# design 1

Fig. 1: design 1, clock distribution
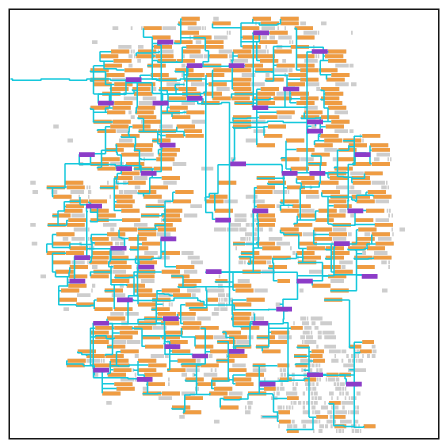

### config.mk
export PLATFORM = sky130hd
export DESIGN_NAME = vc_input_datapath_pkt
export DESIGN_NICKNAME = d
export VERILOG_FILES = /design/src/rtl/ravenoc_pkg.sv /design/src/rtl/vc_circ_fifo.sv /design/src/rtl/vc_input_datapath_pkt.sv
export SDC_FILE = /design/constraint.sdc
export NUM_CORES = 1
export LEC_CHECK = 0
export CORE_MARGIN = 2
export CORE_UTILIZATION = 30
export DETAILED_ROUTE_END_ITERATION = 12
export DONT_BUFFER_PORTS = 1
export SLEW_MARGIN = 20
export SYNTH_ARGS = -nofsm -noshare
export SYNTH_HDL_FRONTEND = slang
export SYNTH_SLANG_ARGS = --single-unit
### constraint.sdc
create_clock -name clk -period 3.2 [get_ports clk]
set_input_delay 0.48 -clock clk [delete_from_list [all_inputs] [get_ports clk]]
set_output_delay 0.48 -clock clk [all_outputs]
set_load 0.01 [all_outputs]
### src/rtl/ravenoc_pkg.sv
// Shared types and width helpers for the router input datapath: flit types,
// arbiter FSM states and the VC-id / occupancy width functions.
package ravenoc_pkg;

    typedef enum logic [1:0] {
        FLIT_HEAD      = 2'd0,
        FLIT_BODY      = 2'd1,
        FLIT_TAIL      = 2'd2,
        FLIT_HEAD_TAIL = 2'd3
    } flit_type_e;

    typedef enum logic {
        ARB_IDLE = 1'b0,
        ARB_LOCK = 1'b1
    } arb_state_e;

    function automatic int vc_width(input int num_vc);
        return (num_vc > 1) ? $clog2(num_vc) : 1;
    endfunction

    function automatic int occ_width(input int depth);
        return $clog2(depth + 1);
    endfunction

endpackage

### src/rtl/vc_circ_fifo.sv
// Single virtual-channel circular FIFO with wrap-around pointers and an
// up/down occupancy counter. Depth must be a power of two (>= 2).
module vc_circ_fifo #(
    parameter int Depth = 4,
    parameter int Width = 36,
    localparam int PtrW = $clog2(Depth),
    localparam int OccW = $clog2(Depth + 1)
) (
    input  logic            clk,
    input  logic            arst,
    input  logic            push,
    input  logic            pop,
    input  logic [Width-1:0] wdata,
    output logic [Width-1:0] rdata,
    output logic            full,
    output logic            empty,
    output logic [OccW-1:0] occ
);

    logic [Width-1:0] mem_r [Depth];
    logic [PtrW-1:0]  wr_ptr_r;
    logic [PtrW-1:0]  rd_ptr_r;
    logic [OccW-1:0]  occ_r;
    logic             full_s;
    logic             empty_s;
    logic             do_push_s;
    logic             do_pop_s;

    // Status flags and guarded push/pop strobes
    always_comb begin
        full_s    = (occ_r == OccW'(Depth));
        empty_s   = (occ_r == {OccW{1'b0}});
        do_push_s = push & ~full_s;
        do_pop_s  = pop & ~empty_s;
    end

    // Pointer and occupancy state
    always_ff @(posedge clk) begin
        if (arst) begin
            wr_ptr_r <= {PtrW{1'b0}};
            rd_ptr_r <= {PtrW{1'b0}};
            occ_r    <= {OccW{1'b0}};
        end else begin
            if (do_push_s) wr_ptr_r <= wr_ptr_r + PtrW'(1);
            if (do_pop_s)  rd_ptr_r <= rd_ptr_r + PtrW'(1);
            case ({do_push_s, do_pop_s})
                2'b10:   occ_r <= occ_r + OccW'(1);
                2'b01:   occ_r <= occ_r - OccW'(1);
                default: occ_r <= occ_r;
            endcase
        end
    end

    // Payload storage; contents need no reset since occupancy gates visibility
    always_ff @(posedge clk) begin
        if (do_push_s) mem_r[wr_ptr_r] <= wdata;
    end

    assign rdata = mem_r[rd_ptr_r];
    assign full  = full_s;
    assign empty = empty_s;
    assign occ   = occ_r;

endmodule

### src/rtl/vc_input_datapath_pkt.sv
// Router input datapath: VC demux into per-VC FIFOs, packet/flit arbiter and
// output mux. Define RAVENOC_RR_ARB_EN for round-robin instead of fixed priority.
module vc_input_datapath_pkt
    import ravenoc_pkg::*;
#(
    parameter int NumVc        = 3,
    parameter int VcDepth      = 4,
    parameter int FlitWidth    = 34,
    parameter int PktArb       = 1,
    parameter int HighPrioZero = 1,
    localparam int VcW         = vc_width(NumVc),
    localparam int OccW        = occ_width(VcDepth)
) (
    input  logic                  clk,
    input  logic                  arst,
    input  logic [FlitWidth-1:0]  fin_fdata_i,
    input  logic [1:0]            fin_type_i,
    input  logic [VcW-1:0]        fin_vc_i,
    input  logic                  fin_valid_i,
    output logic                  fin_ready_o,
    output logic [FlitWidth-1:0]  fout_fdata_o,
    output logic [1:0]            fout_type_o,
    output logic [VcW-1:0]        fout_vc_o,
    output logic                  fout_valid_o,
    input  logic                  fout_ready_i,
    output logic [NumVc-1:0]      full_o,
    output logic [NumVc-1:0]      empty_o,
    output logic [NumVc*OccW-1:0] occ_o,
    output logic                  err_o
);

    localparam int PadVc = 1 << VcW;
    localparam int EntW  = FlitWidth + 2;

    logic [NumVc-1:0] full_s;
    logic [NumVc-1:0] empty_s;
    logic [NumVc-1:0] push_s;
    logic [NumVc-1:0] pop_s;
    logic [PadVc-1:0] full_pad_s;
    logic [PadVc-1:0] nonempty_pad_s;
    logic [EntW-1:0]  rdata_pad_s [PadVc];
    logic [EntW-1:0]  head_ent_s;
    logic [VcW-1:0]   win_s;
    logic [VcW-1:0]   sel_s;
    logic             vc_legal_s;
    logic             fin_ready_s;
    logic             fout_valid_s;
    logic             handshake_s;
    logic [1:0]       out_type_s;

    arb_state_e       state_r;
    logic [VcW-1:0]   gnt_r;
    logic             hold_r;
    logic             err_r;
`ifdef RAVENOC_RR_ARB_EN
    logic [VcW-1:0]   rr_ptr_r;
    int               rr_idx_s;
`endif

    // Input acceptance: illegal VC ids are always accepted (and dropped)
    always_comb begin
        vc_legal_s = (int'(fin_vc_i) < NumVc);
        if (fin_valid_i && vc_legal_s) begin
            fin_ready_s = ~full_pad_s[fin_vc_i];
        end else begin
            fin_ready_s = 1'b1;
        end
    end

    for (genvar i = 0; i < NumVc; i++) begin : g_vc
        logic [EntW-1:0] rdata_s;
        logic [OccW-1:0] occ_s;

        assign push_s[i] = fin_valid_i & fin_ready_s & vc_legal_s & (fin_vc_i == VcW'(i));
        assign pop_s[i]  = handshake_s & (sel_s == VcW'(i));

        vc_circ_fifo #(
            .Depth (VcDepth),
            .Width (EntW)
        ) u_fifo (
            .clk   (clk),
            .arst  (arst),
            .push  (push_s[i]),
            .pop   (pop_s[i]),
            .wdata ({fin_type_i, fin_fdata_i}),
            .rdata (rdata_s),
            .full  (full_s[i]),
            .empty (empty_s[i]),
            .occ   (occ_s)
        );

        assign full_pad_s[i]            = full_s[i];
        assign nonempty_pad_s[i]        = ~empty_s[i];
        assign rdata_pad_s[i]           = rdata_s;
        assign occ_o[i*OccW +: OccW]    = occ_s;
    end

    // Unused VC-id codes look permanently empty and never full
    for (genvar j = NumVc; j < PadVc; j++) begin : g_pad
        assign full_pad_s[j]     = 1'b0;
        assign nonempty_pad_s[j] = 1'b0;
        assign rdata_pad_s[j]    = {EntW{1'b0}};
    end

    // Arbitration among non-empty VCs; the last hit in each loop has priority
    always_comb begin
        win_s = {VcW{1'b0}};
`ifdef RAVENOC_RR_ARB_EN
        rr_idx_s = 0;
        for (int k = NumVc - 1; k >= 0; k--) begin
            rr_idx_s = int'(rr_ptr_r) + k;
            if (rr_idx_s >= NumVc) begin
                rr_idx_s = rr_idx_s - NumVc;
            end else begin
                rr_idx_s = rr_idx_s;
            end
            if (nonempty_pad_s[VcW'(rr_idx_s)]) begin
                win_s = VcW'(rr_idx_s);
            end else begin
                win_s = win_s;
            end
        end
`else
        if (HighPrioZero != 0) begin
            for (int i = NumVc - 1; i >= 0; i--) begin
                if (nonempty_pad_s[VcW'(i)]) win_s = VcW'(i);
                else                         win_s = win_s;
            end
        end else begin
            for (int i = 0; i < NumVc; i++) begin
                if (nonempty_pad_s[VcW'(i)]) win_s = VcW'(i);
                else                         win_s = win_s;
            end
        end
`endif
    end

    // Output selection: a lock or a stalled presentation pins the grant
    always_comb begin
        if ((state_r == ARB_LOCK) || hold_r) begin
            sel_s = gnt_r;
        end else begin
            sel_s = win_s;
        end
        case (state_r)
            ARB_LOCK: fout_valid_s = nonempty_pad_s[gnt_r];
            ARB_IDLE: fout_valid_s = hold_r | (|nonempty_pad_s);
            default:  fout_valid_s = 1'b0;
        endcase
        handshake_s = fout_valid_s & fout_ready_i;
        head_ent_s  = rdata_pad_s[sel_s];
        out_type_s  = head_ent_s[EntW-1:FlitWidth];
    end

    // Arbiter FSM, grant/hold registers, round-robin pointer and sticky error
    always_ff @(posedge clk) begin
        if (arst) begin
            state_r  <= ARB_IDLE;
            gnt_r    <= {VcW{1'b0}};
            hold_r   <= 1'b0;
            err_r    <= 1'b0;
`ifdef RAVENOC_RR_ARB_EN
            rr_ptr_r <= {VcW{1'b0}};
`endif
        end else begin
            err_r  <= err_r | (fin_valid_i & ~vc_legal_s);
            hold_r <= fout_valid_s & ~fout_ready_i;
            if (fout_valid_s) gnt_r <= sel_s;
            case (state_r)
                ARB_IDLE: begin
                    if (handshake_s && (PktArb != 0) && (out_type_s == FLIT_HEAD)) begin
                        state_r <= ARB_LOCK;
                    end
                end
                ARB_LOCK: begin
                    if (handshake_s && ((out_type_s == FLIT_TAIL) || (out_type_s == FLIT_HEAD_TAIL))) begin
                        state_r <= ARB_IDLE;
                    end
                end
                default: state_r <= ARB_IDLE;
            endcase
`ifdef RAVENOC_RR_ARB_EN
            if ((state_r == ARB_IDLE) && handshake_s) begin
                rr_ptr_r <= (sel_s == VcW'(NumVc - 1)) ? {VcW{1'b0}} : sel_s + VcW'(1);
            end
`endif
        end
    end

    assign fin_ready_o  = fin_ready_s;
    assign fout_fdata_o = head_ent_s[FlitWidth-1:0];
    assign fout_type_o  = out_type_s;
    assign fout_vc_o    = sel_s;
    assign fout_valid_o = fout_valid_s;
    assign full_o       = full_s;
    assign empty_o      = empty_s;
    assign err_o        = err_r;

endmodule

# design 2

**src/rtl/wb_trace_fifo.sv**
```systemverilog
// Write-back trace FIFO: records every architectural register write of the
// single-cycle MIPS CPU as {seq, pc, addr, data} and drains them over a
// valid/ready stream. Overflows never stall the CPU. They are counted
// instead, and the sequence number still advances so the consumer sees a gap.
module wb_trace_fifo #(
    parameter int DEPTH   = 8,
    parameter int SEQ_W   = 16,
    parameter int DROP_R0 = 1
) (
    input  logic                       clk,
    input  logic                       rst_n,
    input  logic                       flush,
    input  logic                       wb_en,
    input  logic [31:0]                wb_pc,
    input  logic [4:0]                 wb_addr,
    input  logic [31:0]                wb_data,
    output logic                       out_valid,
    input  logic                       out_ready,
    output logic [SEQ_W-1:0]           out_seq,
    output logic [31:0]                out_pc,
    output logic [4:0]                 out_addr,
    output logic [31:0]                out_data,
    output logic [$clog2(DEPTH):0]     count,
    output logic                       overflow,
    output logic [15:0]                drop_cnt
);

    localparam int PTR_W = $clog2(DEPTH);
    localparam int CNT_W = PTR_W + 1;
    localparam logic [CNT_W-1:0] FULL_CNT = CNT_W'(DEPTH);

    // Record storage, one array per field; deliberately not reset
    logic [SEQ_W-1:0] mem_seq  [DEPTH];
    logic [31:0]      mem_pc   [DEPTH];
    logic [4:0]       mem_addr [DEPTH];
    logic [31:0]      mem_data [DEPTH];

    logic [PTR_W-1:0] wr_ptr;
    logic [PTR_W-1:0] rd_ptr;
    logic [CNT_W-1:0] count_q;
    logic [SEQ_W-1:0] seq_q;
    logic             overflow_q;
    logic [15:0]      drop_q;

    logic is_event;
    logic is_full;
    logic do_pop;
    logic do_push;
    logic do_drop;

    // Classify this cycle: event filter, pop handshake, push or drop decision
    always_comb begin
        is_event = wb_en && !((DROP_R0 != 0) && (wb_addr == 5'd0));
        is_full  = (count_q == FULL_CNT);
        do_pop   = (count_q != '0) && out_ready;
        do_push  = is_event && (!is_full || do_pop);
        do_drop  = is_event && is_full && !do_pop;
    end

    // Pointers, occupancy, sequence counter and overflow bookkeeping
    always_ff @(posedge clk or negedge rst_n) begin
        if (!rst_n) begin
            wr_ptr     <= '0;
            rd_ptr     <= '0;
            count_q    <= '0;
            seq_q      <= '0;
            overflow_q <= 1'b0;
            drop_q     <= '0;
        end else if (flush) begin
            wr_ptr     <= '0;
            rd_ptr     <= '0;
            count_q    <= '0;
            seq_q      <= '0;
            overflow_q <= 1'b0;
            drop_q     <= '0;
        end else begin
            if (do_push) begin
                wr_ptr <= wr_ptr + PTR_W'(1);
            end
            if (do_pop) begin
                rd_ptr <= rd_ptr + PTR_W'(1);
            end
            if (do_push && !do_pop) begin
                count_q <= count_q + CNT_W'(1);
            end else if (do_pop && !do_push) begin
                count_q <= count_q - CNT_W'(1);
            end
            if (is_event) begin
                seq_q <= seq_q + SEQ_W'(1);
            end
            if (do_drop) begin
                overflow_q <= 1'b1;
                if (drop_q != 16'hFFFF) begin
                    drop_q <= drop_q + 16'd1;
                end
            end
        end
    end

    // Write the accepted record into storage at the write pointer
    always_ff @(posedge clk) begin
        if (do_push && !flush) begin
            mem_seq[wr_ptr]  <= seq_q;
            mem_pc[wr_ptr]   <= wb_pc;
            mem_addr[wr_ptr] <= wb_addr;
            mem_data[wr_ptr] <= wb_data;
        end
    end

    // Head record comes straight from storage; forced to zero while empty
    always_comb begin
        out_valid = (count_q != '0);
        out_seq   = '0;
        out_pc    = '0;
        out_addr  = '0;
        out_data  = '0;
        if (out_valid) begin
            out_seq  = mem_seq[rd_ptr];
            out_pc   = mem_pc[rd_ptr];
            out_addr = mem_addr[rd_ptr];
            out_data = mem_data[rd_ptr];
        end
    end

    assign count    = count_q;
    assign overflow = overflow_q;
    assign drop_cnt = drop_q;

endmodule
```
**config.mk**
```make
export PLATFORM = sky130hd
export DESIGN_NAME = wb_trace_fifo
export DESIGN_NICKNAME = d
export VERILOG_FILES = /design/src/rtl/wb_trace_fifo.sv
export SDC_FILE = /design/constraint.sdc
export NUM_CORES = 1
export LEC_CHECK = 0
export CELL_PAD_IN_SITES_DETAIL_PLACEMENT = 1
export CELL_PAD_IN_SITES_GLOBAL_PLACEMENT = 2
export CORE_MARGIN = 2
export CORE_UTILIZATION = 30
export CTS_CLUSTER_DIAMETER = 40
export DETAILED_ROUTE_END_ITERATION = 8
export PLACE_DENSITY_LB_ADDON = 0.2
export SETUP_SLACK_MARGIN = 0.3
export SLEW_MARGIN = 30
export SYNTH_ARGS = -nofsm -noshare
export SYNTH_HDL_FRONTEND = slang
export SYNTH_SLANG_ARGS = --single-unit
```
**constraint.sdc**
```tcl
create_clock -name clk -period 24 [get_ports clk]
set_input_delay 4.8 -clock clk [delete_from_list [all_inputs] [get_ports clk]]
set_output_delay 4.8 -clock clk [all_outputs]
set_load 0.01 [all_outputs]
```
# design 3

### src/rtl/uart_pkg.sv
// uart_pkg: shared types and helpers for the UART receive path.
//   - uart_state_e : receiver state encoding
//   - UART_SAMPLE_RATIO / UART_DATA_BITS : default parameter values
//   - majority3()  : 2-of-3 vote used for bit decisions
package uart_pkg;

    localparam int UART_SAMPLE_RATIO = 16;
    localparam int UART_DATA_BITS    = 8;

    typedef enum logic [2:0] {
        IDLE   = 3'd0,
        START  = 3'd1,
        DATA   = 3'd2,
        PARITY = 3'd3,
        STOP   = 3'd4,
        BREAK  = 3'd5
    } uart_state_e;

    function automatic logic majority3(input logic a, input logic b, input logic c);
        return (a & b) | (a & c) | (b & c);
    endfunction

endpackage

### src/rtl/uart_rx_oversampler_sync_2ff.sv
// sync_2ff: two-flop synchronizer for an asynchronous single-bit input.
// Both flops reset to 1 so an idle-high serial line reads idle out of reset.
// Ports:
//   clk   in  system clock
//   rst_n in  asynchronous active-low reset
//   i_d   in  asynchronous input
//   o_q   out synchronized output (2 clk latency)
module sync_2ff (
    input  logic clk,
    input  logic rst_n,
    input  logic i_d,
    output logic o_q
);

    logic r_meta;
    logic r_sync;

    always_ff @(posedge clk or negedge rst_n) begin
        if (!rst_n) begin
            r_meta <= 1'b1;
            r_sync <= 1'b1;
        end else begin
            r_meta <= i_d;
            r_sync <= r_meta;
        end
    end

    assign o_q = r_sync;

endmodule

### src/rtl/uart_rx_oversampler.sv
// uart_rx_oversampler: oversampling UART receiver (start, DATA_BITS LSB-first, stop).
// Each bit is a 2-of-3 vote over synced samples at counter M-1, M, M+1
// (M = SAMPLE_RATIO/2); all state moves only on sample_tick.
// Optional parity bit after the data bits when UART_RX_PARITY_EN is defined.
// Ports:
//   clk         in  system clock
//   rst_n       in  asynchronous active-low reset
//   sample_tick in  strobe at SAMPLE_RATIO x baud
//   din         in  asynchronous serial line, idle high
//   rx_data     out last good byte
//   rx_valid    out one-clk pulse when rx_data updates
//   rx_busy     out high whenever not IDLE
//   frame_err   out one-clk pulse on a bad stop bit
//   parity_err  out one-clk pulse on parity mismatch (0 without the macro)
//
// State    | meaning
// IDLE     | line idle, waiting for a low synced sample
// START    | validating the start bit
// DATA     | shifting in data bits
// PARITY   | checking the parity bit (macro only)
// STOP     | checking the stop bit
// BREAK    | stop bit was low; wait for the line to go high
module uart_rx_oversampler
    import uart_pkg::*;
#(
    parameter int SAMPLE_RATIO = UART_SAMPLE_RATIO,
    parameter int DATA_BITS    = UART_DATA_BITS,
    parameter bit PARITY_ODD   = 1'b0
) (
    input  logic                 clk,
    input  logic                 rst_n,
    input  logic                 sample_tick,
    input  logic                 din,
    output logic [DATA_BITS-1:0] rx_data,
    output logic                 rx_valid,
    output logic                 rx_busy,
    output logic                 frame_err,
    output logic                 parity_err
);

    localparam int CW = $clog2(SAMPLE_RATIO);
    localparam int BW = (DATA_BITS > 1) ? $clog2(DATA_BITS) : 1;
    localparam int M  = SAMPLE_RATIO / 2;

    logic w_din_s;

    sync_2ff u_sync (
        .clk   (clk),
        .rst_n (rst_n),
        .i_d   (din),
        .o_q   (w_din_s)
    );

    uart_state_e          r_state, w_state_nxt;
    logic [CW-1:0]        r_cnt, w_cnt_nxt;
    logic [BW-1:0]        r_bit, w_bit_nxt;
    logic [DATA_BITS-1:0] r_shift, w_shift_nxt;
    logic [1:0]           r_samp;
    logic [DATA_BITS-1:0] r_rx_data;
    logic                 r_rx_valid, r_frame_err, r_parity_err;
    logic                 w_valid_nxt, w_ferr_nxt, w_perr_nxt;
    logic                 w_wrap, w_dec_pt, w_dec, w_par_ok;

    assign w_wrap   = (r_cnt == CW'(SAMPLE_RATIO - 1));
    assign w_dec_pt = (r_cnt == CW'(M + 1));
    // The third vote is the live synced sample on the decision tick.
    assign w_dec    = majority3(r_samp[0], r_samp[1], w_din_s);

`ifdef UART_RX_PARITY_EN
    logic r_par_bad, w_pbad_nxt;
    assign w_par_ok = ~r_par_bad;
`else
    logic w_unused_parity_odd;
    assign w_unused_parity_odd = PARITY_ODD;
    assign w_par_ok = 1'b1;
`endif

    always_ff @(posedge clk or negedge rst_n) begin
        if (!rst_n) begin
            r_state <= IDLE;
        end else begin
            r_state <= w_state_nxt;
        end
    end

    always_comb begin
        w_state_nxt = r_state;
        w_cnt_nxt   = r_cnt;
        w_bit_nxt   = r_bit;
        w_shift_nxt = r_shift;
        w_valid_nxt = 1'b0;
        w_ferr_nxt  = 1'b0;
        w_perr_nxt  = 1'b0;
`ifdef UART_RX_PARITY_EN
        w_pbad_nxt  = r_par_bad;
`endif
        if (sample_tick) begin
            w_cnt_nxt = w_wrap ? '0 : r_cnt + CW'(1);
            case (r_state)
                IDLE: begin
                    w_cnt_nxt = '0;
                    w_bit_nxt = '0;
`ifdef UART_RX_PARITY_EN
                    w_pbad_nxt = 1'b0;
`endif
                    if (!w_din_s) begin
                        w_state_nxt = START;
                    end
                end
                START: begin
                    if (w_dec_pt && w_dec) begin
                        w_state_nxt = IDLE;
                        w_cnt_nxt   = '0;
                    end else if (w_wrap) begin
                        w_state_nxt = DATA;
                        w_bit_nxt   = '0;
                    end
                end
                DATA: begin
                    if (w_dec_pt) begin
                        w_shift_nxt = {w_dec, r_shift[DATA_BITS-1:1]};
                    end
                    if (w_wrap) begin
                        if (r_bit == BW'(DATA_BITS - 1)) begin
`ifdef UART_RX_PARITY_EN
                            w_state_nxt = PARITY;
`else
                            w_state_nxt = STOP;
`endif
                        end else begin
                            w_bit_nxt = r_bit + BW'(1);
                        end
                    end
                end
`ifdef UART_RX_PARITY_EN
                PARITY: begin
                    if (w_dec_pt && (w_dec != ((^r_shift) ^ PARITY_ODD))) begin
                        w_perr_nxt = 1'b1;
                        w_pbad_nxt = 1'b1;
                    end
                    if (w_wrap) begin
                        w_state_nxt = STOP;
                    end
                end
`endif
                STOP: begin
                    // Leave mid-stop-bit so a back-to-back start edge is caught.
                    if (w_dec_pt) begin
                        w_cnt_nxt = '0;
                        if (w_dec) begin
                            w_state_nxt = IDLE;
                            w_valid_nxt = w_par_ok;
                        end else begin
                            w_state_nxt = BREAK;
                            w_ferr_nxt  = 1'b1;
                        end
                    end
                end
                BREAK: begin
                    w_cnt_nxt = '0;
                    if (w_din_s) begin
                        w_state_nxt = IDLE;
                    end
                end
                default: begin
                    w_state_nxt = IDLE;
                    w_cnt_nxt   = '0;
                end
            endcase
        end
    end

    always_ff @(posedge clk or negedge rst_n) begin
        if (!rst_n) begin
            r_cnt        <= '0;
            r_bit        <= '0;
            r_shift      <= '0;
            r_samp       <= 2'b11;
            r_rx_data    <= '0;
            r_rx_valid   <= 1'b0;
            r_frame_err  <= 1'b0;
            r_parity_err <= 1'b0;
        end else begin
            r_cnt        <= w_cnt_nxt;
            r_bit        <= w_bit_nxt;
            r_shift      <= w_shift_nxt;
            r_rx_valid   <= w_valid_nxt;
            r_frame_err  <= w_ferr_nxt;
            r_parity_err <= w_perr_nxt;
            if (w_valid_nxt) begin
                r_rx_data <= w_shift_nxt;
            end
            if (sample_tick && r_state != IDLE) begin
                if (r_cnt == CW'(M - 1)) r_samp[0] <= w_din_s;
                if (r_cnt == CW'(M))     r_samp[1] <= w_din_s;
            end
        end
    end

`ifdef UART_RX_PARITY_EN
    always_ff @(posedge clk or negedge rst_n) begin
        if (!rst_n) begin
            r_par_bad <= 1'b0;
        end else begin
            r_par_bad <= w_pbad_nxt;
        end
    end
`endif

    assign rx_data    = r_rx_data;
    assign rx_valid   = r_rx_valid;
    assign rx_busy    = (r_state != IDLE);
    assign frame_err  = r_frame_err;
    assign parity_err = r_parity_err;

endmodule

### config.mk
export PLATFORM = sky130hd
export DESIGN_NAME = uart_rx_oversampler
export DESIGN_NICKNAME = d
export VERILOG_FILES = /design/src/rtl/uart_pkg.sv /design/src/rtl/uart_rx_oversampler_sync_2ff.sv /design/src/rtl/uart_rx_oversampler.sv
export SDC_FILE = /design/constraint.sdc
export NUM_CORES = 1
export LEC_CHECK = 0
export CAP_MARGIN = 25
export CORE_AREA = 5 5 114 73
export DETAILED_ROUTE_END_ITERATION = 10
export DIE_AREA = 0 0 119 78
export GPL_ROUTABILITY_DRIVEN = 0
export PLACE_DENSITY = 0.44
export SYNTH_ARGS = -nofsm -noshare
export SYNTH_HDL_FRONTEND = slang
export SYNTH_SLANG_ARGS = --single-unit
### constraint.sdc
create_clock -name clk -period 4.3 [get_ports clk]
set_clock_uncertainty 0.05 [all_clocks]
set_input_delay 0.86 -clock clk [delete_from_list [all_inputs] [get_ports clk]]
set_output_delay 0.86 -clock clk [all_outputs]
set_load 0.005 [all_outputs]
# design 4

[src/rtl/transposer_egress_bridge.sv]
// transposer_egress_bridge
//   Adapts the transposer core's valid-only output stream to a Decoupled
//   column interface. Beats are buffered in a small FIFO so that consumer
//   backpressure is honoured. The core receives an almost-full stall, and a
//   sticky overflow flag records any dropped beat.
// Ports
//   clock, reset                     rising-edge clock, async active-high reset
//   out_output_payload_discriminant  core beat valid (push request)
//   out_output_payload_Some_0_0      core beat, lane i at [i*ELEM_W +: ELEM_W]
//   core_stall                       count >= DEPTH-SKID
//   io_outCol_valid/ready/bits       Decoupled head-of-FIFO output
//   overflow                         sticky, set when a beat is dropped
//   occupancy                        current FIFO count (0..DEPTH)
module transposer_egress_bridge #(
    parameter int unsigned LANES  = 16,
    parameter int unsigned ELEM_W = 8,
    parameter int unsigned DEPTH  = 4,
    parameter int unsigned SKID   = 2
) (
    input  logic                       clock,
    input  logic                       reset,
    input  logic                       out_output_payload_discriminant,
    input  logic [LANES*ELEM_W-1:0]    out_output_payload_Some_0_0,
    output logic                       core_stall,
    output logic                       io_outCol_valid,
    output logic [LANES*ELEM_W-1:0]    io_outCol_bits,
    input  logic                       io_outCol_ready,
    output logic                       overflow,
    output logic [$clog2(DEPTH):0]     occupancy
);

    localparam int unsigned W  = LANES * ELEM_W;
    localparam int unsigned PW = $clog2(DEPTH);
    localparam int unsigned CW = PW + 1;

    logic [PW-1:0] wr_ptr_q, wr_ptr_d;
    logic [PW-1:0] rd_ptr_q, rd_ptr_d;
    logic [CW-1:0] count_q, count_d;
    logic          overflow_q, overflow_d;
    logic [W-1:0]  mem_q [DEPTH];
    logic [W-1:0]  mem_d [DEPTH];

    logic push, pop, full, empty, push_acc;

    always_comb begin
        empty    = (count_q == '0);
        full     = (count_q == CW'(DEPTH));
        push     = out_output_payload_discriminant;
        pop      = !empty && io_outCol_ready;
        // At full, a push still lands when the head leaves in the same cycle.
        push_acc = push && (!full || pop);
    end

    always_comb begin
        wr_ptr_d   = wr_ptr_q;
        rd_ptr_d   = rd_ptr_q;
        count_d    = count_q;
        overflow_d = overflow_q;
        mem_d      = mem_q;

        if (push_acc) begin
            mem_d[wr_ptr_q] = out_output_payload_Some_0_0;
            // DEPTH is a power of two, so the pointer wraps naturally.
            wr_ptr_d = wr_ptr_q + PW'(1);
        end
        if (pop) begin
            rd_ptr_d = rd_ptr_q + PW'(1);
        end
        if (push && !push_acc) begin
            overflow_d = 1'b1;
        end

        if (push_acc && !pop) begin
            count_d = count_q + CW'(1);
        end else if (!push_acc && pop) begin
            count_d = count_q - CW'(1);
        end
    end

    always_ff @(posedge clock or posedge reset) begin
        if (reset) begin
            wr_ptr_q   <= '0;
            rd_ptr_q   <= '0;
            count_q    <= '0;
            overflow_q <= 1'b0;
            for (int i = 0; i < int'(DEPTH); i++) begin
                mem_q[i] <= '0;
            end
        end else begin
            wr_ptr_q   <= wr_ptr_d;
            rd_ptr_q   <= rd_ptr_d;
            count_q    <= count_d;
            overflow_q <= overflow_d;
            mem_q      <= mem_d;
        end
    end

    assign io_outCol_valid = !empty;
    assign io_outCol_bits  = mem_q[rd_ptr_q];
    assign core_stall      = (count_q >= CW'(DEPTH - SKID));
    assign overflow        = overflow_q;
    assign occupancy       = count_q;

endmodule

[config.mk]
export PLATFORM = sky130hd
export DESIGN_NAME = transposer_egress_bridge
export DESIGN_NICKNAME = d
export VERILOG_FILES = /design/src/rtl/transposer_egress_bridge.sv
export SDC_FILE = /design/constraint.sdc
export NUM_CORES = 1
export LEC_CHECK = 0
export CORE_MARGIN = 2
export CORE_UTILIZATION = 61
export DETAILED_ROUTE_END_ITERATION = 8
export PLACE_DENSITY = 0.9
export SETUP_SLACK_MARGIN = 0.3
export SYNTH_ARGS = -nofsm -noshare
export SYNTH_HDL_FRONTEND = slang
export SYNTH_SLANG_ARGS = --single-unit
[constraint.sdc]
create_clock -name clock -period 28.2 [get_ports clock]
set_input_delay 5.64 -clock clock [delete_from_list [all_inputs] [get_ports clock]]
set_output_delay 5.64 -clock clock [all_outputs]
set_load 0.1 [all_outputs]
Fig. 2: design 4, metal 1
Supply wires on this layer in gray.
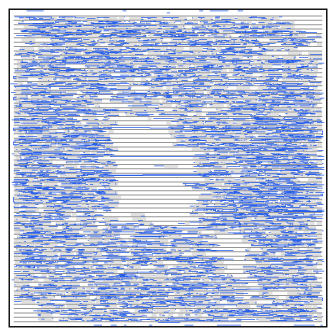
The longest straight run is 59.8 microns. The layer carries 19700 microns of wire. The wires run mostly horizontal. The layer holds 41% of the routed length. 1529 nets have wire on it.
met1 usage: 0.3409
final WL: 47.77 mm
Vias: 12320

Fig. 3: design 4, placement by cell class
Bar = 50 microns.
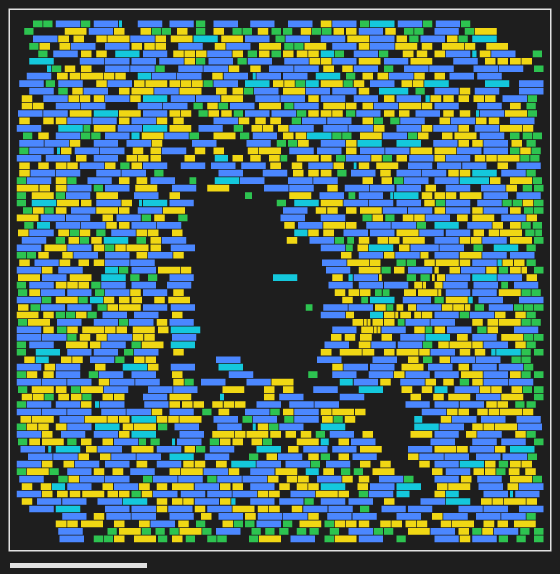
Key: all other logic = yellow [cells 674, share of their area 34%]; flip-flops = blue [cells 520, share of their area 49%]; clock drivers and dummy loads = cyan [cells 96, share of their area 6.6%]; other buffers and delay cells = green [cells 282, share of their area 10%]
core region area: 0.03661 sq mm
Rows: 70

==> results.yml, design 4 <==
# flow metrics
outcome:
  status: "complete, no violations"
worst_setup_path:
  endpoint: "io_outCol_bits[97]"
  crit_cells: 4
  critPathLaunchType: "register"
  crit_type: "reg -> out"
  critPathSlowestCell: "clkdlybuf4s50_1"
  r2r_setup_slack_ps: 25240
routing:
  met3_length_mm: 3.218
  dr.pass1.iters: 4
cells_and_area:
  num_antenna_cells: 2
  nonClockBufferCount: 282
  drive_gt1_frac: 0.4790
  clock_buffers: 80
  largest-register: "mem_q"
  comb_area_share: 0.3295
run:
  drv_cap: 0
die:
  die_height_microns: 196.8
  top_level_ports: 266
synth:
  mux_share: 0.3822
  netlist_instances: 1279
  ys_sh_simple: 0.003806
  ys_area_sq_mm: 0.02269
  syn_area_sq_mm: 0.02269
  syn_area_per_cell_sq_um: 17.74
timing:
  fin_crit_ps: 10420
  setup_viol: 0
-- design 4: cell families after synthesis --
group / count (synthesis)
multiplexers: 642
flip-flops: 520
buffers and inverters: 89
AND/OR/NAND/NOR: 15
XOR/XNOR: 6
adder cells (fa/ha/maj): 6
AND-OR/OR-AND: 1
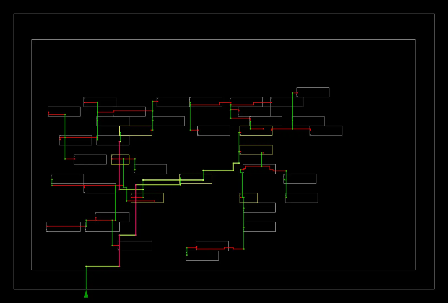
Fig. 4. Clock routing (design 3).
CTS buffer count: 5
clk ins delay skew pair: 270 ps
Clock Sink Count: 32
CLK BUF: 7

==> results.yml, design 3 <==
# flow metrics
worst_setup_path:
  critPathSlowestCell: "dfrtp_1"
  crit_type: "reg -> out"
  cpLargestDelayFamily: "flip-flops"
synth:
  flop_cell: "dfrtp_1"
  ys_sh_simple: 0.1368
  mux_share: 0.1712
  syn_area_sq_mm: 0.001600
  yosys.cell_count.top_type: "dfrtp_1"
  syn_area_per_cell_sq_um: 12.60
global_route:
  antenna_found_initial: 0
  gr-total-overflow: 0
  grt_max_degree: 33
  track_usage: 0.07595
  grt_use_met2: 0.09859
die:
  dieArea_sq_mm: 0.009282
  die_x_microns: 119
  taps: 91
routing:
  dr.pass1.iters: 4
  dr.first_iter.drc_count: 56
  dr.max_layer_used: "met4"
cells_and_area:
  syn2layout_area_growth_pct: 23.22
  logic_gates: 83
  drive_gt1_frac: 0.2394
  bufAreaShareNonClock: 0.07487
outcome:
  status: "complete, no violations"
clocking:
  ctsHoldBuffers: 0
  cts_setup_buffers: 0
run:
  warnings: 28
placed_design:
  io_buffers: 14
timing:
  finalHoldViolCount: 0
  setup_viol: 0
  fin_crit_ps: 2607
## design 3: worst register-to-register path, stage by stage, from the launching register on
cell and delay, ps:
dfrtp_1 540, nor3b_1 430, and3_4 370, mux2_4 330
mux2_4 260
## design 3: worst paths after layout
| check | to | depth (start not counted) |
|---|---|---|
| hold reg to reg | u_sync.o_q | 0 |
| min in group asynchronous | r_cnt[1] | 2 |
| setup reg to reg | rx_data[5] | 4 |
| hold / removal | u_sync.o_q | 0 |
| max in group asynchronous | r_samp[0] | 2 |
| setup / recovery | rx_busy | 2 |
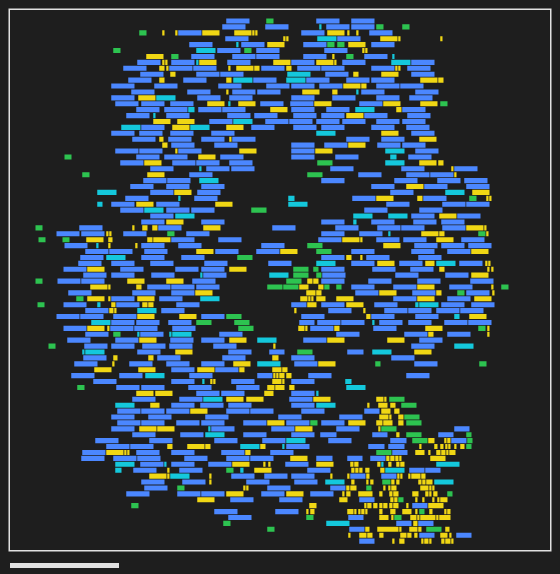
Fig. 5. Placement by cell class (design 1).
Bar = 50 microns.
Key: flip-flops = blue [cells 464, share of their area 67%]; all other logic = yellow [cells 382, share of their area 21%]; other buffers and delay cells = green [cells 75, share of their area 4.8%]; clock drivers and dummy loads = cyan [cells 84, share of their area 7.2%]
core region area: 0.05902 sq mm
fin area: 0.02116 sq mm

## Picture notes: Fig. 1
Key: cells driving clock nets = purple [count 47]; flip-flops = orange [count 464]; clock wires = cyan [length 5660 microns]
There are 48 routed clock nets.
clk ins delay skew pair: 570 ps

==> results.yml, design 1 <==
# flow metrics
outcome:
  status: "complete, no violations"
synth:
  postSynthNetCount: 952
  yosys.cell_count.top_type: "edfxtp_1"
  logic_family: "multiplexers"
  ys_warn_count: 0
  ys_sh_xor: 0.004395
  ys_sh_simple: 0.03851
clocking:
  root_buffer: "clkbuf_16"
  clockBufferDepth: 3
  htree_levels: 2
  clkSinkCount: 464
die:
  fp_util: 0.3039
  die_x_microns: 248.5
worst_setup_path:
  startpoint: "g_vc[0].u_fifo.occ[2]"
  critPathLaunchType: "register"
  critical_path.max_fanout: 34
  worst-endpoint-required_ps: 2720
  crit_cells: 7
  cp_cell_sequence: "or3_4 -> clkinvlp_4 -> a21oi_1 -> or2_1 -> buf_12 -> a22oi_1 -> nand2_2"
run:
  warnings: 36
cells_and_area:
  seq_area_sq_mm: 0.01362
  logic_gates: 358
  layout_top_cells: "edfxtp_1, mux4_2, nand2_1, clkbuf_16, dlygate4sd3_1"
placed_design:
  io_buffers: 0
  postPlaceCellArea_sq_mm: 0.01927
timing:
  fin_tns_setup_ps: 0
  hold_slack_ps: 66.83
  rsz0062_at_grt: "true"
worst_hold_path:
  min_delay_path_depth: 2
routing:
  dr.first_iter.drc_count: 650
==> design 1: metal layers <==
layer  part of all wire  routed length (microns)  up-vias
met3              0.055                     2254       59
met1               0.43                    17590     4633
met5                  0                        0        -
met2               0.50                    20420      198
met4              0.020                      828        0
li1                   -                        -     3748
==> design 1: worst reg2reg max path: cells and delay by family (launching register included) <==
kind / cells / cell delay (ps)
AOI/OAI and AO/OA: 3 / 590
xor gates and xnor gates: 1 / 160
adders and majority gates: 2 / 580
buffers and inverters: 3 / 360
DFF: 1 / 470
and+or+nand+nor: 3 / 650
Fig. 6: design 2, sizing map
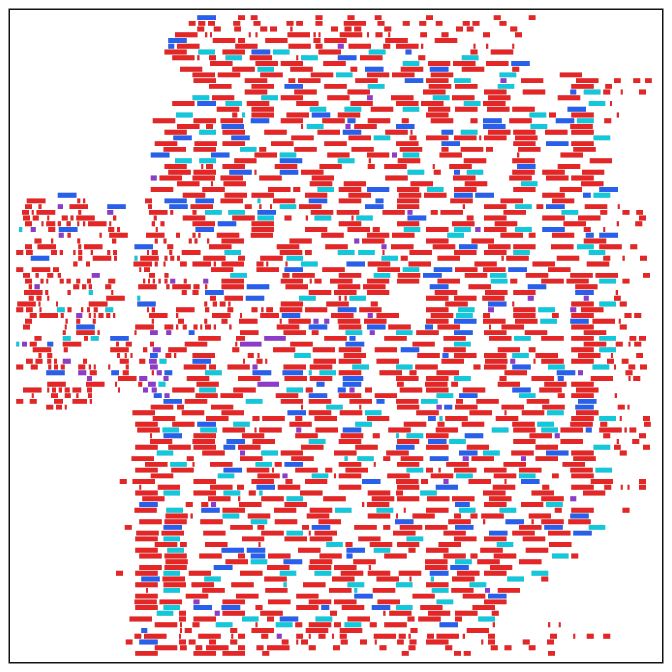
Key: drive 3 to 4 = purple [cells 64, share 3.8%, most used clkinvlp_4]; drive 2 = cyan [cells 191, share 11%, most used mux4_2]; drive 6 and up = blue [cells 164, share 9.6%, most used clkbuf_16]; drive 1 or less = red [cells 1283, share 75%, most used edfxtp_1]
Layout area overhead: 26.63%
fin area: 0.03548 sq mm
bufs w/o clock: 210

==> results.yml, design 2 <==
# flow metrics
placed_design:
  pre_cts_ws_ps: 14810
  globalplace.congestion: 0.6951
synth:
  ys_sh_xor: 0.006251
  numSynthFlops: 723
  aoi_share: 0.008038
  yosys.cell_count.top_type: "edfxtp_1"
  edf_count: 680
  top_cell_area_share: 0.7287
  logic_family: "multiplexers"
  topCellsByArea: "edfxtp_1, mux4_2, dfrtp_1, mux2i_1, nor2_1"
  ys_types: 41
worst_setup_path:
  startpoint: "rd_ptr[0]"
  r2r_start: "count[1]"
  endpoint: "out_pc[26]"
  crit_type: "reg -> out"
  cpLargestDelayFamily: "buffers and inverters"
  r2r_end: "mem_data[6][1]"
routing:
  dr.pass1.iters: 6
  wl_met2_mm: 34.20
  vias: 13880
  via_per_inst: 4.692
  met3_length_mm: 3.769
  drtAntennaViolNets: 0
timing:
  worst_slack_ps: 14820
  worst_slew_pin_slew_ps: 924.4
  fin_tns_setup_ps: 0
  rsz0062_at_grt: "false"
  fmax_ghz: 0.1089
  fin_crit_ps: 9181
  finalHoldViolCount: 0
global_route:
  use_met1: 0.1889
  grt_first_pass_wirelength_mm: 103.4
  busiest_layer: "met2"
cells_and_area:
  drive_gt1_frac: 0.2462
outcome:
  status: "complete, no violations"
die:
  die_height_microns: 309.6
clocking:
  cts_buffers: 116
  clkSinkCount: 723
run:
  drv_cap: 0
worst_hold_path:
  worstHoldEndpoint: "overflow"
==> design 2: final cells by class <==
type                            instances  area (sq um)
Fill cell                            8902         57430
Sequential cell                       723         21510
Clock inverter                         90         992.2
Tap cell                             1254          1569
Antenna cell                            1         2.502
Multi-Input combinational cell        540          6285
Timing Repair Buffer                  210          2095
Inverter                               10         37.54
Clock buffer                          129          2994
==> design 2: flip-flops by register name (all words and copies together) (netlist names) <==
signal / flops
overflow: 1
mem_pc: 256
seq_q: 16
mem_addr: 40
mem_data: 256
drop_cnt: 16
wr_ptr: 3
rd_ptr: 3
mem_seq: 128
count: 4

# design 5

Fig. 7: design 5, placement by cell class
Bar = 50 microns.
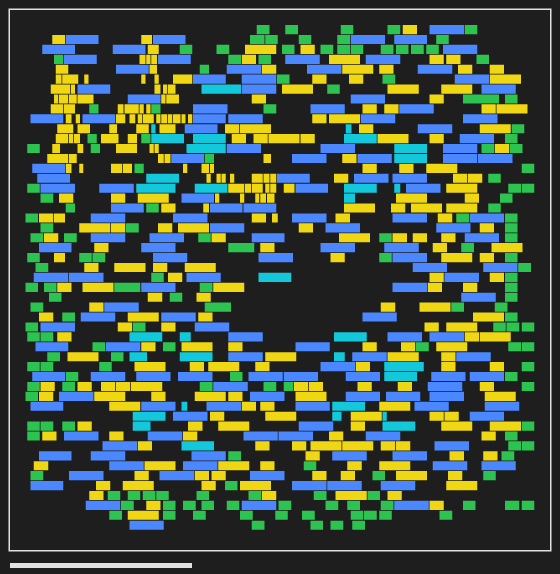

===== src/rtl/pcs64b66b_pkg.sv =====
// Shared 64b/66b PCS definitions: sync headers, lock FSM states, lock-machine
// default parameters and the descrambler polynomial taps.
package pcs64b66b_pkg;

   localparam int unsigned DATA_W = 64;
   localparam int unsigned HEAD_W = 2;
   localparam int unsigned SEQ_W  = 6;
   localparam int unsigned SCR_W  = 58;

   // x^58 + x^39 + 1 seen from the 58-bit history register (s[0] is oldest)
   localparam int unsigned TAP_A = 0;
   localparam int unsigned TAP_B = 19;

   localparam logic [HEAD_W-1:0] SH_DATA = 2'b01;
   localparam logic [HEAD_W-1:0] SH_CTRL = 2'b10;

   localparam int unsigned LOCK_CNT_DEF   = 64;
   localparam int unsigned UNLOCK_CNT_DEF = 16;
   localparam int unsigned WIN_CNT_DEF    = 64;
   localparam int unsigned SLIP_WAIT_DEF  = 32;

   typedef enum logic [1:0] {
      HUNT     = 2'd0,
      LOCKED   = 2'd1,
      SLIPWAIT = 2'd2
   } lock_state_e;

   // One received beat as presented on the output side
   typedef struct packed {
      logic [DATA_W-1:0] data;
      logic [HEAD_W-1:0] head;
      logic [SEQ_W-1:0]  seq;
   } beat_t;

   function automatic logic sh_valid(input logic [HEAD_W-1:0] h);
      return (h == SH_DATA) || (h == SH_CTRL);
   endfunction

endpackage


===== src/rtl/descramble64b66b_if.sv =====
// Gearbox-side and decoder-side signals of the RX descrambler.
//   master: drives data_i/head_i/seq_i/en, observes the outputs
//   slave : the descrambler itself
interface descramble64b66b_if;
   import pcs64b66b_pkg::*;

   logic [DATA_W-1:0] data_i;
   logic [HEAD_W-1:0] head_i;
   logic [SEQ_W-1:0]  seq_i;
   logic              en;
   logic [DATA_W-1:0] data_o;
   logic [HEAD_W-1:0] head_o;
   logic [SEQ_W-1:0]  seq_o;
   logic              vld;
   logic              block_lock;
   logic              slip_o;

   modport master (
      output data_i, head_i, seq_i, en,
      input  data_o, head_o, seq_o, vld, block_lock, slip_o
   );

   modport slave (
      input  data_i, head_i, seq_i, en,
      output data_o, head_o, seq_o, vld, block_lock, slip_o
   );

endinterface


===== src/rtl/block_lock_fsm.sv =====
// Block-lock state machine on 64b/66b sync headers.
// Ports: clk, rst_n, head_i (sync header), en (beat valid),
//        block_lock (registered lock status), slip_o (one-cycle slip request).
module block_lock_fsm
   import pcs64b66b_pkg::*;
#(
   parameter int unsigned LOCK_CNT   = LOCK_CNT_DEF,
   parameter int unsigned UNLOCK_CNT = UNLOCK_CNT_DEF,
   parameter int unsigned WIN_CNT    = WIN_CNT_DEF,
   parameter int unsigned SLIP_WAIT  = SLIP_WAIT_DEF
) (
   input  logic              clk,
   input  logic              rst_n,
   input  logic [HEAD_W-1:0] head_i,
   input  logic              en,
   output logic              block_lock,
   output logic              slip_o
);

   // sh_cnt serves both the acquire run and the monitoring window
   localparam int unsigned SH_MAX = (LOCK_CNT > WIN_CNT) ? LOCK_CNT : WIN_CNT;
   localparam int unsigned SH_W   = $clog2(SH_MAX + 1);
   localparam int unsigned BAD_W  = $clog2(UNLOCK_CNT + 1);
   localparam int unsigned WAIT_W = $clog2(SLIP_WAIT + 1);

   lock_state_e       state_q, state_d;
   logic [SH_W-1:0]   sh_cnt_q, sh_cnt_d;
   logic [BAD_W-1:0]  bad_cnt_q, bad_cnt_d;
   logic [WAIT_W-1:0] wait_cnt_q, wait_cnt_d;
   logic              lock_q, lock_d;
   logic              slip_q, slip_d;
   logic              hv_c;

   // State and registered outputs
   always_ff @(posedge clk or negedge rst_n) begin
      if (!rst_n) begin
         state_q    <= HUNT;
         sh_cnt_q   <= '0;
         bad_cnt_q  <= '0;
         wait_cnt_q <= '0;
         lock_q     <= 1'b0;
         slip_q     <= 1'b0;
      end else begin
         state_q    <= state_d;
         sh_cnt_q   <= sh_cnt_d;
         bad_cnt_q  <= bad_cnt_d;
         wait_cnt_q <= wait_cnt_d;
         lock_q     <= lock_d;
         slip_q     <= slip_d;
      end
   end

   // Next-state logic; everything holds on en=0 beats, slip is a pulse
   always_comb begin
      state_d    = state_q;
      sh_cnt_d   = sh_cnt_q;
      bad_cnt_d  = bad_cnt_q;
      wait_cnt_d = wait_cnt_q;
      lock_d     = lock_q;
      slip_d     = 1'b0;
      hv_c       = sh_valid(head_i);

      if (en) begin
         unique case (state_q)
            HUNT: begin
               if (!hv_c) begin
                  slip_d   = 1'b1;
                  sh_cnt_d = '0;
                  state_d  = SLIPWAIT;
               end else if (sh_cnt_q == SH_W'(LOCK_CNT - 1)) begin
                  sh_cnt_d = '0;
                  lock_d   = 1'b1;
                  state_d  = LOCKED;
               end else begin
                  sh_cnt_d = sh_cnt_q + SH_W'(1);
               end
            end
            SLIPWAIT: begin
               if (wait_cnt_q == WAIT_W'(SLIP_WAIT - 1)) begin
                  wait_cnt_d = '0;
                  state_d    = HUNT;
               end else begin
                  wait_cnt_d = wait_cnt_q + WAIT_W'(1);
               end
            end
            LOCKED: begin
               // Unlock takes priority over the window boundary
               if (!hv_c && (bad_cnt_q == BAD_W'(UNLOCK_CNT - 1))) begin
                  sh_cnt_d  = '0;
                  bad_cnt_d = '0;
                  lock_d    = 1'b0;
                  slip_d    = 1'b1;
                  state_d   = SLIPWAIT;
               end else if (sh_cnt_q == SH_W'(WIN_CNT - 1)) begin
                  sh_cnt_d  = '0;
                  bad_cnt_d = '0;
               end else begin
                  sh_cnt_d = sh_cnt_q + SH_W'(1);
                  if (!hv_c) begin
                     bad_cnt_d = bad_cnt_q + BAD_W'(1);
                  end
               end
            end
            default: begin
               state_d = HUNT;
            end
         endcase
      end
   end

   assign block_lock = lock_q;
   assign slip_o     = slip_q;

endmodule


===== src/rtl/descramble64b66b.sv =====
// RX self-synchronous descrambler (x^58 + x^39 + 1) with sync-header
// pass-through and block-lock / bit-slip control.
// Ports: clk, rst_n (async active-low), bus (slave side of
//        descramble64b66b_if: data/head/seq/en in, data/head/seq/vld,
//        block_lock, slip_o out).
module descramble64b66b
   import pcs64b66b_pkg::*;
#(
   parameter int unsigned LOCK_CNT   = LOCK_CNT_DEF,
   parameter int unsigned UNLOCK_CNT = UNLOCK_CNT_DEF,
   parameter int unsigned WIN_CNT    = WIN_CNT_DEF,
   parameter int unsigned SLIP_WAIT  = SLIP_WAIT_DEF
) (
   input logic               clk,
   input logic               rst_n,
   descramble64b66b_if.slave bus
);

   // Bit-serial descramble of one beat; returns {next history, payload}.
   // History shifts in received bits, which makes the descrambler self-syncing.
   function automatic logic [SCR_W+DATA_W-1:0] descramble(
      input logic [DATA_W-1:0] r,
      input logic [SCR_W-1:0]  s
   );
      logic [SCR_W-1:0]  st;
      logic [DATA_W-1:0] d;
      st = s;
      d  = '0;
      for (int i = 0; i < int'(DATA_W); i++) begin
         d[i] = r[i] ^ st[TAP_B] ^ st[TAP_A];
         st   = {r[i], st[SCR_W-1:1]};
      end
      return {st, d};
   endfunction

   logic [SCR_W-1:0]  scr_q, scr_d;
   logic [DATA_W-1:0] plain_c;
   beat_t             out_q;
   logic              vld_q;

   assign {scr_d, plain_c} = descramble(bus.data_i, scr_q);

   // Descrambler history and output beat register; both hold across gaps
   always_ff @(posedge clk or negedge rst_n) begin
      if (!rst_n) begin
         scr_q      <= '1;
         out_q.data <= '1;
         out_q.head <= '0;
         out_q.seq  <= '0;
         vld_q      <= 1'b0;
      end else begin
         vld_q <= bus.en;
         if (bus.en) begin
            scr_q      <= scr_d;
            out_q.data <= plain_c;
            out_q.head <= bus.head_i;
            out_q.seq  <= bus.seq_i;
         end
      end
   end

   assign bus.data_o = out_q.data;
   assign bus.head_o = out_q.head;
   assign bus.seq_o  = out_q.seq;
   assign bus.vld    = vld_q;

   block_lock_fsm #(
      .LOCK_CNT   (LOCK_CNT),
      .UNLOCK_CNT (UNLOCK_CNT),
      .WIN_CNT    (WIN_CNT),
      .SLIP_WAIT  (SLIP_WAIT)
   ) u_lock (
      .clk        (clk),
      .rst_n      (rst_n),
      .head_i     (bus.head_i),
      .en         (bus.en),
      .block_lock (bus.block_lock),
      .slip_o     (bus.slip_o)
   );

endmodule


===== src/flat_wrapper.sv =====
// flat-port wrapper written by rule: the top's interface ports become plain ports
module descramble64b66b_flat import pcs64b66b_pkg::*;
#(
   parameter int unsigned LOCK_CNT   = LOCK_CNT_DEF,
   parameter int unsigned UNLOCK_CNT = UNLOCK_CNT_DEF,
   parameter int unsigned WIN_CNT    = WIN_CNT_DEF,
   parameter int unsigned SLIP_WAIT  = SLIP_WAIT_DEF
)
  (clk, rst_n, bus_data_i, bus_head_i, bus_seq_i, bus_en, bus_data_o, bus_head_o, bus_seq_o, bus_vld, bus_block_lock, bus_slip_o);
  descramble64b66b_if bus_i ();
  input logic clk;
  input logic rst_n;
  input wire logic [$bits(bus_i.data_i)-1:0] bus_data_i;
  input wire logic [$bits(bus_i.head_i)-1:0] bus_head_i;
  input wire logic [$bits(bus_i.seq_i)-1:0] bus_seq_i;
  input wire logic [$bits(bus_i.en)-1:0] bus_en;
  output wire logic [$bits(bus_i.data_o)-1:0] bus_data_o;
  output wire logic [$bits(bus_i.head_o)-1:0] bus_head_o;
  output wire logic [$bits(bus_i.seq_o)-1:0] bus_seq_o;
  output wire logic [$bits(bus_i.vld)-1:0] bus_vld;
  output wire logic [$bits(bus_i.block_lock)-1:0] bus_block_lock;
  output wire logic [$bits(bus_i.slip_o)-1:0] bus_slip_o;
  assign bus_i.data_i = bus_data_i;
  assign bus_i.head_i = bus_head_i;
  assign bus_i.seq_i = bus_seq_i;
  assign bus_i.en = bus_en;
  assign bus_data_o = bus_i.data_o;
  assign bus_head_o = bus_i.head_o;
  assign bus_seq_o = bus_i.seq_o;
  assign bus_vld = bus_i.vld;
  assign bus_block_lock = bus_i.block_lock;
  assign bus_slip_o = bus_i.slip_o;
  descramble64b66b #(.LOCK_CNT(LOCK_CNT), .UNLOCK_CNT(UNLOCK_CNT), .WIN_CNT(WIN_CNT), .SLIP_WAIT(SLIP_WAIT)) u_core (.clk(clk), .rst_n(rst_n), .bus(bus_i));
endmodule

===== config.mk =====
export PLATFORM = sky130hd
export DESIGN_NAME = descramble64b66b_flat
export DESIGN_NICKNAME = d
export VERILOG_FILES = /design/src/rtl/pcs64b66b_pkg.sv /design/src/rtl/descramble64b66b_if.sv /design/src/rtl/block_lock_fsm.sv /design/src/rtl/descramble64b66b.sv /design/src/flat_wrapper.sv
export SDC_FILE = /design/constraint.sdc
export NUM_CORES = 1
export LEC_CHECK = 0
export CELL_PAD_IN_SITES_DETAIL_PLACEMENT = 0
export CELL_PAD_IN_SITES_GLOBAL_PLACEMENT = 1
export CORE_MARGIN = 4
export CORE_UTILIZATION = 39
export DETAILED_ROUTE_END_ITERATION = 6
export PLACE_DENSITY_LB_ADDON = 0.08
export SETUP_SLACK_MARGIN = 0.05
export SYNTH_ARGS = -nofsm -noshare
export SYNTH_HDL_FRONTEND = slang
export SYNTH_HIERARCHICAL = 1
export SYNTH_SLANG_ARGS = --single-unit

===== constraint.sdc =====
create_clock -name clk -period 1.87 [get_ports clk]
set_input_delay 0.187 -clock clk [delete_from_list [all_inputs] [get_ports clk]]
set_output_delay 0.187 -clock clk [all_outputs]
set_load 0.005 [all_outputs]

# design 6

==> src/rtl/nibble_serial_add_ctrl.sv <==
`default_nettype none
// ============================================================================
// Module   : nibble_serial_add_ctrl (with leaf fulladd4)
// Desc     : Adds NIBBLES-wide operands through one 4-bit adder, one nibble per
//            clock, LSB first; valid/ready handshakes on both sides.
//            Define NIBBLE_SUB_EN to add the sub port and subtract path.
// Revision : 1.0 - initial release
// ============================================================================

module fulladd4 (
    input  logic [3:0] a,
    input  logic [3:0] b,
    input  logic       ci,
    output logic [3:0] add,
    output logic       co
);
    logic [4:0] w_total;

    assign w_total = {1'b0, a} + {1'b0, b} + {4'b0000, ci};
    assign add     = w_total[3:0];
    assign co      = w_total[4];
endmodule

module nibble_serial_add_ctrl #(
    parameter int NIBBLES = 4
) (
    input  logic                 clk,
    input  logic                 rst_n,
    input  logic                 in_valid,
    output logic                 in_ready,
    input  logic [4*NIBBLES-1:0] a,
    input  logic [4*NIBBLES-1:0] b,
    input  logic                 ci,
`ifdef NIBBLE_SUB_EN
    input  logic                 sub,
`endif
    output logic                 out_valid,
    input  logic                 out_ready,
    output logic [4*NIBBLES-1:0] sum,
    output logic                 co,
    output logic                 busy
);
    localparam int               W        = 4 * NIBBLES;
    localparam int               IDX_W    = (NIBBLES > 1) ? $clog2(NIBBLES) : 1;
    localparam logic [IDX_W-1:0] LAST_IDX = IDX_W'(NIBBLES - 1);

    localparam logic [1:0] ST_IDLE = 2'd0;
    localparam logic [1:0] ST_RUN  = 2'd1;
    localparam logic [1:0] ST_DONE = 2'd2;

    logic [1:0]       r_state;
    logic [IDX_W-1:0] r_idx;
    logic [W-1:0]     r_a;
    logic [W-1:0]     r_b;
    logic [W-1:0]     r_sum;
    logic             r_carry;
    logic             r_co;

    logic [3:0]       w_a_nib;
    logic [3:0]       w_b_raw;
    logic [3:0]       w_b_nib;
    logic [3:0]       w_add;
    logic             w_co;
    logic             w_init_carry;
    logic             w_last;

    assign w_a_nib = r_a[{r_idx, 2'b00} +: 4];
    assign w_b_raw = r_b[{r_idx, 2'b00} +: 4];
    assign w_last  = (r_idx == LAST_IDX);

`ifdef NIBBLE_SUB_EN
    logic r_sub;

    // Two's-complement subtract: invert B and inject the +1 as initial carry.
    assign w_b_nib      = w_b_raw ^ {4{r_sub}};
    assign w_init_carry = sub | ci;
`else
    assign w_b_nib      = w_b_raw;
    assign w_init_carry = ci;
`endif

    fulladd4 u_fulladd4 (
        .a   (w_a_nib),
        .b   (w_b_nib),
        .ci  (r_carry),
        .add (w_add),
        .co  (w_co)
    );

    always_ff @(posedge clk or negedge rst_n) begin
        if (!rst_n) begin
            r_state <= ST_IDLE;
            r_idx   <= '0;
            r_a     <= '0;
            r_b     <= '0;
            r_sum   <= '0;
            r_carry <= 1'b0;
            r_co    <= 1'b0;
        end else begin
            case (r_state)
                ST_IDLE: begin
                    if (in_valid) begin
                        r_a     <= a;
                        r_b     <= b;
                        r_carry <= w_init_carry;
                        r_idx   <= '0;
                        r_state <= ST_RUN;
                    end
                end
                ST_RUN: begin
                    r_sum[{r_idx, 2'b00} +: 4] <= w_add;
                    r_carry                    <= w_co;
                    if (w_last) begin
                        r_co    <= w_co;
                        r_idx   <= '0;
                        r_state <= ST_DONE;
                    end else begin
                        r_idx <= r_idx + 1'b1;
                    end
                end
                ST_DONE: begin
                    if (out_ready) begin
                        r_state <= ST_IDLE;
                    end
                end
                default: r_state <= ST_IDLE;
            endcase
        end
    end

`ifdef NIBBLE_SUB_EN
    always_ff @(posedge clk or negedge rst_n) begin
        if (!rst_n) begin
            r_sub <= 1'b0;
        end else if (r_state == ST_IDLE && in_valid) begin
            r_sub <= sub;
        end
    end
`endif

    assign in_ready  = (r_state == ST_IDLE);
    assign out_valid = (r_state == ST_DONE);
    assign busy      = (r_state != ST_IDLE);
    assign sum       = r_sum;
    assign co        = r_co;

endmodule
`default_nettype wire

==> config.mk <==
export PLATFORM = sky130hd
export DESIGN_NAME = nibble_serial_add_ctrl
export DESIGN_NICKNAME = d
export VERILOG_FILES = /design/src/rtl/nibble_serial_add_ctrl.sv
export SDC_FILE = /design/constraint.sdc
export NUM_CORES = 1
export LEC_CHECK = 0
export ABC_AREA = 1
export CORE_UTILIZATION = 39
export DETAILED_ROUTE_END_ITERATION = 7
export PLACE_DENSITY = 0.72
export SYNTH_ARGS = -nofsm -noshare
export SYNTH_HDL_FRONTEND = slang
export SYNTH_HIERARCHICAL = 1
export SYNTH_SLANG_ARGS = --single-unit
export TNS_END_PERCENT = 100
==> constraint.sdc <==
create_clock -name clk -period 3.1 [get_ports clk]
set_clock_uncertainty 0.1 [all_clocks]
set_input_delay 0.465 -clock clk [delete_from_list [all_inputs] [get_ports clk]]
set_output_delay 0.465 -clock clk [all_outputs]
set_load 0.01 [all_outputs]
# design 7

[src/rtl/link_arb2.sv]
// Two-master round-robin arbiter relaying a registered 4-phase req/ack handshake to one slave.
// Optional abort-on-no-ack watchdog is enabled by defining LINK_ARB_TIMEOUT_EN.
module link_arb2 #(
  parameter int unsigned DATA_W  = 8,
  parameter int unsigned TIMEOUT = 16
) (
  input  logic              clk,
  input  logic              rst,
  input  logic              m0_req,
  input  logic [DATA_W-1:0] m0_data,
  output logic              m0_ack,
  input  logic              m1_req,
  input  logic [DATA_W-1:0] m1_data,
  output logic              m1_ack,
  output logic              s_req,
  output logic [DATA_W-1:0] s_data,
  input  logic              s_ack,
  output logic [1:0]        grant,
  output logic [7:0]        xfer_cnt,
  output logic              err
);

  typedef enum logic [1:0] {
    ST_IDLE,
    ST_WAIT_ACK,
    ST_WAIT_MREL,
    ST_WAIT_SREL
  } state_t;

  state_t            r_state, w_state_nxt;
  logic              r_owner, w_owner_nxt;
  logic              r_last, w_last_nxt;
  logic              r_s_req, w_s_req_nxt;
  logic [DATA_W-1:0] r_s_data, w_s_data_nxt;
  logic              r_m0_ack, w_m0_ack_nxt;
  logic              r_m1_ack, w_m1_ack_nxt;
  logic [1:0]        r_grant, w_grant_nxt;
  logic [7:0]        r_xfer_cnt, w_xfer_cnt_nxt;
  logic              w_owner_req;
  logic              w_pick;

`ifdef LINK_ARB_TIMEOUT_EN
  logic [15:0]       r_tcnt, w_tcnt_nxt;
  logic              r_err, w_err_nxt;
`endif

  assign w_owner_req = r_owner ? m1_req : m0_req;
  // On a tie the master not served last wins; a lone requester always wins.
  assign w_pick      = (m0_req && m1_req) ? ~r_last : m1_req;

  always_comb begin
    w_state_nxt    = r_state;
    w_owner_nxt    = r_owner;
    w_last_nxt     = r_last;
    w_s_req_nxt    = r_s_req;
    w_s_data_nxt   = r_s_data;
    w_m0_ack_nxt   = r_m0_ack;
    w_m1_ack_nxt   = r_m1_ack;
    w_grant_nxt    = r_grant;
    w_xfer_cnt_nxt = r_xfer_cnt;
`ifdef LINK_ARB_TIMEOUT_EN
    w_tcnt_nxt     = r_tcnt;
    w_err_nxt      = r_err;
`endif
    case (r_state)
      ST_IDLE: begin
        if ((m0_req || m1_req) && !s_ack) begin
          w_owner_nxt  = w_pick;
          w_s_data_nxt = w_pick ? m1_data : m0_data;
          w_grant_nxt  = w_pick ? 2'b10 : 2'b01;
          w_s_req_nxt  = 1'b1;
          w_state_nxt  = ST_WAIT_ACK;
`ifdef LINK_ARB_TIMEOUT_EN
          w_tcnt_nxt   = '0;
`endif
        end
      end
      ST_WAIT_ACK: begin
        if (s_ack) begin
          w_m0_ack_nxt = ~r_owner;
          w_m1_ack_nxt = r_owner;
          w_state_nxt  = ST_WAIT_MREL;
        end
`ifdef LINK_ARB_TIMEOUT_EN
        // Abort on the TIMEOUT-th consecutive cycle without an ack.
        else if (r_tcnt == 16'(TIMEOUT - 1)) begin
          w_s_req_nxt  = 1'b0;
          w_grant_nxt  = 2'b00;
          w_err_nxt    = 1'b1;
          w_last_nxt   = r_owner;
          w_state_nxt  = ST_IDLE;
        end else begin
          w_tcnt_nxt   = r_tcnt + 16'd1;
        end
`endif
      end
      ST_WAIT_MREL: begin
        if (!w_owner_req) begin
          w_s_req_nxt = 1'b0;
          w_state_nxt = ST_WAIT_SREL;
        end
      end
      ST_WAIT_SREL: begin
        if (!s_ack) begin
          w_m0_ack_nxt   = 1'b0;
          w_m1_ack_nxt   = 1'b0;
          w_grant_nxt    = 2'b00;
          w_last_nxt     = r_owner;
          w_xfer_cnt_nxt = r_xfer_cnt + 8'd1;
          w_state_nxt    = ST_IDLE;
        end
      end
      default: w_state_nxt = ST_IDLE;
    endcase
  end

  always_ff @(posedge clk) begin
    if (rst) begin
      r_state    <= ST_IDLE;
      r_owner    <= 1'b0;
      r_last     <= 1'b1;
      r_s_req    <= 1'b0;
      r_s_data   <= '0;
      r_m0_ack   <= 1'b0;
      r_m1_ack   <= 1'b0;
      r_grant    <= 2'b00;
      r_xfer_cnt <= '0;
`ifdef LINK_ARB_TIMEOUT_EN
      r_tcnt     <= '0;
      r_err      <= 1'b0;
`endif
    end else begin
      r_state    <= w_state_nxt;
      r_owner    <= w_owner_nxt;
      r_last     <= w_last_nxt;
      r_s_req    <= w_s_req_nxt;
      r_s_data   <= w_s_data_nxt;
      r_m0_ack   <= w_m0_ack_nxt;
      r_m1_ack   <= w_m1_ack_nxt;
      r_grant    <= w_grant_nxt;
      r_xfer_cnt <= w_xfer_cnt_nxt;
`ifdef LINK_ARB_TIMEOUT_EN
      r_tcnt     <= w_tcnt_nxt;
      r_err      <= w_err_nxt;
`endif
    end
  end

  assign m0_ack   = r_m0_ack;
  assign m1_ack   = r_m1_ack;
  assign s_req    = r_s_req;
  assign s_data   = r_s_data;
  assign grant    = r_grant;
  assign xfer_cnt = r_xfer_cnt;
`ifdef LINK_ARB_TIMEOUT_EN
  assign err      = r_err;
`else
  assign err      = 1'b0;
`endif

endmodule

[config.mk]
export PLATFORM = sky130hd
export DESIGN_NAME = link_arb2
export DESIGN_NICKNAME = d
export VERILOG_FILES = /design/src/rtl/link_arb2.sv
export SDC_FILE = /design/constraint.sdc
export NUM_CORES = 1
export LEC_CHECK = 0
export ABC_AREA = 1
export CORE_UTILIZATION = 46
export DETAILED_ROUTE_END_ITERATION = 16
export PLACE_DENSITY_LB_ADDON = 0.1
export REMOVE_ABC_BUFFERS = 1
export SLEW_MARGIN = 20
export SYNTH_ARGS = -nofsm -noshare
export SYNTH_HDL_FRONTEND = slang
export SYNTH_SLANG_ARGS = --single-unit
[constraint.sdc]
create_clock -name clk -period 1.8 [get_ports clk]
set_input_delay 0.54 -clock clk [delete_from_list [all_inputs] [get_ports clk]]
set_output_delay 0.54 -clock clk [all_outputs]
set_load 0.005 [all_outputs]
# design 8

--- src/rtl/mem_port_arbiter_pkg.sv ---
// Shared definitions for the memory port arbiter: FSM encoding, width defaults
// and the starvation counter sizing helper.
package mem_port_arbiter_pkg;

    localparam logic [1:0] ST_IDLE     = 2'd0;
    localparam logic [1:0] ST_IFU_BUSY = 2'd1;
    localparam logic [1:0] ST_MAU_BUSY = 2'd2;

    localparam int DEF_ADDR_W       = 32;
    localparam int DEF_DATA_W       = 32;
    localparam int DEF_STARVE_LIMIT = 4;

    // Counter must hold STARVE_LIMIT itself; never narrower than 3 bits.
    function automatic int starve_cnt_w(input int limit);
        int w;
        w = $clog2(limit + 1);
        return (w < 3) ? 3 : w;
    endfunction

endpackage

--- src/rtl/mem_port_arbiter_starve_counter.sv ---
// Counts consecutive MAU grants taken while the IFU waits and raises an
// override once STARVE_LIMIT is reached. Built only with ARB_STARVE_GUARD_EN.
`ifdef ARB_STARVE_GUARD_EN
module arb_starve_counter
    import mem_port_arbiter_pkg::*;
#(
    parameter int STARVE_LIMIT = DEF_STARVE_LIMIT
) (
    input  logic clk,
    input  logic reset,
    input  logic i_idle,
    input  logic i_ifu_req,
    input  logic i_ifu_grant,
    input  logic i_mau_grant,
    output logic o_override
);

    localparam int CNT_W = starve_cnt_w(STARVE_LIMIT);
    localparam logic [CNT_W-1:0] LIMIT = CNT_W'(STARVE_LIMIT);

    logic [CNT_W-1:0] r_cnt;
    logic             w_at_limit;

    assign w_at_limit = (r_cnt >= LIMIT);

    always_ff @(posedge clk or posedge reset) begin
        if (reset) begin
            r_cnt <= '0;
        end else if (i_ifu_grant || (i_idle && !i_ifu_req)) begin
            r_cnt <= '0;
        end else if (i_mau_grant && i_ifu_req && !w_at_limit) begin
            r_cnt <= r_cnt + 1'b1;
        end
    end

    // Only meaningful while the IFU is actually waiting.
    assign o_override = w_at_limit & i_ifu_req;

endmodule
`endif

--- src/rtl/mem_port_arbiter.sv ---
// Single 32-bit memory port shared by IFU (fetch) and MAU (load/store); MAU has
// priority. Define ARB_STARVE_GUARD_EN to bound consecutive MAU wins over a waiting IFU.
module mem_port_arbiter
    import mem_port_arbiter_pkg::*;
#(
    parameter int ADDR_W       = DEF_ADDR_W,
    parameter int DATA_W       = DEF_DATA_W,
    parameter int STARVE_LIMIT = DEF_STARVE_LIMIT
) (
    input  logic              clk,
    input  logic              reset,
    input  logic              ifu_req,
    input  logic [ADDR_W-1:0] ifu_addr,
    output logic              ifu_done,
    output logic [DATA_W-1:0] ifu_rdata,
    input  logic              mau_req,
    input  logic              mau_we,
    input  logic [ADDR_W-1:0] mau_addr,
    input  logic [DATA_W-1:0] mau_wdata,
    output logic              mau_done,
    output logic [DATA_W-1:0] mau_rdata,
    output logic              mau_data_conflict,
    output logic              mem_req,
    output logic              mem_we,
    output logic [ADDR_W-1:0] mem_addr,
    output logic [DATA_W-1:0] mem_wdata,
    input  logic [DATA_W-1:0] mem_rdata,
    input  logic              mem_ready
);

    logic [1:0]        r_state;
    logic              r_mem_req;
    logic              r_mem_we;
    logic [ADDR_W-1:0] r_mem_addr;
    logic [DATA_W-1:0] r_mem_wdata;
    logic [DATA_W-1:0] r_ifu_rdata;
    logic [DATA_W-1:0] r_mau_rdata;
    logic              r_ifu_done;
    logic              r_mau_done;

    logic w_idle;
    logic w_override;
    logic w_grant_mau;
    logic w_grant_ifu;

    assign w_idle      = (r_state == ST_IDLE);
    assign w_grant_mau = w_idle & mau_req & ~w_override;
    assign w_grant_ifu = w_idle & ifu_req & ~w_grant_mau;

`ifdef ARB_STARVE_GUARD_EN
    arb_starve_counter #(
        .STARVE_LIMIT (STARVE_LIMIT)
    ) u_starve (
        .clk         (clk),
        .reset       (reset),
        .i_idle      (w_idle),
        .i_ifu_req   (ifu_req),
        .i_ifu_grant (w_grant_ifu),
        .i_mau_grant (w_grant_mau),
        .o_override  (w_override)
    );
`else
    // Strict MAU priority: the limit has no effect, so the override is tied low.
    assign w_override = (STARVE_LIMIT < 0);
`endif

    always_ff @(posedge clk or posedge reset) begin
        if (reset) begin
            r_state     <= ST_IDLE;
            r_mem_req   <= 1'b0;
            r_mem_we    <= 1'b0;
            r_mem_addr  <= '0;
            r_mem_wdata <= '0;
            r_ifu_rdata <= '0;
            r_mau_rdata <= '0;
            r_ifu_done  <= 1'b0;
            r_mau_done  <= 1'b0;
        end else begin
            r_ifu_done <= 1'b0;
            r_mau_done <= 1'b0;
            case (r_state)
                ST_IDLE: begin
                    if (w_grant_mau) begin
                        r_state     <= ST_MAU_BUSY;
                        r_mem_req   <= 1'b1;
                        r_mem_we    <= mau_we;
                        r_mem_addr  <= mau_addr;
                        r_mem_wdata <= mau_wdata;
                    end else if (w_grant_ifu) begin
                        r_state    <= ST_IFU_BUSY;
                        r_mem_req  <= 1'b1;
                        r_mem_we   <= 1'b0;
                        r_mem_addr <= ifu_addr;
                    end
                end
                ST_IFU_BUSY: begin
                    if (mem_ready) begin
                        r_state     <= ST_IDLE;
                        r_mem_req   <= 1'b0;
                        r_mem_we    <= 1'b0;
                        r_ifu_rdata <= mem_rdata;
                        r_ifu_done  <= 1'b1;
                    end
                end
                ST_MAU_BUSY: begin
                    if (mem_ready) begin
                        r_state    <= ST_IDLE;
                        r_mem_req  <= 1'b0;
                        r_mem_we   <= 1'b0;
                        r_mau_done <= 1'b1;
                        // Stores complete without touching the load data register.
                        if (!r_mem_we) begin
                            r_mau_rdata <= mem_rdata;
                        end
                    end
                end
                default: begin
                    r_state   <= ST_IDLE;
                    r_mem_req <= 1'b0;
                    r_mem_we  <= 1'b0;
                end
            endcase
        end
    end

    assign mau_data_conflict = (r_state == ST_MAU_BUSY) | (w_idle & mau_req & ~w_override);

    assign mem_req   = r_mem_req;
    assign mem_we    = r_mem_we;
    assign mem_addr  = r_mem_addr;
    assign mem_wdata = r_mem_wdata;
    assign ifu_rdata = r_ifu_rdata;
    assign mau_rdata = r_mau_rdata;
    assign ifu_done  = r_ifu_done;
    assign mau_done  = r_mau_done;

endmodule

--- config.mk ---
export PLATFORM = sky130hd
export DESIGN_NAME = mem_port_arbiter
export DESIGN_NICKNAME = d
export VERILOG_FILES = /design/src/rtl/mem_port_arbiter_pkg.sv /design/src/rtl/mem_port_arbiter_starve_counter.sv /design/src/rtl/mem_port_arbiter.sv
export SDC_FILE = /design/constraint.sdc
export NUM_CORES = 1
export LEC_CHECK = 0
export CAP_MARGIN = 10
export CORE_MARGIN = 2
export CORE_UTILIZATION = 25
export CTS_CLUSTER_SIZE = 20
export DETAILED_ROUTE_END_ITERATION = 8
export PLACE_DENSITY = 0.51
export SKIP_LAST_GASP = 1
export SLEW_MARGIN = 20
export SYNTH_ARGS = -nofsm -noshare
export SYNTH_HDL_FRONTEND = slang
export SYNTH_SLANG_ARGS = --single-unit
export TNS_END_PERCENT = 20
--- constraint.sdc ---
create_clock -name clk -period 8.9 [get_ports clk]
set_input_delay 1.335 -clock clk [delete_from_list [all_inputs] [get_ports clk]]
set_output_delay 1.335 -clock clk [all_outputs]
set_load 0.02 [all_outputs]
Fig. 8: design 5, sizing map
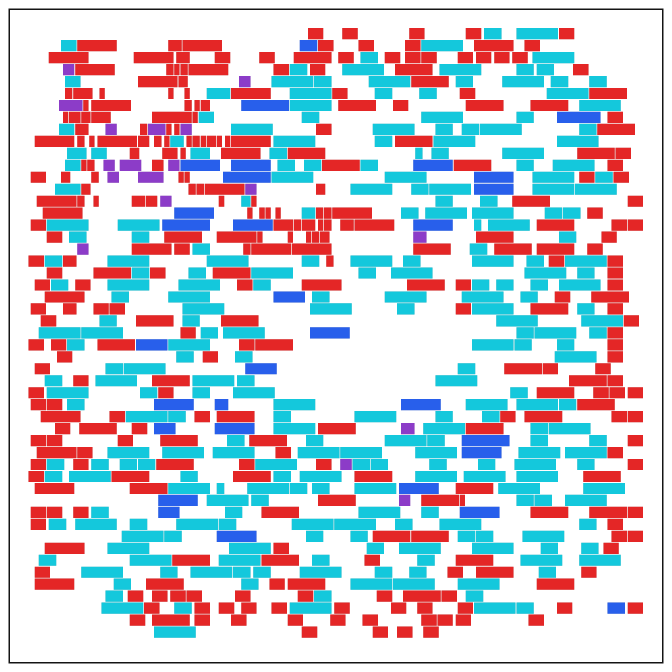
Key: drive 6 and up = blue [cells 30, share 4.7%, most used clkbuf_16]; drive 3 to 4 = purple [cells 18, share 2.8%, most used buf_4]; drive 1 or less = red [cells 321, share 50%, most used clkdlybuf4s50_1]; drive 2 = cyan [cells 269, share 42%, most used mux2_2]
fin area: 0.01024 sq mm
bufs w/o clock: 166

## Picture notes: Fig. 7
Key: flip-flops = blue [cells 153, share of their area 40%]; other buffers and delay cells = green [cells 166, share of their area 17%]; clock drivers and dummy loads = cyan [cells 32, share of their area 6.4%]; all other logic = yellow [cells 287, share of their area 36%]
Seq/total area: 0.3889
Rows: 51

==> results.yml, design 5 <==
# flow metrics
outcome:
  status: "complete, no violations"
clocking:
  clkTransAtPathRegs_ps: 70
  clkSinkCount: 153
  cts_resized: 1
  clkLatencyLatePin_ps: 410
  root_buffer: "clkbuf_16"
  cts_setup_buffers: 2
synth:
  netlist_instances: 455
  postSynthNetCount: 534
  ys_warn_count: 6
  syn_area_per_cell_sq_um: 16.84
  flop_cell: "dfstp_2"
placed_design:
  postPlaceCellArea_sq_mm: 0.009517
  hpwl_mm: 11.55
cells_and_area:
  top_area_cell_class: "flip-flops and latches"
  bufAreaShareNonClock: 0.1645
  flops: 153
  seq_area_sq_mm: 0.003981
  mi_logic_area_sq_mm: 0.003583
  clock_buffers: 21
  fin_util: 0.5277
global_route:
  grt_first_pass_wirelength_mm: 26.10
pwr:
  p_per_area_mw_per_mm2: 1076
  p_total_mw: 11.01
die:
  dieArea_sq_mm: 0.02196
  fp_util: 0.3951
routing:
  drtAntennaViolNets: 0
  drc: 0
  via_per_inst: 4.746
worst_setup_path:
  slowest_delay_ps: 400
  critPathSlowestCell: "dfrtp_1"
  cp_cell_sequence: "ha_1 -> and3_1 -> ha_1 -> buf_4 -> o41ai_1 -> a22o_2"
  crit_cells: 6
  r2r_end: "u_core/u_lock/bad_cnt_q[2]"
  worst-r2r-cell-count: 6
  endpoint: "u_core/u_lock/bad_cnt_q[2]"
timing:
  slew_viol_final: 0
  fin_crit_ps: 1777
==> design 5: report_power, final <==
| group | switching [mW] | leakage [nW] | internal, mW |
|---|---|---|---|
| Combinational | 0.766 | 2.42 | 1.85 |
| Sequential | 0.438 | 1.67 | 4.30 |
| Clock | 1.34 | 0.307 | 2.31 |
==> design 5: metal layers <==
layer / global-route usage / vias to the layer above / wire length [microns]
li1: - / 1985 / -
met1: 0.2006 / 2176 / 7275
met2: 0.2386 / 112 / 7678
met3: 0.06033 / 11 / 1178
met4: 0.03741 / 2 / 127
met5: 0 / - / 13
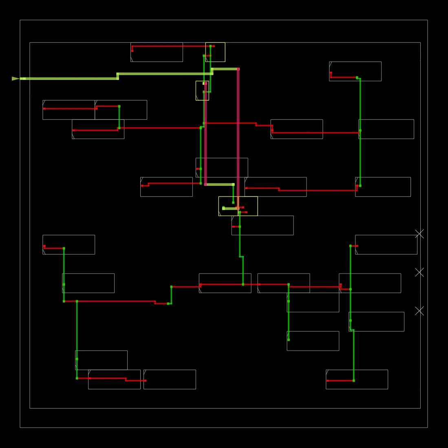
Fig. 9. Clock routing (design 7).
registers: 25
CLK BUF: 3

==> results.yml, design 7 <==
# flow metrics
pwr:
  top_power_group: "combinational logic"
  p_per_area_mw_per_mm2: 951.8
cells_and_area:
  bufAreaShareNonClock: 0.2391
  fin_nets: 248
  clkCellAreaFrac: 0.01437
outcome:
  status: "complete, but fails checks"
  violations: "design-rule violations"
clocking:
  clkTransAtPathRegs_ps: 150
  cts_setup_buffers: 0
  ctsHoldBuffers: 0
  clockBufferDepth: 2
worst_setup_path:
  critical_path.max_fanout: 5
  crit_arrival_ps: 1220
  end_kind: "output port"
routing:
  dr.pass1.iters: 10
  drc: 3
placed_design:
  globalplace.congestion: 0.8494
worst_hold_path:
  worstHoldEndpoint: "s_req"
synth:
  mux_share: 0
  syn_area_sq_mm: 0.001421
  ys_types: 32
  ys_sh_simple: 0.2887
timing:
  rsz0062_at_grt: "false"
==> design 7: through the flow <==
step | setup slack (ps) | util | hold slack (ps) | power (mW) | instances
after floorplan | 514.3 | - | 437.3 | 1.258 | 170
after global placement | -17.60 | 0.6504 | 429.9 | 1.550 | 247
after detailed placement | -44.27 | 0.6504 | 431.1 | 1.578 | 247
after CTS | 1.151 | 0.6627 | 451.1 | 1.841 | 251
after global routing | 2.976 | 0.6715 | 481.3 | 1.958 | 252
final | 38.24 | 0.6715 | 448.1 | 1.823 | 252
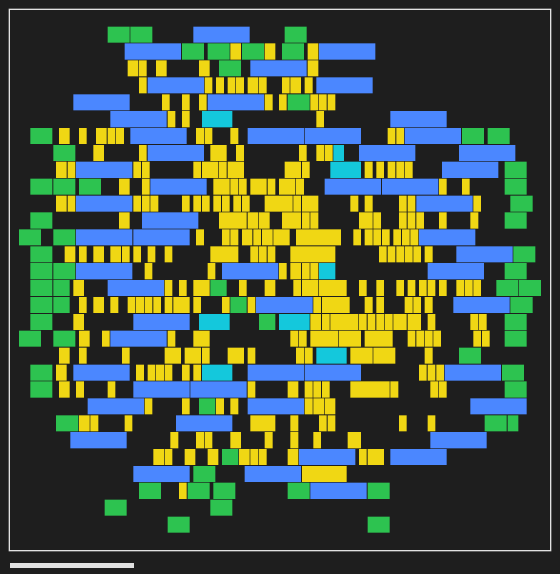
Fig. 10. Placement by cell class (design 6).
Bar = 20 microns.
Key: flip-flops = blue [cells 54, share of their area 40%]; all other logic = yellow [cells 283, share of their area 40%]; other buffers and delay cells = green [cells 63, share of their area 18%]; clock drivers and dummy loads = cyan [cells 8, share of their area 2.8%]
fin area: 0.003528 sq mm
Rows: 30
core region area: 0.006869 sq mm

==> results.yml, design 6 <==
# flow metrics
routing:
  drc: 0
  dr.pass1.iters: 4
  drtAntennaViolNets: 0
  dr.first_iter.drc_count: 135
clocking:
  clkLatencyLatePin_ps: 310
  clkTransAtPathRegs_ps: 100
  cts_resized: 0
cells_and_area:
  fin_util: 0.5137
  nonClockBufferCount: 63
  comb_area_share: 0.3489
  flops: 54
placed_design:
  postPlaceCellArea_sq_mm: 0.003433
  pre_cts_ws_ps: 522.1
worst_setup_path:
  end_kind: "register"
die:
  dieArea_sq_mm: 0.007556
timing:
  slew_viol_final: 0
  worst_slew_pin_slew_ps: 602.9
pwr:
  p_per_area_mw_per_mm2: 1038
run:
  drv_cap: 0
global_route:
  grt_first_pass_wirelength_mm: 10.25
synth:
  ys_area_sq_mm: 0.002813
outcome:
  status: "complete, no violations"
-- design 6: sequential cells by signal, summed over array words and instances, names as in the netlist --
register / count
r_a: 16
r_state: 2
sum: 16
r_idx: 2
co: 1
r_b: 16
r_carry: 1
-- design 6: where the power goes --
part / switching, mW / leakage [nW] / internal [mW] / total [mW]
registers: 0.220 / 0.693 / 1.01 / 1.23
logic: 1.20 / 1.08 / 0.817 / 2.02
clock network: 0.230 / 0.0472 / 0.180 / 0.410
total: 1.65 / 1.82 / 2.01 / 3.66
Fig. 11: design 8, sizing map
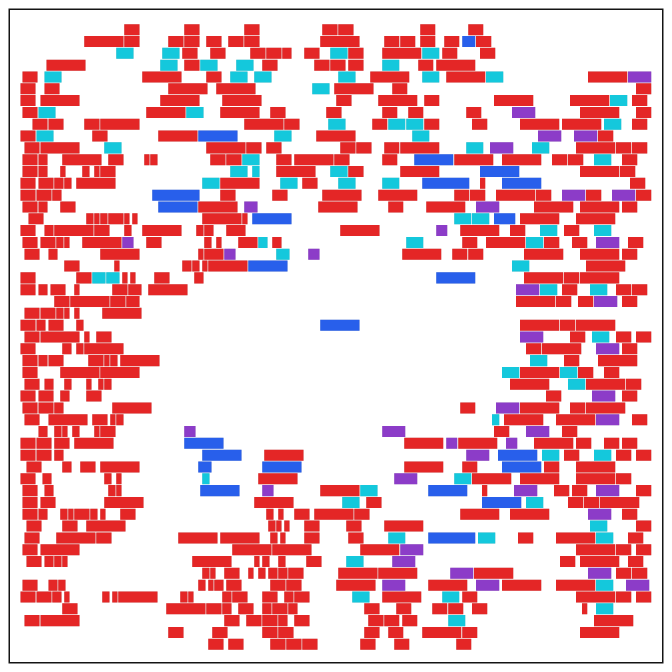
Key: drive 1 or less = red [cells 521, share 79%, most used clkdlybuf4s50_1]; drive 3 to 4 = purple [cells 39, share 5.9%, most used mux2_4]; drive 2 = cyan [cells 73, share 11%, most used mux2_2]; drive 6 and up = blue [cells 23, share 3.5%, most used clkbuf_16]
bufs w/o clock: 270
setup ws final: 4570 ps
fin area: 0.008850 sq mm
Layout area overhead: 65.96%

==> results.yml, design 8 <==
# flow metrics
cells_and_area:
  seq_share: 0.3789
  clkCellAreaFrac: 0.06772
  mostFrequentLayoutCell: "clkdlybuf4s50_1"
  fin_nets: 780
synth:
  synth_seq_share: 0.6288
  ys_cells: 377
placed_design:
  pre_cts_ws_ps: 4546
clocking:
  cts_resized: 0
  cts_buffers: 17
timing:
  worst_slew_pin_slew_ps: 992.6
die:
  dieArea_sq_mm: 0.02252
  taps: 275
outcome:
  status: "complete, no violations"
worst_setup_path:
  r2r_start: "r_state[0]"
  startpoint: "mau_req"
pwr:
  switching_power_mw: 1.200
==> design 8: synth_stat cells <==
master	n
mux2_2	66
and2_1	1
nor2b_1	1
clkbuf_1	5
a21oi_1	35
nand2_1	2
buf_2	13
ha_1	3
buf_6	4
nor2_1	35
inv_1	6
nand2b_1	4
a32o_1	1
dfrtp_1	134
o21a_1	1
o22ai_1	33
a22o_1	1
buf_1	1
mux2_4	30
o22a_1	1
==> design 8: metrics by stage <==
stage                 util  std cells
global placement    0.3935        899
finish              0.4223        931
detailed placement  0.3935        899
CTS                 0.4221        931
floorplan                -        377
global route        0.4223        931

# design 9

Fig. 12: design 9, clock routing
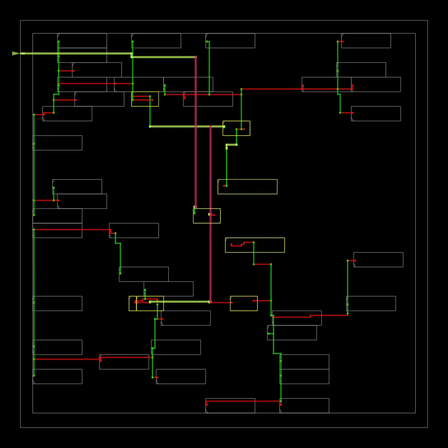

## config.mk

```make
export PLATFORM = sky130hd
export DESIGN_NAME = fft_twiddle_addr_gen
export DESIGN_NICKNAME = d
export VERILOG_FILES = /design/src/rtl/fft_twiddle_addr_gen.sv
export SDC_FILE = /design/constraint.sdc
export NUM_CORES = 1
export LEC_CHECK = 0
export CAP_MARGIN = 40
export CORE_MARGIN = 2
export CORE_UTILIZATION = 55
export CTS_CLUSTER_SIZE = 8
export DETAILED_ROUTE_END_ITERATION = 16
export GPL_TIMING_DRIVEN = 0
export HOLD_SLACK_MARGIN = 0.08
export PLACE_DENSITY_LB_ADDON = 0.25
export SLEW_MARGIN = 20
export SYNTH_ARGS = -nofsm -noshare
export SYNTH_HDL_FRONTEND = slang
export SYNTH_SLANG_ARGS = --single-unit
export TNS_END_PERCENT = 20
```

## constraint.sdc

```tcl
create_clock -name clk -period 4.96 [get_ports clk]
set_clock_uncertainty 0.15 [all_clocks]
set_input_delay 1.488 -clock clk [delete_from_list [all_inputs] [get_ports clk]]
set_output_delay 1.488 -clock clk [all_outputs]
set_load 0.02 [all_outputs]
```

## src/rtl/fft_twiddle_addr_gen.sv

```systemverilog
// Butterfly address and twiddle (k, n) sequencer for a radix-2 DIT in-place FFT of runtime size N.
// Emits one registered descriptor per cycle over a valid/ready stream, stage by stage.
module fft_twiddle_addr_gen #(
    parameter int MAX_N       = 32,
    parameter int ADDR_WIDTH  = $clog2(MAX_N),
    parameter int STAGE_WIDTH = $clog2(ADDR_WIDTH + 1)
) (
    input  logic                   clk,
    input  logic                   rst_n,
    input  logic                   start,
    input  logic [ADDR_WIDTH:0]    n_cfg,
    output logic                   busy,
    output logic                   cfg_err,
    output logic                   out_valid,
    input  logic                   out_ready,
    output logic [ADDR_WIDTH-1:0]  addr_a,
    output logic [ADDR_WIDTH-1:0]  addr_b,
    output logic [ADDR_WIDTH-1:0]  tw_k,
    output logic [ADDR_WIDTH:0]    tw_n,
    output logic [STAGE_WIDTH-1:0] stage,
    output logic                   last_bfly,
    output logic                   done
);

    typedef enum logic [1:0] {
        ST_IDLE,
        ST_RUN,
        ST_DONE
    } state_e;

    typedef struct packed {
        logic [ADDR_WIDTH-1:0]  addr_a;
        logic [ADDR_WIDTH-1:0]  addr_b;
        logic [ADDR_WIDTH-1:0]  tw_k;
        logic [ADDR_WIDTH:0]    tw_n;
        logic [STAGE_WIDTH-1:0] stage;
        logic                   last_bfly;
    } desc_t;

    localparam logic [ADDR_WIDTH:0]    N_ONE = 1;
    localparam logic [ADDR_WIDTH-1:0]  A_ONE = 1;
    localparam logic [STAGE_WIDTH-1:0] S_ONE = 1;

    state_e                 state_q, state_d;
    desc_t                  desc_q, desc_d;
    logic [ADDR_WIDTH-1:0]  b_q, b_d;
    logic [STAGE_WIDTH-1:0] l_q, l_d;
    logic                   out_valid_q, out_valid_d;
    logic                   busy_q, busy_d;
    logic                   cfg_err_q, cfg_err_d;
    logic                   done_q, done_d;

    logic                   cfg_legal;
    logic [STAGE_WIDTH-1:0] cfg_log2;
    logic [STAGE_WIDTH-1:0] s_nx;
    logic [ADDR_WIDTH-1:0]  b_nx;
    logic                   xfer;

    // Descriptor for butterfly b of stage s: half = 2^s, pos = b mod half, grp = b / half.
    function automatic desc_t make_desc(
        input logic [STAGE_WIDTH-1:0] s,
        input logic [ADDR_WIDTH-1:0]  b,
        input logic [STAGE_WIDTH-1:0] l,
        input logic [ADDR_WIDTH:0]    n
    );
        desc_t                 d;
        logic [ADDR_WIDTH-1:0] half;
        logic [ADDR_WIDTH-1:0] pos;
        logic [ADDR_WIDTH-1:0] grp;
        half        = A_ONE << s;
        pos         = b & (half - A_ONE);
        grp         = b >> s;
        d.addr_a    = (grp << (s + S_ONE)) | pos;
        d.addr_b    = d.addr_a + half;
        d.tw_k      = pos << (l - S_ONE - s);
        d.tw_n      = n;
        d.stage     = s;
        d.last_bfly = (b == ADDR_WIDTH'(n >> 1) - A_ONE);
        return d;
    endfunction

    // Legal sizes are exactly the powers of two 2..MAX_N; the matching exponent is L.
    always_comb begin
        cfg_legal = 1'b0;
        cfg_log2  = '0;
        for (int i = 1; i <= ADDR_WIDTH; i++) begin
            if (n_cfg == (N_ONE << i)) begin
                cfg_legal = 1'b1;
                cfg_log2  = STAGE_WIDTH'(i);
            end
        end
    end

    assign xfer = out_valid_q && out_ready;

    // NOTE: every signal written here gets a default first, so no path can infer a latch.
    always_comb begin
        state_d     = state_q;
        desc_d      = desc_q;
        b_d         = b_q;
        l_d         = l_q;
        out_valid_d = out_valid_q;
        busy_d      = busy_q;
        cfg_err_d   = 1'b0;
        done_d      = 1'b0;
        s_nx        = desc_q.stage;
        b_nx        = b_q + A_ONE;

        unique case (state_q)
            ST_IDLE: begin
                if (start && cfg_legal) begin
                    state_d     = ST_RUN;
                    l_d         = cfg_log2;
                    b_d         = '0;
                    desc_d      = make_desc('0, '0, cfg_log2, n_cfg);
                    out_valid_d = 1'b1;
                    busy_d      = 1'b1;
                end else if (start) begin
                    cfg_err_d = 1'b1;
                end
            end

            ST_RUN: begin
                if (xfer) begin
                    if (desc_q.last_bfly) begin
                        s_nx = desc_q.stage + S_ONE;
                        b_nx = '0;
                    end
                    if (desc_q.last_bfly && (desc_q.stage == l_q - S_ONE)) begin
                        state_d     = ST_DONE;
                        desc_d      = '0;
                        b_d         = '0;
                        out_valid_d = 1'b0;
                        done_d      = 1'b1;
                    end else begin
                        b_d    = b_nx;
                        desc_d = make_desc(s_nx, b_nx, l_q, desc_q.tw_n);
                    end
                end
            end

            ST_DONE: begin
                state_d = ST_IDLE;
                busy_d  = 1'b0;
                l_d     = '0;
            end

            default: begin
                state_d     = ST_IDLE;
                desc_d      = '0;
                out_valid_d = 1'b0;
                busy_d      = 1'b0;
            end
        endcase
    end

    // NOTE: sequential state uses non-blocking assignments so every flop samples pre-edge values.
    always_ff @(posedge clk or negedge rst_n) begin
        if (!rst_n) begin
            state_q     <= ST_IDLE;
            desc_q      <= '0;
            b_q         <= '0;
            l_q         <= '0;
            out_valid_q <= 1'b0;
            busy_q      <= 1'b0;
            cfg_err_q   <= 1'b0;
            done_q      <= 1'b0;
        end else begin
            state_q     <= state_d;
            desc_q      <= desc_d;
            b_q         <= b_d;
            l_q         <= l_d;
            out_valid_q <= out_valid_d;
            busy_q      <= busy_d;
            cfg_err_q   <= cfg_err_d;
            done_q      <= done_d;
        end
    end

    assign busy      = busy_q;
    assign cfg_err   = cfg_err_q;
    assign out_valid = out_valid_q;
    assign done      = done_q;
    assign addr_a    = desc_q.addr_a;
    assign addr_b    = desc_q.addr_b;
    assign tw_k      = desc_q.tw_k;
    assign tw_n      = desc_q.tw_n;
    assign stage     = desc_q.stage;
    assign last_bfly = desc_q.last_bfly;

endmodule

```

# design 10

$ cat src/rtl/cache_pkg.sv
// Shared types and line geometry for the cache line-fill controller.
package cache_pkg;

  localparam int WORDS_PER_LINE = 8;
  localparam int WORD_IDX_W     = 3;
  localparam int LINE_OFFSET_W  = 4;

  typedef enum logic [1:0] {
    IDLE,
    REQ,
    WAIT,
    DONE
  } fill_state_e;

  function automatic logic [WORDS_PER_LINE-1:0] word_onehot(
    input logic [WORD_IDX_W-1:0] idx
  );
    word_onehot      = '0;
    word_onehot[idx] = 1'b1;
  endfunction

endpackage

$ cat src/rtl/cache_fill_ctrl_if.sv
// Miss, memory-read and cache-write signals of the line-fill controller.
// master = controller side, slave = cache/memory side.
interface cache_fill_ctrl_if #(
  parameter int ADDR_W = 16,
  parameter int DATA_W = 16
);

  logic                                 miss_detected;
  logic [ADDR_W-1:0]                    miss_address;
  logic [DATA_W-1:0]                    memory_data;
  logic                                 memory_data_valid;
  logic                                 fsm_busy;
  logic                                 mem_read;
  logic [ADDR_W-1:0]                    memory_address;
  logic                                 write_data_array;
  logic [cache_pkg::WORDS_PER_LINE-1:0] word_enable;
  logic [DATA_W-1:0]                    data_out;
  logic                                 write_tag_array;

  modport master (
    input  miss_detected,
    input  miss_address,
    input  memory_data,
    input  memory_data_valid,
    output fsm_busy,
    output mem_read,
    output memory_address,
    output write_data_array,
    output word_enable,
    output data_out,
    output write_tag_array
  );

  modport slave (
    output miss_detected,
    output miss_address,
    output memory_data,
    output memory_data_valid,
    input  fsm_busy,
    input  mem_read,
    input  memory_address,
    input  write_data_array,
    input  word_enable,
    input  data_out,
    input  write_tag_array
  );

endinterface

$ cat src/rtl/fill_counter.sv
// 3-bit word counter; done latches when the count wraps past the last word.
module fill_counter
  import cache_pkg::*;
(
  input  logic                  clk,
  input  logic                  rst,
  input  logic                  clr,
  input  logic                  en,
  output logic [WORD_IDX_W-1:0] cnt,
  output logic                  done
);

  always_ff @(posedge clk or negedge rst) begin
    if (!rst) begin
      cnt  <= '0;
      done <= 1'b0;
    end else if (clr) begin
      cnt  <= '0;
      done <= 1'b0;
    end else if (en) begin
      cnt <= cnt + WORD_IDX_W'(1);
      if (&cnt)
        done <= 1'b1;
    end
  end

endmodule

$ cat src/rtl/cache_fill_ctrl.sv
// Fills one 8-word cache line from memory after a miss.
// Define CACHE_CWF_EN to fetch the critical (missing) word first.
module cache_fill_ctrl
  import cache_pkg::*;
#(
  parameter int ADDR_W = 16,
  parameter int DATA_W = 16
) (
  input  logic              clk,
  input  logic              rst,
  cache_fill_ctrl_if.master bus
);

  localparam int TAG_W = ADDR_W - LINE_OFFSET_W;

  fill_state_e           state;
  logic [TAG_W-1:0]      line_tag;
  logic [WORD_IDX_W-1:0] req_cnt;
  logic [WORD_IDX_W-1:0] rx_cnt;
  logic [WORD_IDX_W-1:0] req_idx;
  logic [WORD_IDX_W-1:0] rx_idx;
  logic                  req_done;
  logic                  rx_done;
  logic [WORD_IDX_W:0]   issued;
  logic [WORD_IDX_W:0]   received;
  logic                  cnt_clr;
  logic                  req_en;
  logic                  in_fill;
  logic                  accept;
  logic                  last_req;
  logic                  last_rx;
  logic                  busy_q;
  logic                  rd_q;
  logic                  tag_q;
  logic                  unused_addr;

  assign cnt_clr = (state == IDLE);
  assign req_en  = (state == REQ);
  assign in_fill = (state == REQ) || (state == WAIT);

  fill_counter u_req_cnt (
    .clk  (clk),
    .rst  (rst),
    .clr  (cnt_clr),
    .en   (req_en),
    .cnt  (req_cnt),
    .done (req_done)
  );

  fill_counter u_rx_cnt (
    .clk  (clk),
    .rst  (rst),
    .clr  (cnt_clr),
    .en   (accept),
    .cnt  (rx_cnt),
    .done (rx_done)
  );

`ifdef CACHE_CWF_EN
  logic [WORD_IDX_W-1:0] word_off;

  assign req_idx = word_off + req_cnt;
  assign rx_idx  = word_off + rx_cnt;
`else
  assign req_idx = req_cnt;
  assign rx_idx  = rx_cnt;
`endif

  // The request issued this cycle counts, so zero-latency returns match.
  assign issued   = req_done ? (WORD_IDX_W+1)'(WORDS_PER_LINE)
                             : {1'b0, req_cnt} + {{WORD_IDX_W{1'b0}}, req_en};
  assign received = {rx_done, rx_cnt};
  assign accept   = in_fill && bus.memory_data_valid
                    && (received < issued);
  assign last_req = req_en && (&req_cnt);
  assign last_rx  = accept && (&rx_cnt);

  assign bus.write_data_array = accept;
  assign bus.word_enable      = accept ? word_onehot(rx_idx) : '0;
  assign bus.data_out         = accept ? bus.memory_data
                                       : {DATA_W{1'b0}};
  assign bus.fsm_busy         = busy_q;
  assign bus.mem_read         = rd_q;
  assign bus.write_tag_array  = tag_q;
  assign bus.memory_address   = rd_q ? {line_tag, req_idx, 1'b0}
                                     : '0;

  assign unused_addr = ^bus.miss_address[LINE_OFFSET_W-1:0];

  always_ff @(posedge clk or negedge rst) begin
    if (!rst) begin
      state    <= IDLE;
      line_tag <= '0;
      busy_q   <= 1'b0;
      rd_q     <= 1'b0;
      tag_q    <= 1'b0;
`ifdef CACHE_CWF_EN
      word_off <= '0;
`endif
    end else begin
      tag_q <= 1'b0;
      unique case (state)
        IDLE: begin
          if (bus.miss_detected) begin
            state    <= REQ;
            line_tag <= bus.miss_address[ADDR_W-1:LINE_OFFSET_W];
            busy_q   <= 1'b1;
            rd_q     <= 1'b1;
`ifdef CACHE_CWF_EN
            word_off <= bus.miss_address[LINE_OFFSET_W-1:1];
`endif
          end
        end
        REQ: begin
          if (last_req)
            rd_q <= 1'b0;
          if (last_rx) begin
            state <= DONE;
            tag_q <= 1'b1;
          end else if (last_req) begin
            state <= WAIT;
          end
        end
        WAIT: begin
          if (last_rx) begin
            state <= DONE;
            tag_q <= 1'b1;
          end
        end
        DONE: begin
          state  <= IDLE;
          busy_q <= 1'b0;
        end
        default: state <= IDLE;
      endcase
    end
  end

endmodule

$ cat src/flat_wrapper.sv
// flat-port wrapper written by rule: the top's interface ports become plain ports
module cache_fill_ctrl_flat import cache_pkg::*;
#(
  parameter int ADDR_W = 16,
  parameter int DATA_W = 16
)
  (clk, rst, bus_miss_detected, bus_miss_address, bus_memory_data, bus_memory_data_valid, bus_fsm_busy, bus_mem_read, bus_memory_address, bus_write_data_array, bus_word_enable, bus_data_out, bus_write_tag_array);
  cache_fill_ctrl_if #(.ADDR_W(ADDR_W), .DATA_W(DATA_W)) bus_i ();
  input  logic clk;
  input  logic rst;
  input wire logic [$bits(bus_i.miss_detected)-1:0] bus_miss_detected;
  input wire logic [$bits(bus_i.miss_address)-1:0] bus_miss_address;
  input wire logic [$bits(bus_i.memory_data)-1:0] bus_memory_data;
  input wire logic [$bits(bus_i.memory_data_valid)-1:0] bus_memory_data_valid;
  output wire logic [$bits(bus_i.fsm_busy)-1:0] bus_fsm_busy;
  output wire logic [$bits(bus_i.mem_read)-1:0] bus_mem_read;
  output wire logic [$bits(bus_i.memory_address)-1:0] bus_memory_address;
  output wire logic [$bits(bus_i.write_data_array)-1:0] bus_write_data_array;
  output wire logic [$bits(bus_i.word_enable)-1:0] bus_word_enable;
  output wire logic [$bits(bus_i.data_out)-1:0] bus_data_out;
  output wire logic [$bits(bus_i.write_tag_array)-1:0] bus_write_tag_array;
  assign bus_i.miss_detected = bus_miss_detected;
  assign bus_i.miss_address = bus_miss_address;
  assign bus_i.memory_data = bus_memory_data;
  assign bus_i.memory_data_valid = bus_memory_data_valid;
  assign bus_fsm_busy = bus_i.fsm_busy;
  assign bus_mem_read = bus_i.mem_read;
  assign bus_memory_address = bus_i.memory_address;
  assign bus_write_data_array = bus_i.write_data_array;
  assign bus_word_enable = bus_i.word_enable;
  assign bus_data_out = bus_i.data_out;
  assign bus_write_tag_array = bus_i.write_tag_array;
  cache_fill_ctrl #(.ADDR_W(ADDR_W), .DATA_W(DATA_W)) u_core (.clk(clk), .rst(rst), .bus(bus_i));
endmodule
$ cat config.mk
export PLATFORM = sky130hd
export DESIGN_NAME = cache_fill_ctrl_flat
export DESIGN_NICKNAME = d
export VERILOG_FILES = /design/src/rtl/cache_pkg.sv /design/src/rtl/cache_fill_ctrl_if.sv /design/src/rtl/fill_counter.sv /design/src/rtl/cache_fill_ctrl.sv /design/src/flat_wrapper.sv
export SDC_FILE = /design/constraint.sdc
export NUM_CORES = 1
export LEC_CHECK = 0
export CAP_MARGIN = 20
export CORE_ASPECT_RATIO = 1.25
export CORE_MARGIN = 4
export CORE_UTILIZATION = 36
export DETAILED_ROUTE_END_ITERATION = 6
export PLACE_DENSITY = 0.77
export SYNTH_ARGS = -nofsm -noshare
export SYNTH_HDL_FRONTEND = slang
export SYNTH_HIERARCHICAL = 1
export SYNTH_SLANG_ARGS = --single-unit
$ cat constraint.sdc
create_clock -name clk -period 3 [get_ports clk]
set_input_delay 0.6 -clock clk [delete_from_list [all_inputs] [get_ports clk]]
set_output_delay 0.6 -clock clk [all_outputs]
set_load 0.01 [all_outputs]
Fig. 13: design 9, metal 1
Supply wires on this layer in gray.
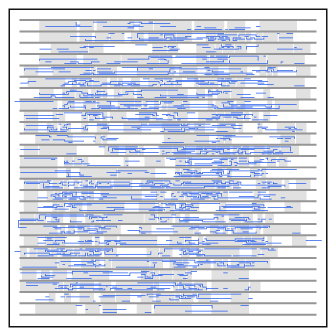
The longest straight run is 24.4 microns. The layer carries 3270 microns of wire. The layer holds 47% of the routed length.
Vias: 2476
final WL: 7.019 mm

Notes on Fig. 12 above:
CLK BUF: 6
Clock Sink Count: 39

==> results.yml, design 9 <==
# flow metrics
outcome:
  status: "complete, no violations"
synth:
  mux_share: 0.01894
cells_and_area:
  flops: 39
  nNonClkInverters: 16
  mi_logic_area_sq_mm: 0.001707
worst_setup_path:
  startpoint: "last_bfly"
timing:
  slew_headroom: 0.5530
  fin_crit_ps: 4599
  hold_slack_ps: 341.3
pwr:
  sequentialPowerShare: 0.486
  intPower_mw: 0.5279
worst_hold_path:
  worstHoldEndpoint: "busy"
clocking:
  cts_tree: "built"
die:
  core_sq_mm: 0.005042
  die_x_microns: 75.86
  fp_util: 0.5633
[design 9: critical path, stage by stage (launching register included)]
cell	delay, ps
dfrtp_1	440
buf_6	170
clkbuf_1	460
xor2_1	470
inv_1	130
ha_1	270
nand2_1	100
ha_1	180
xnor2_1	110
nor3_1	380
a31o_2	230
ha_1	270
a21o_1	160
a21oi_1	170
xnor2_1	110
or4_1	420
a32o_1	270
[design 9: routing by layer]
layer	part of all wire	global-route usage	up-vias
met2	0.47	0.3994	77
met5	0	0	-
met1	0.47	0.3792	1206
met4	0.015	0.07992	0
li1	-	-	1182
met3	0.044	0.04101	11
Fig. 14: design 10, metal 1
Supply wires on this layer in gray.
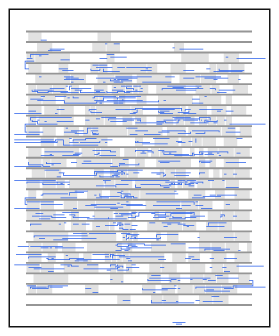
The layer carries 1670 microns of wire. The layer holds 37% of the routed length.
met1 usage: 0.1680
Vias: 1502
final WL: 4.459 mm

==> results.yml, design 10 <==
# flow metrics
synth:
  syn_area_sq_mm: 0.001565
  logic_family: "simple AND/OR/NAND/NOR gates"
  synthArstFlopShare: 1.000
  ys_sh_simple: 0.2670
  yosys.cell_count.top_type: "and2_1"
  ys_types: 32
  numSynthFlops: 25
pwr:
  comb_power_mw: 1.91
  power_frac_comb: 0.718
  seq_cell_power_mw: 0.554
  p_total_mw: 2.661
  p_per_area_mw_per_mm2: 947.3
  top_power_group: "combinational logic"
timing:
  setup_viol: 25
  worst_slack_ps: -179.4
  hold_slack_ps: 507.0
  fmax_ghz: 0.3145
worst_setup_path:
  r2r_setup_slack_ps: 140
  critical_path.max_fanout: 3
  r2r_start: "u_core/state[0]"
  critPathLaunchType: "register"
outcome:
  violations: "negative setup slack"
  status: "complete, but fails checks"
global_route:
  grt_pass1_vias: 1613
  track_usage: 0.1625
cells_and_area:
  largest-register: "u_core/line_tag"
  syn2layout_area_growth_pct: 79.46
clocking:
  cts_setup_buffers: 9
  cts_resized: 123
routing:
  dr.pass1.iters: 4
  drc: 0
  drtAntennaViolNets: 0
run:
  drv_cap: 0
worst_hold_path:
  min_delay_path_depth: 1
[design 10: layer usage]
metal	part of all wire	GRT usage	up-vias
met5	0	0	-
met4	0.0047	0.03854	0
met3	0.094	0.04104	2
met2	0.53	0.3204	60
met1	0.37	0.1680	730
li1	-	-	710
[design 10: layout make-up]
class / count / area [sq um] / share of cell area
Timing Repair Buffer: 100 / 978.4 / 0.3483
Tap cell: 56 / 70.07 / 0.02494
Inverter: 3 / 11.26 / 0.004009
Clock buffer: 4 / 45.04 / 0.01604
Multi-Input combinational cell: 121 / 1079 / 0.3840
Sequential cell: 25 / 625.6 / 0.2227

==> gallery <==
Clock distribution.
panel A
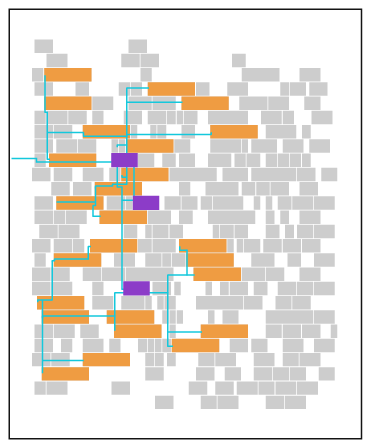
panel B
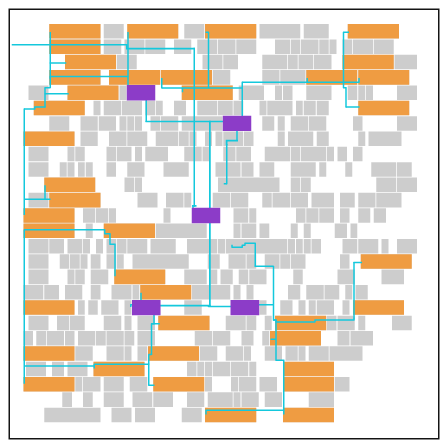
Of these, most sequential cells: panel B
design 9 -> panel B
design 10 -> panel A

Key to panel B:
Key: clock wires = cyan [length 488 microns]; flip-flops = orange [count 39]; cells driving clock nets = purple [count 5]
There are 6 routed clock nets. Position of the flops: all over the die.


# design 11

Fig. 15: design 11, placement by cell class
Bar = 20 microns.
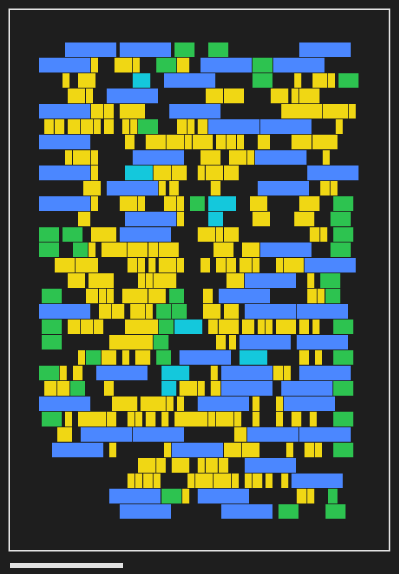

$ cat config.mk
export PLATFORM = sky130hd
export DESIGN_NAME = cbd_stream_sampler
export DESIGN_NICKNAME = d
export VERILOG_FILES = /design/src/rtl/cbd_stream_sampler.sv
export SDC_FILE = /design/constraint.sdc
export NUM_CORES = 1
export LEC_CHECK = 0
export ABC_CLOCK_PERIOD_IN_PS = 2650
export CORE_ASPECT_RATIO = 1.5
export CORE_MARGIN = 5
export CORE_UTILIZATION = 55
export DETAILED_ROUTE_END_ITERATION = 10
export HOLD_SLACK_MARGIN = 0.02
export PLACE_DENSITY_LB_ADDON = 0.05
export SLEW_MARGIN = 10
export SYNTH_ARGS = -nofsm -noshare
export SYNTH_HDL_FRONTEND = slang
export SYNTH_SLANG_ARGS = --single-unit
$ cat constraint.sdc
create_clock -name clk -period 2.65 [get_ports clk]
set_input_delay 0.3975 -clock clk [delete_from_list [all_inputs] [get_ports clk]]
set_output_delay 0.3975 -clock clk [all_outputs]
set_load 0.02 [all_outputs]
$ cat src/rtl/cbd_stream_sampler.sv
// Streaming centered-binomial-distribution sampler (eta = 2 or 3).
// Consumes a PRF byte stream into a 16-bit bit buffer and emits N_COEFF signed
// coefficients over a valid/ready handshake, with backpressure on both sides.
// Optional feature macro: CBD_MODQ_OUT_EN adds the coeff_modq output (f mod 3329).
module cbd_stream_sampler #(
    parameter int ETA     = 2,
    parameter int N_COEFF = 256,
    parameter int COEFF_W = 4
) (
    input  logic                       clk,
    input  logic                       rst_n,
    input  logic                       start,
    input  logic [7:0]                 in_data,
    input  logic                       in_valid,
    output logic                       in_ready,
    output logic signed [COEFF_W-1:0]  coeff,
    output logic [$clog2(N_COEFF)-1:0] coeff_idx,
    output logic                       coeff_last,
    output logic                       coeff_valid,
    input  logic                       coeff_ready,
    output logic                       busy,
    output logic                       done
`ifdef CBD_MODQ_OUT_EN
    ,
    output logic [11:0]                coeff_modq
`endif
);

    localparam int IDXW   = $clog2(N_COEFF);
    localparam int SH     = 2 * ETA;
    localparam int BUDGET = 64 * ETA;
    localparam int BW     = $clog2(BUDGET + 1);

    localparam logic [1:0] S_IDLE = 2'd0;
    localparam logic [1:0] S_RUN  = 2'd1;
    localparam logic [1:0] S_DONE = 2'd2;

    if (ETA != 2 && ETA != 3) begin : g_eta_chk
        $error("cbd_stream_sampler: ETA must be 2 or 3");
    end
    if (COEFF_W < 3) begin : g_w_chk
        $error("cbd_stream_sampler: COEFF_W must be >= 3");
    end

    logic [1:0]                state_q, state_d;
    logic [15:0]               buf_q, buf_d;
    logic [4:0]                cnt_q, cnt_d;
    logic [BW-1:0]             bytes_q, bytes_d;
    logic [IDXW:0]             gen_q, gen_d;
    logic signed [COEFF_W-1:0] coeff_q, coeff_d;
    logic [IDXW-1:0]           idx_q, idx_d;
    logic                      last_q, last_d;
    logic                      valid_q, valid_d;
    logic [11:0]               modq_q, modq_d;

    logic                      accept, fire, load;
    logic [1:0]                a_sum, b_sum;
    logic signed [COEFF_W-1:0] f;
    logic [15:0]               base_buf;
    logic [4:0]                base_cnt;

    assign in_ready = (state_q == S_RUN) && (cnt_q <= 5'd8) && (bytes_q < BW'(BUDGET));
    assign accept   = in_valid && in_ready;
    assign fire     = valid_q && coeff_ready;
    assign load     = (state_q == S_RUN) && (cnt_q >= 5'(SH)) &&
                      (gen_q < (IDXW+1)'(N_COEFF)) && (!valid_q || coeff_ready);

    assign coeff       = coeff_q;
    assign coeff_idx   = idx_q;
    assign coeff_last  = last_q;
    assign coeff_valid = valid_q;
    assign busy        = (state_q == S_RUN);
    assign done        = (state_q == S_DONE);
`ifdef CBD_MODQ_OUT_EN
    assign coeff_modq  = modq_q;
`endif

    // Popcounts of the two eta-bit halves at the bottom of the buffer.
    always_comb begin
        a_sum = '0;
        b_sum = '0;
        for (int unsigned k = 0; k < ETA; k++) begin
            a_sum = a_sum + 2'(buf_q[k]);
            b_sum = b_sum + 2'(buf_q[ETA+k]);
        end
    end

    assign f = $signed(COEFF_W'(a_sum)) - $signed(COEFF_W'(b_sum));

    // Next-state: bit buffer, counters, output register and FSM.
    always_comb begin
        state_d = state_q;
        gen_d   = gen_q;
        coeff_d = coeff_q;
        idx_d   = idx_q;
        last_d  = last_q;
        valid_d = valid_q;
        modq_d  = modq_q;
        bytes_d = bytes_q;

        // Consume first, then append at the post-consume fill level so that a
        // byte accept and a coefficient load can share one cycle.
        base_buf = load ? (buf_q >> SH) : buf_q;
        base_cnt = load ? (cnt_q - 5'(SH)) : cnt_q;
        buf_d    = base_buf;
        cnt_d    = base_cnt;
        if (accept) begin
            buf_d   = base_buf | (16'(in_data) << base_cnt);
            cnt_d   = base_cnt + 5'd8;
            bytes_d = bytes_q + BW'(1);
        end

        if (load) begin
            coeff_d = f;
            idx_d   = gen_q[IDXW-1:0];
            last_d  = (gen_q == (IDXW+1)'(N_COEFF - 1));
            valid_d = 1'b1;
            gen_d   = gen_q + (IDXW+1)'(1);
            modq_d  = (a_sum >= b_sum) ? 12'(a_sum - b_sum)
                                       : 12'd3329 - 12'(b_sum - a_sum);
        end else if (fire) begin
            valid_d = 1'b0;
        end

        case (state_q)
            S_IDLE: begin
                if (start) begin
                    state_d = S_RUN;
                    buf_d   = '0;
                    cnt_d   = '0;
                    bytes_d = '0;
                    gen_d   = '0;
                    coeff_d = '0;
                    idx_d   = '0;
                    last_d  = 1'b0;
                    valid_d = 1'b0;
                    modq_d  = '0;
                end
            end
            S_RUN: begin
                if (fire && last_q) state_d = S_DONE;
            end
            S_DONE: state_d = S_IDLE;
            default: state_d = S_IDLE;
        endcase
    end

    // State registers with asynchronous active-low reset.
    always_ff @(posedge clk or negedge rst_n) begin
        if (!rst_n) begin
            state_q <= S_IDLE;
            buf_q   <= '0;
            cnt_q   <= '0;
            bytes_q <= '0;
            gen_q   <= '0;
            coeff_q <= '0;
            idx_q   <= '0;
            last_q  <= 1'b0;
            valid_q <= 1'b0;
            modq_q  <= '0;
        end else begin
            state_q <= state_d;
            buf_q   <= buf_d;
            cnt_q   <= cnt_d;
            bytes_q <= bytes_d;
            gen_q   <= gen_d;
            coeff_q <= coeff_d;
            idx_q   <= idx_d;
            last_q  <= last_d;
            valid_q <= valid_d;
            modq_q  <= modq_d;
        end
    end

endmodule
# design 12

[src/rtl/spi_master.sv]
`default_nettype none
// ============================================================================
// Module   : spi_master
// Purpose  : SPI mode-0 master, one 8-bit full-duplex transfer per start,
//            SCLK derived from clk by a programmable half-period divider.
// Revision : 1.0 - initial release
// ============================================================================

module spi_master #(
  parameter int CLK_DIV = 4
) (
  input  logic       clk,
  input  logic       reset,
  input  logic       start,
  input  logic [7:0] masterDataToSend,
  output logic [7:0] masterDataReceived,
  output logic       busy,
  output logic       done,
  output logic       SCLK,
  output logic       CS,
  output logic       MOSI,
  input  logic       MISO
);

  localparam int                 c_CNT_W    = (CLK_DIV > 1) ? $clog2(CLK_DIV) : 1;
  localparam logic [c_CNT_W-1:0] c_CNT_LAST = c_CNT_W'(CLK_DIV - 1);

  typedef enum logic [2:0] {
    S_IDLE  = 3'd0,
    S_SETUP = 3'd1,
    S_HIGH  = 3'd2,
    S_LOW   = 3'd3,
    S_HOLD  = 3'd4,
    S_DONE  = 3'd5
  } state_t;

  state_t             r_state;
  logic [c_CNT_W-1:0] r_div_cnt;
  logic [6:0]         r_tx;       // bits still to send after the one on MOSI
  logic [7:0]         r_rx;
  logic [3:0]         r_bit_cnt;
  logic               w_div_last;

  assign w_div_last = (r_div_cnt == c_CNT_LAST);

  always_ff @(posedge clk) begin
    if (reset) begin
      r_state            <= S_IDLE;
      r_div_cnt          <= '0;
      r_tx               <= '0;
      r_rx               <= '0;
      r_bit_cnt          <= '0;
      masterDataReceived <= 8'h00;
      busy               <= 1'b0;
      done               <= 1'b0;
      SCLK               <= 1'b0;
      CS                 <= 1'b1;
      MOSI               <= 1'b0;
    end else begin
      done <= 1'b0;
      case (r_state)
        S_IDLE, S_DONE: begin
          r_div_cnt <= '0;
          SCLK      <= 1'b0;
          if (start) begin
            r_tx      <= masterDataToSend[6:0];
            r_rx      <= 8'h00;
            r_bit_cnt <= 4'd0;
            MOSI      <= masterDataToSend[7];
            CS        <= 1'b0;
            busy      <= 1'b1;
            r_state   <= S_SETUP;
          end else begin
            MOSI    <= 1'b0;
            CS      <= 1'b1;
            busy    <= 1'b0;
            r_state <= S_IDLE;
          end
        end

        S_SETUP: begin
          if (w_div_last) begin
            r_div_cnt <= '0;
            SCLK      <= 1'b1;
            r_rx      <= {r_rx[6:0], MISO};
            r_bit_cnt <= r_bit_cnt + 4'd1;
            r_state   <= S_HIGH;
          end else begin
            r_div_cnt <= r_div_cnt + 1'b1;
          end
        end

        S_HIGH: begin
          if (w_div_last) begin
            r_div_cnt <= '0;
            SCLK      <= 1'b0;
            r_tx      <= {r_tx[5:0], 1'b0};
            MOSI      <= (r_bit_cnt < 4'd8) ? r_tx[6] : 1'b0;
            r_state   <= S_LOW;
          end else begin
            r_div_cnt <= r_div_cnt + 1'b1;
          end
        end

        S_LOW: begin
          if (w_div_last) begin
            r_div_cnt <= '0;
            if (r_bit_cnt < 4'd8) begin
              SCLK      <= 1'b1;
              r_rx      <= {r_rx[6:0], MISO};
              r_bit_cnt <= r_bit_cnt + 4'd1;
              r_state   <= S_HIGH;
            end else begin
              r_state <= S_HOLD;
            end
          end else begin
            r_div_cnt <= r_div_cnt + 1'b1;
          end
        end

        S_HOLD: begin
          if (w_div_last) begin
            r_div_cnt          <= '0;
            CS                 <= 1'b1;
            busy               <= 1'b0;
            done               <= 1'b1;
            MOSI               <= 1'b0;
            masterDataReceived <= r_rx;
            r_state            <= S_DONE;
          end else begin
            r_div_cnt <= r_div_cnt + 1'b1;
          end
        end

        default: begin
          r_div_cnt <= '0;
          SCLK      <= 1'b0;
          CS        <= 1'b1;
          MOSI      <= 1'b0;
          busy      <= 1'b0;
          r_state   <= S_IDLE;
        end
      endcase
    end
  end

endmodule

`default_nettype wire

[config.mk]
export PLATFORM = sky130hd
export DESIGN_NAME = spi_master
export DESIGN_NICKNAME = d
export VERILOG_FILES = /design/src/rtl/spi_master.sv
export SDC_FILE = /design/constraint.sdc
export NUM_CORES = 1
export LEC_CHECK = 0
export CAP_MARGIN = 20
export CORE_MARGIN = 2
export CORE_UTILIZATION = 47
export DETAILED_ROUTE_END_ITERATION = 6
export GPL_TIMING_DRIVEN = 0
export PLACE_DENSITY = 0.7
export SLEW_MARGIN = 10
export SYNTH_ARGS = -nofsm -noshare
export SYNTH_HDL_FRONTEND = slang
export SYNTH_SLANG_ARGS = --single-unit
[constraint.sdc]
create_clock -name clk -period 1.6 [get_ports clk]
set_input_delay 0.16 -clock clk [delete_from_list [all_inputs] [get_ports clk]]
set_output_delay 0.16 -clock clk [all_outputs]
set_load 0.01 [all_outputs]
Fig. 16: design 11, sizing map
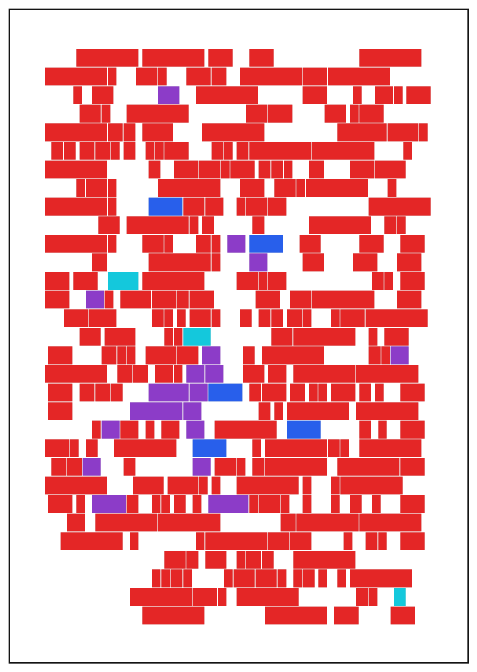
Key: drive 3 to 4 = purple [cells 18, share 5.9%, most used buf_4]; drive 1 or less = red [cells 280, share 92%, most used dfrtp_1]; drive 6 and up = blue [cells 5, share 1.6%, most used clkbuf_8]; drive 2 = cyan [cells 3, share 0.98%]
fin area: 0.003146 sq mm
bufs w/o clock: 40
Layout area overhead: 17.59%

Fig. 17: design 11, clock distribution
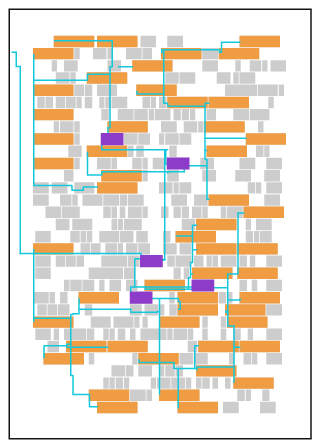
Key: clock wires = cyan [length 623 microns]; flip-flops = orange [count 52]; cells driving clock nets = purple [count 5]
Position of the flops: all over the die. There are 6 routed clock nets.
P_clk: 0.463 mW
Worst Skew: 10.02 ps
Clock Power Share: 0.251

Notes on Fig. 15 above:
Key: all other logic = yellow [cells 206, share of their area 42%]; other buffers and delay cells = green [cells 40, share of their area 12%]; flip-flops = blue [cells 52, share of their area 42%]; clock drivers and dummy loads = cyan [cells 8, share of their area 3.0%]
Seq/total area: 0.4137
Rows: 31
Final Util: 0.6593
core region area: 0.004771 sq mm

==> results.yml, design 11 <==
# flow metrics
outcome:
  status: "complete, no violations"
timing:
  fin_crit_ps: 2354
  fmax_ghz: 0.4248
  fin_tns_setup_ps: 0
  rsz0062_at_grt: "false"
  worst_slew_pin_slew_ps: 549.6
global_route:
  antenna_found_initial: 0
  gr-total-overflow: 0
placed_design:
  pre_cts_ws_ps: 329.2
  globalplace.congestion: 0.7955
clocking:
  clkSinkCount: 52
  cts_tree: "built"
  clockBufferDepth: 2
  cts_buffers: 5
routing:
  vias: 2092
cells_and_area:
  mi_logic_area_sq_mm: 0.001271
pwr:
  switching_power_mw: 0.5592
  intPower_mw: 1.288
  seq_cell_power_mw: 1.01
worst_setup_path:
  r2r_start: "cnt_q[3]"
  r2r_setup_slack_ps: 300
  startpoint: "cnt_q[3]"
synth:
  ys_warn_count: 0
  aoi_share: 0.1347
  synth_seq_share: 0.4864
  netlist_instances: 271
  logic_family: "simple AND/OR/NAND/NOR gates"
design 11: sequential cells by signal, summed over array words and instances, names as in the netlist:
| register | flops |
|---|---|
| buf_q | 16 |
| bytes_q | 8 |
| cnt_q | 3 |
| coeff | 4 |
| coeff_idx | 8 |
| coeff_last | 1 |
| coeff_valid | 1 |
| gen_q | 9 |
| state_q | 2 |
design 11: per-layer routing:
layer / GRT usage / vias to the layer above / wire [microns]
met3: 0.03302 / 8 / 184
met1: 0.2602 / 1022 / 2495
li1: - / 1017 / -
met5: 0 / - / 0
met2: 0.3510 / 45 / 2835
met4: 0.07276 / 0 / 115
Fig. 18: design 12, placement by cell class
Bar = 20 microns.
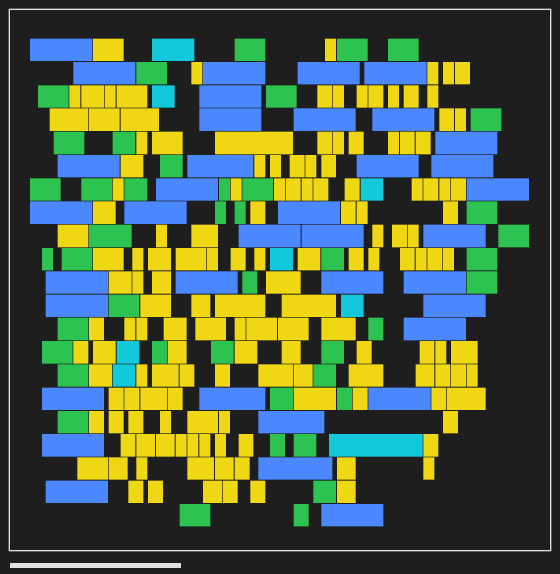
Key: flip-flops = blue [cells 37, share of their area 36%]; other buffers and delay cells = green [cells 43, share of their area 17%]; clock drivers and dummy loads = cyan [cells 8, share of their area 4.2%]; all other logic = yellow [cells 149, share of their area 43%]
fin area: 0.002160 sq mm
Rows: 21

==> results.yml, design 12 <==
# flow metrics
outcome:
  status: "complete, but fails checks"
  violations: "negative setup slack"
die:
  die_x_microns: 63.15
  die_height_microns: 63.15
cells_and_area:
  nonClockBufferCount: 43
  drive_gt1_frac: 0.1772
global_route:
  gr-total-overflow: 0
  track_usage: 0.2207
timing:
  worst_slack_ps: -78.03
  setup_viol: 1
run:
  drv_cap: 0
pwr:
  switching_share: 0.2395
synth:
  topCellsByArea: "dfxtp_1, a21oi_1, nand2_1, mux2i_1, nand3_1"
  synth_seq_share: 0.4505
clocking:
  ctsHoldBuffers: 0
worst_setup_path:
  endpoint: "r_bit_cnt[3]"
routing:
  wl_per_cell_microns: 14.59
placed_design:
  io_buffers: 22
-- design 12: cell families (layout without fill, tap and decap cells) --
logic type | count (synthesis) | in the layout | synth area share
AND/OR/NAND/NOR | 80 | 80 | 0.2329
AND-OR/OR-AND | 52 | 52 | 0.1918
flip-flops | 37 | 37 | 0.4505
buffers and inverters | 18 | 55 | 0.04337
multiplexers | 10 | 10 | 0.06089
adder cells (fa/ha/maj) | 2 | 2 | 0.01522
XOR/XNOR | 1 | 1 | 0.005328


## Gallery

Metal 1.
Supply wires on this layer in gray.
picture 1
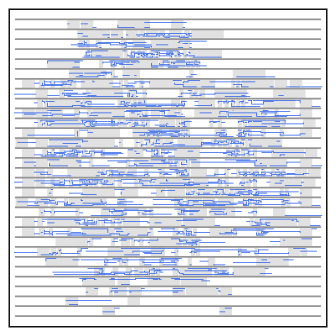
picture 2
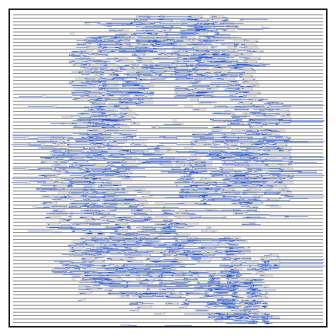
picture 3
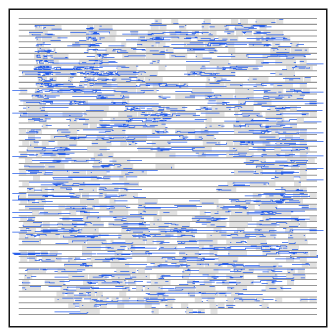
picture 4
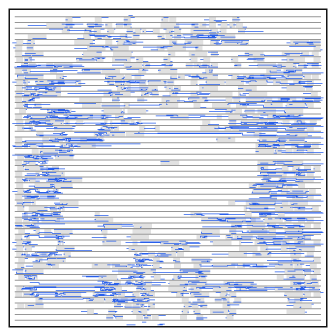
picture 5
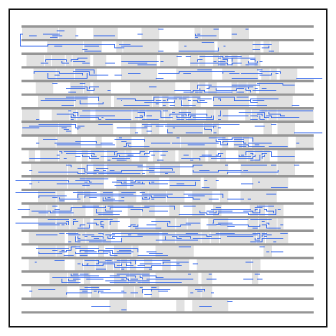
picture 6
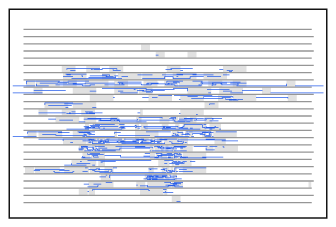
For design 12, see picture 5.
For design 8, see picture 4.
For design 6, see picture 1.
For design 5, see picture 3.
For design 1, see picture 2.
For design 3, see picture 6.


## Gallery

Sizing map.
(a)
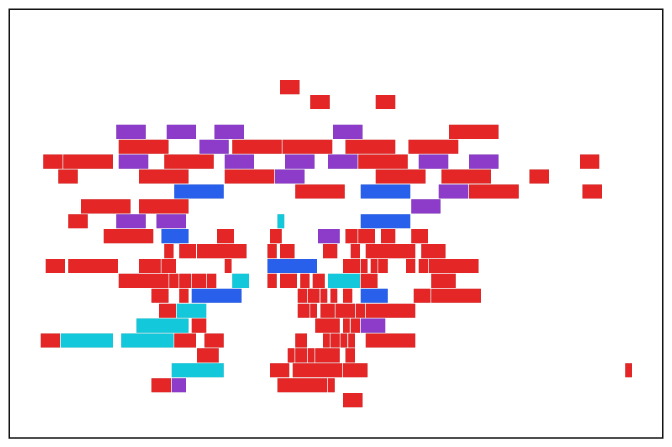
(b)
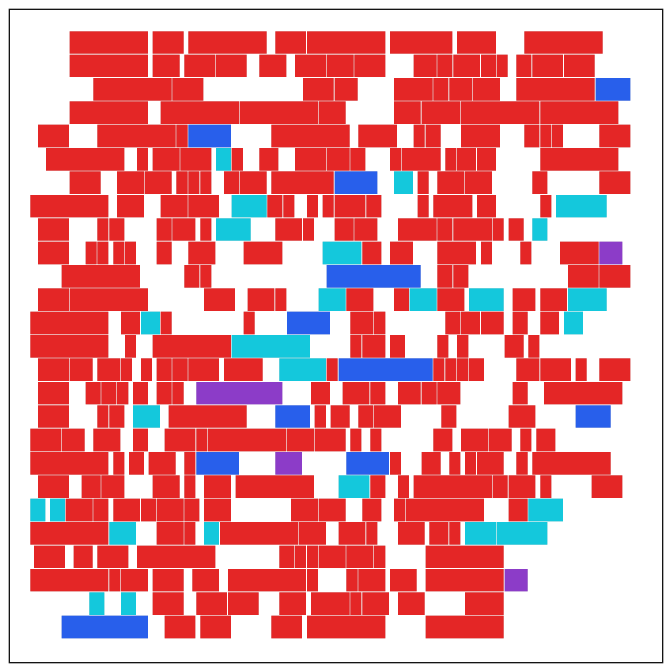
(c)
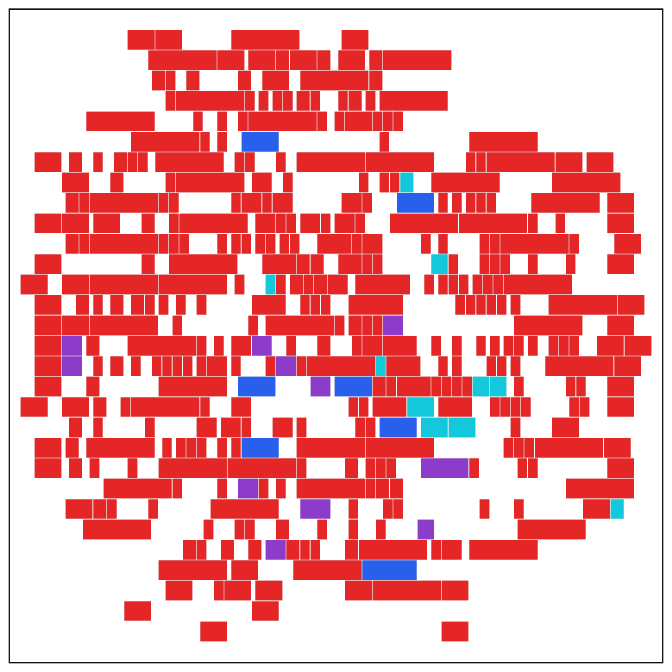
(d)
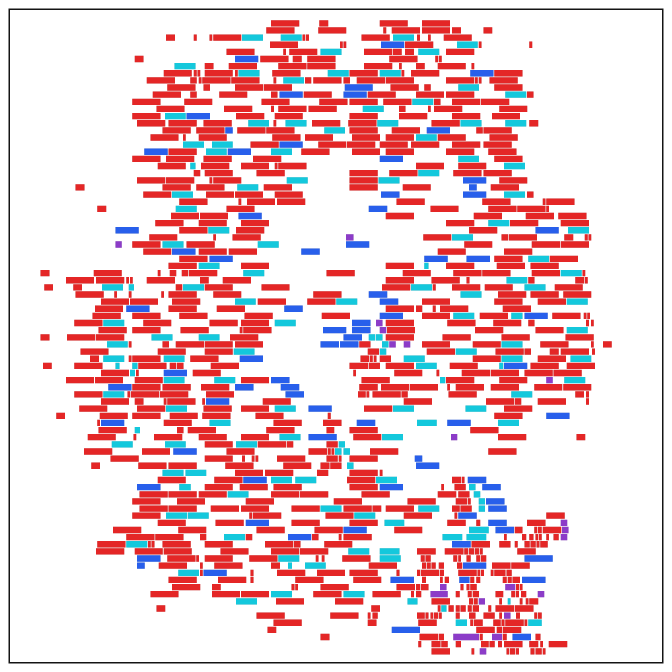
(e)
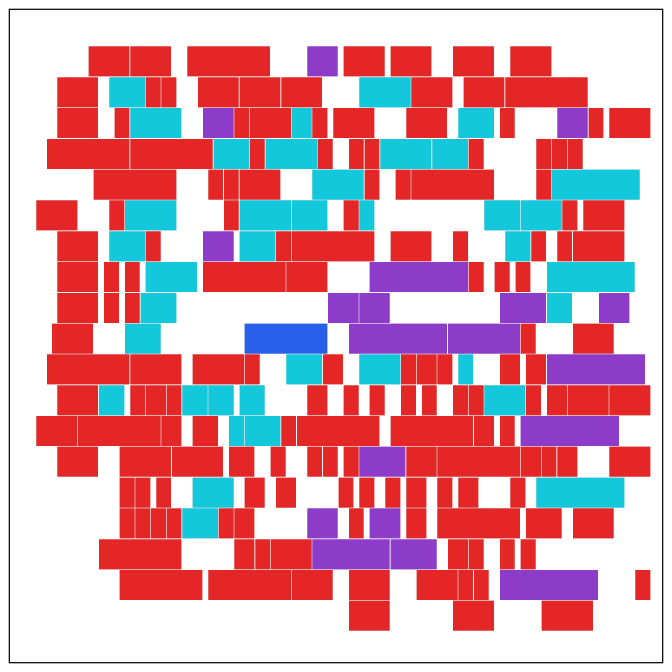
(f)
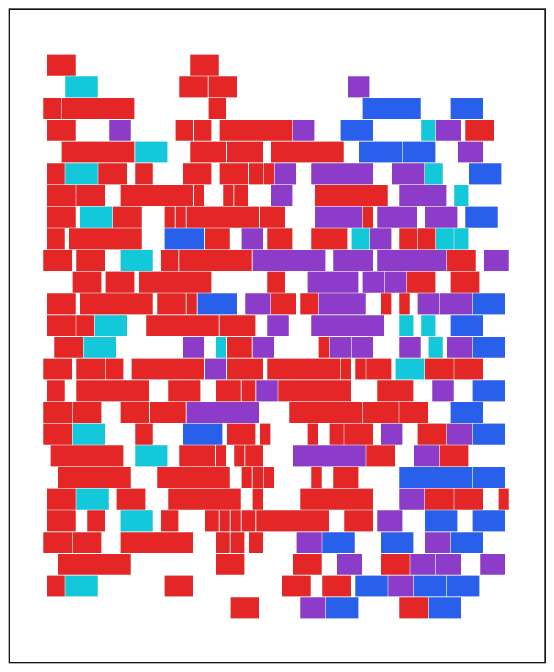
For design 10, see (f).
For design 7, see (e).
For design 1, see (d).
For design 9, see (b).
For design 6, see (c).
For design 3, see (a).
Of these, most cells: (d)

Key to (e):
Key: drive 2 = cyan [cells 38, share 17%, most used a21oi_2]; drive 6 and up = blue [cells 1, share 0.45%, most used nor2_8]; drive 3 to 4 = purple [cells 19, share 8.6%, most used buf_4]; drive 1 or less = red [cells 163, share 74%, most used clkdlybuf4s50_1]

Power and IR drop assume default switching activity.
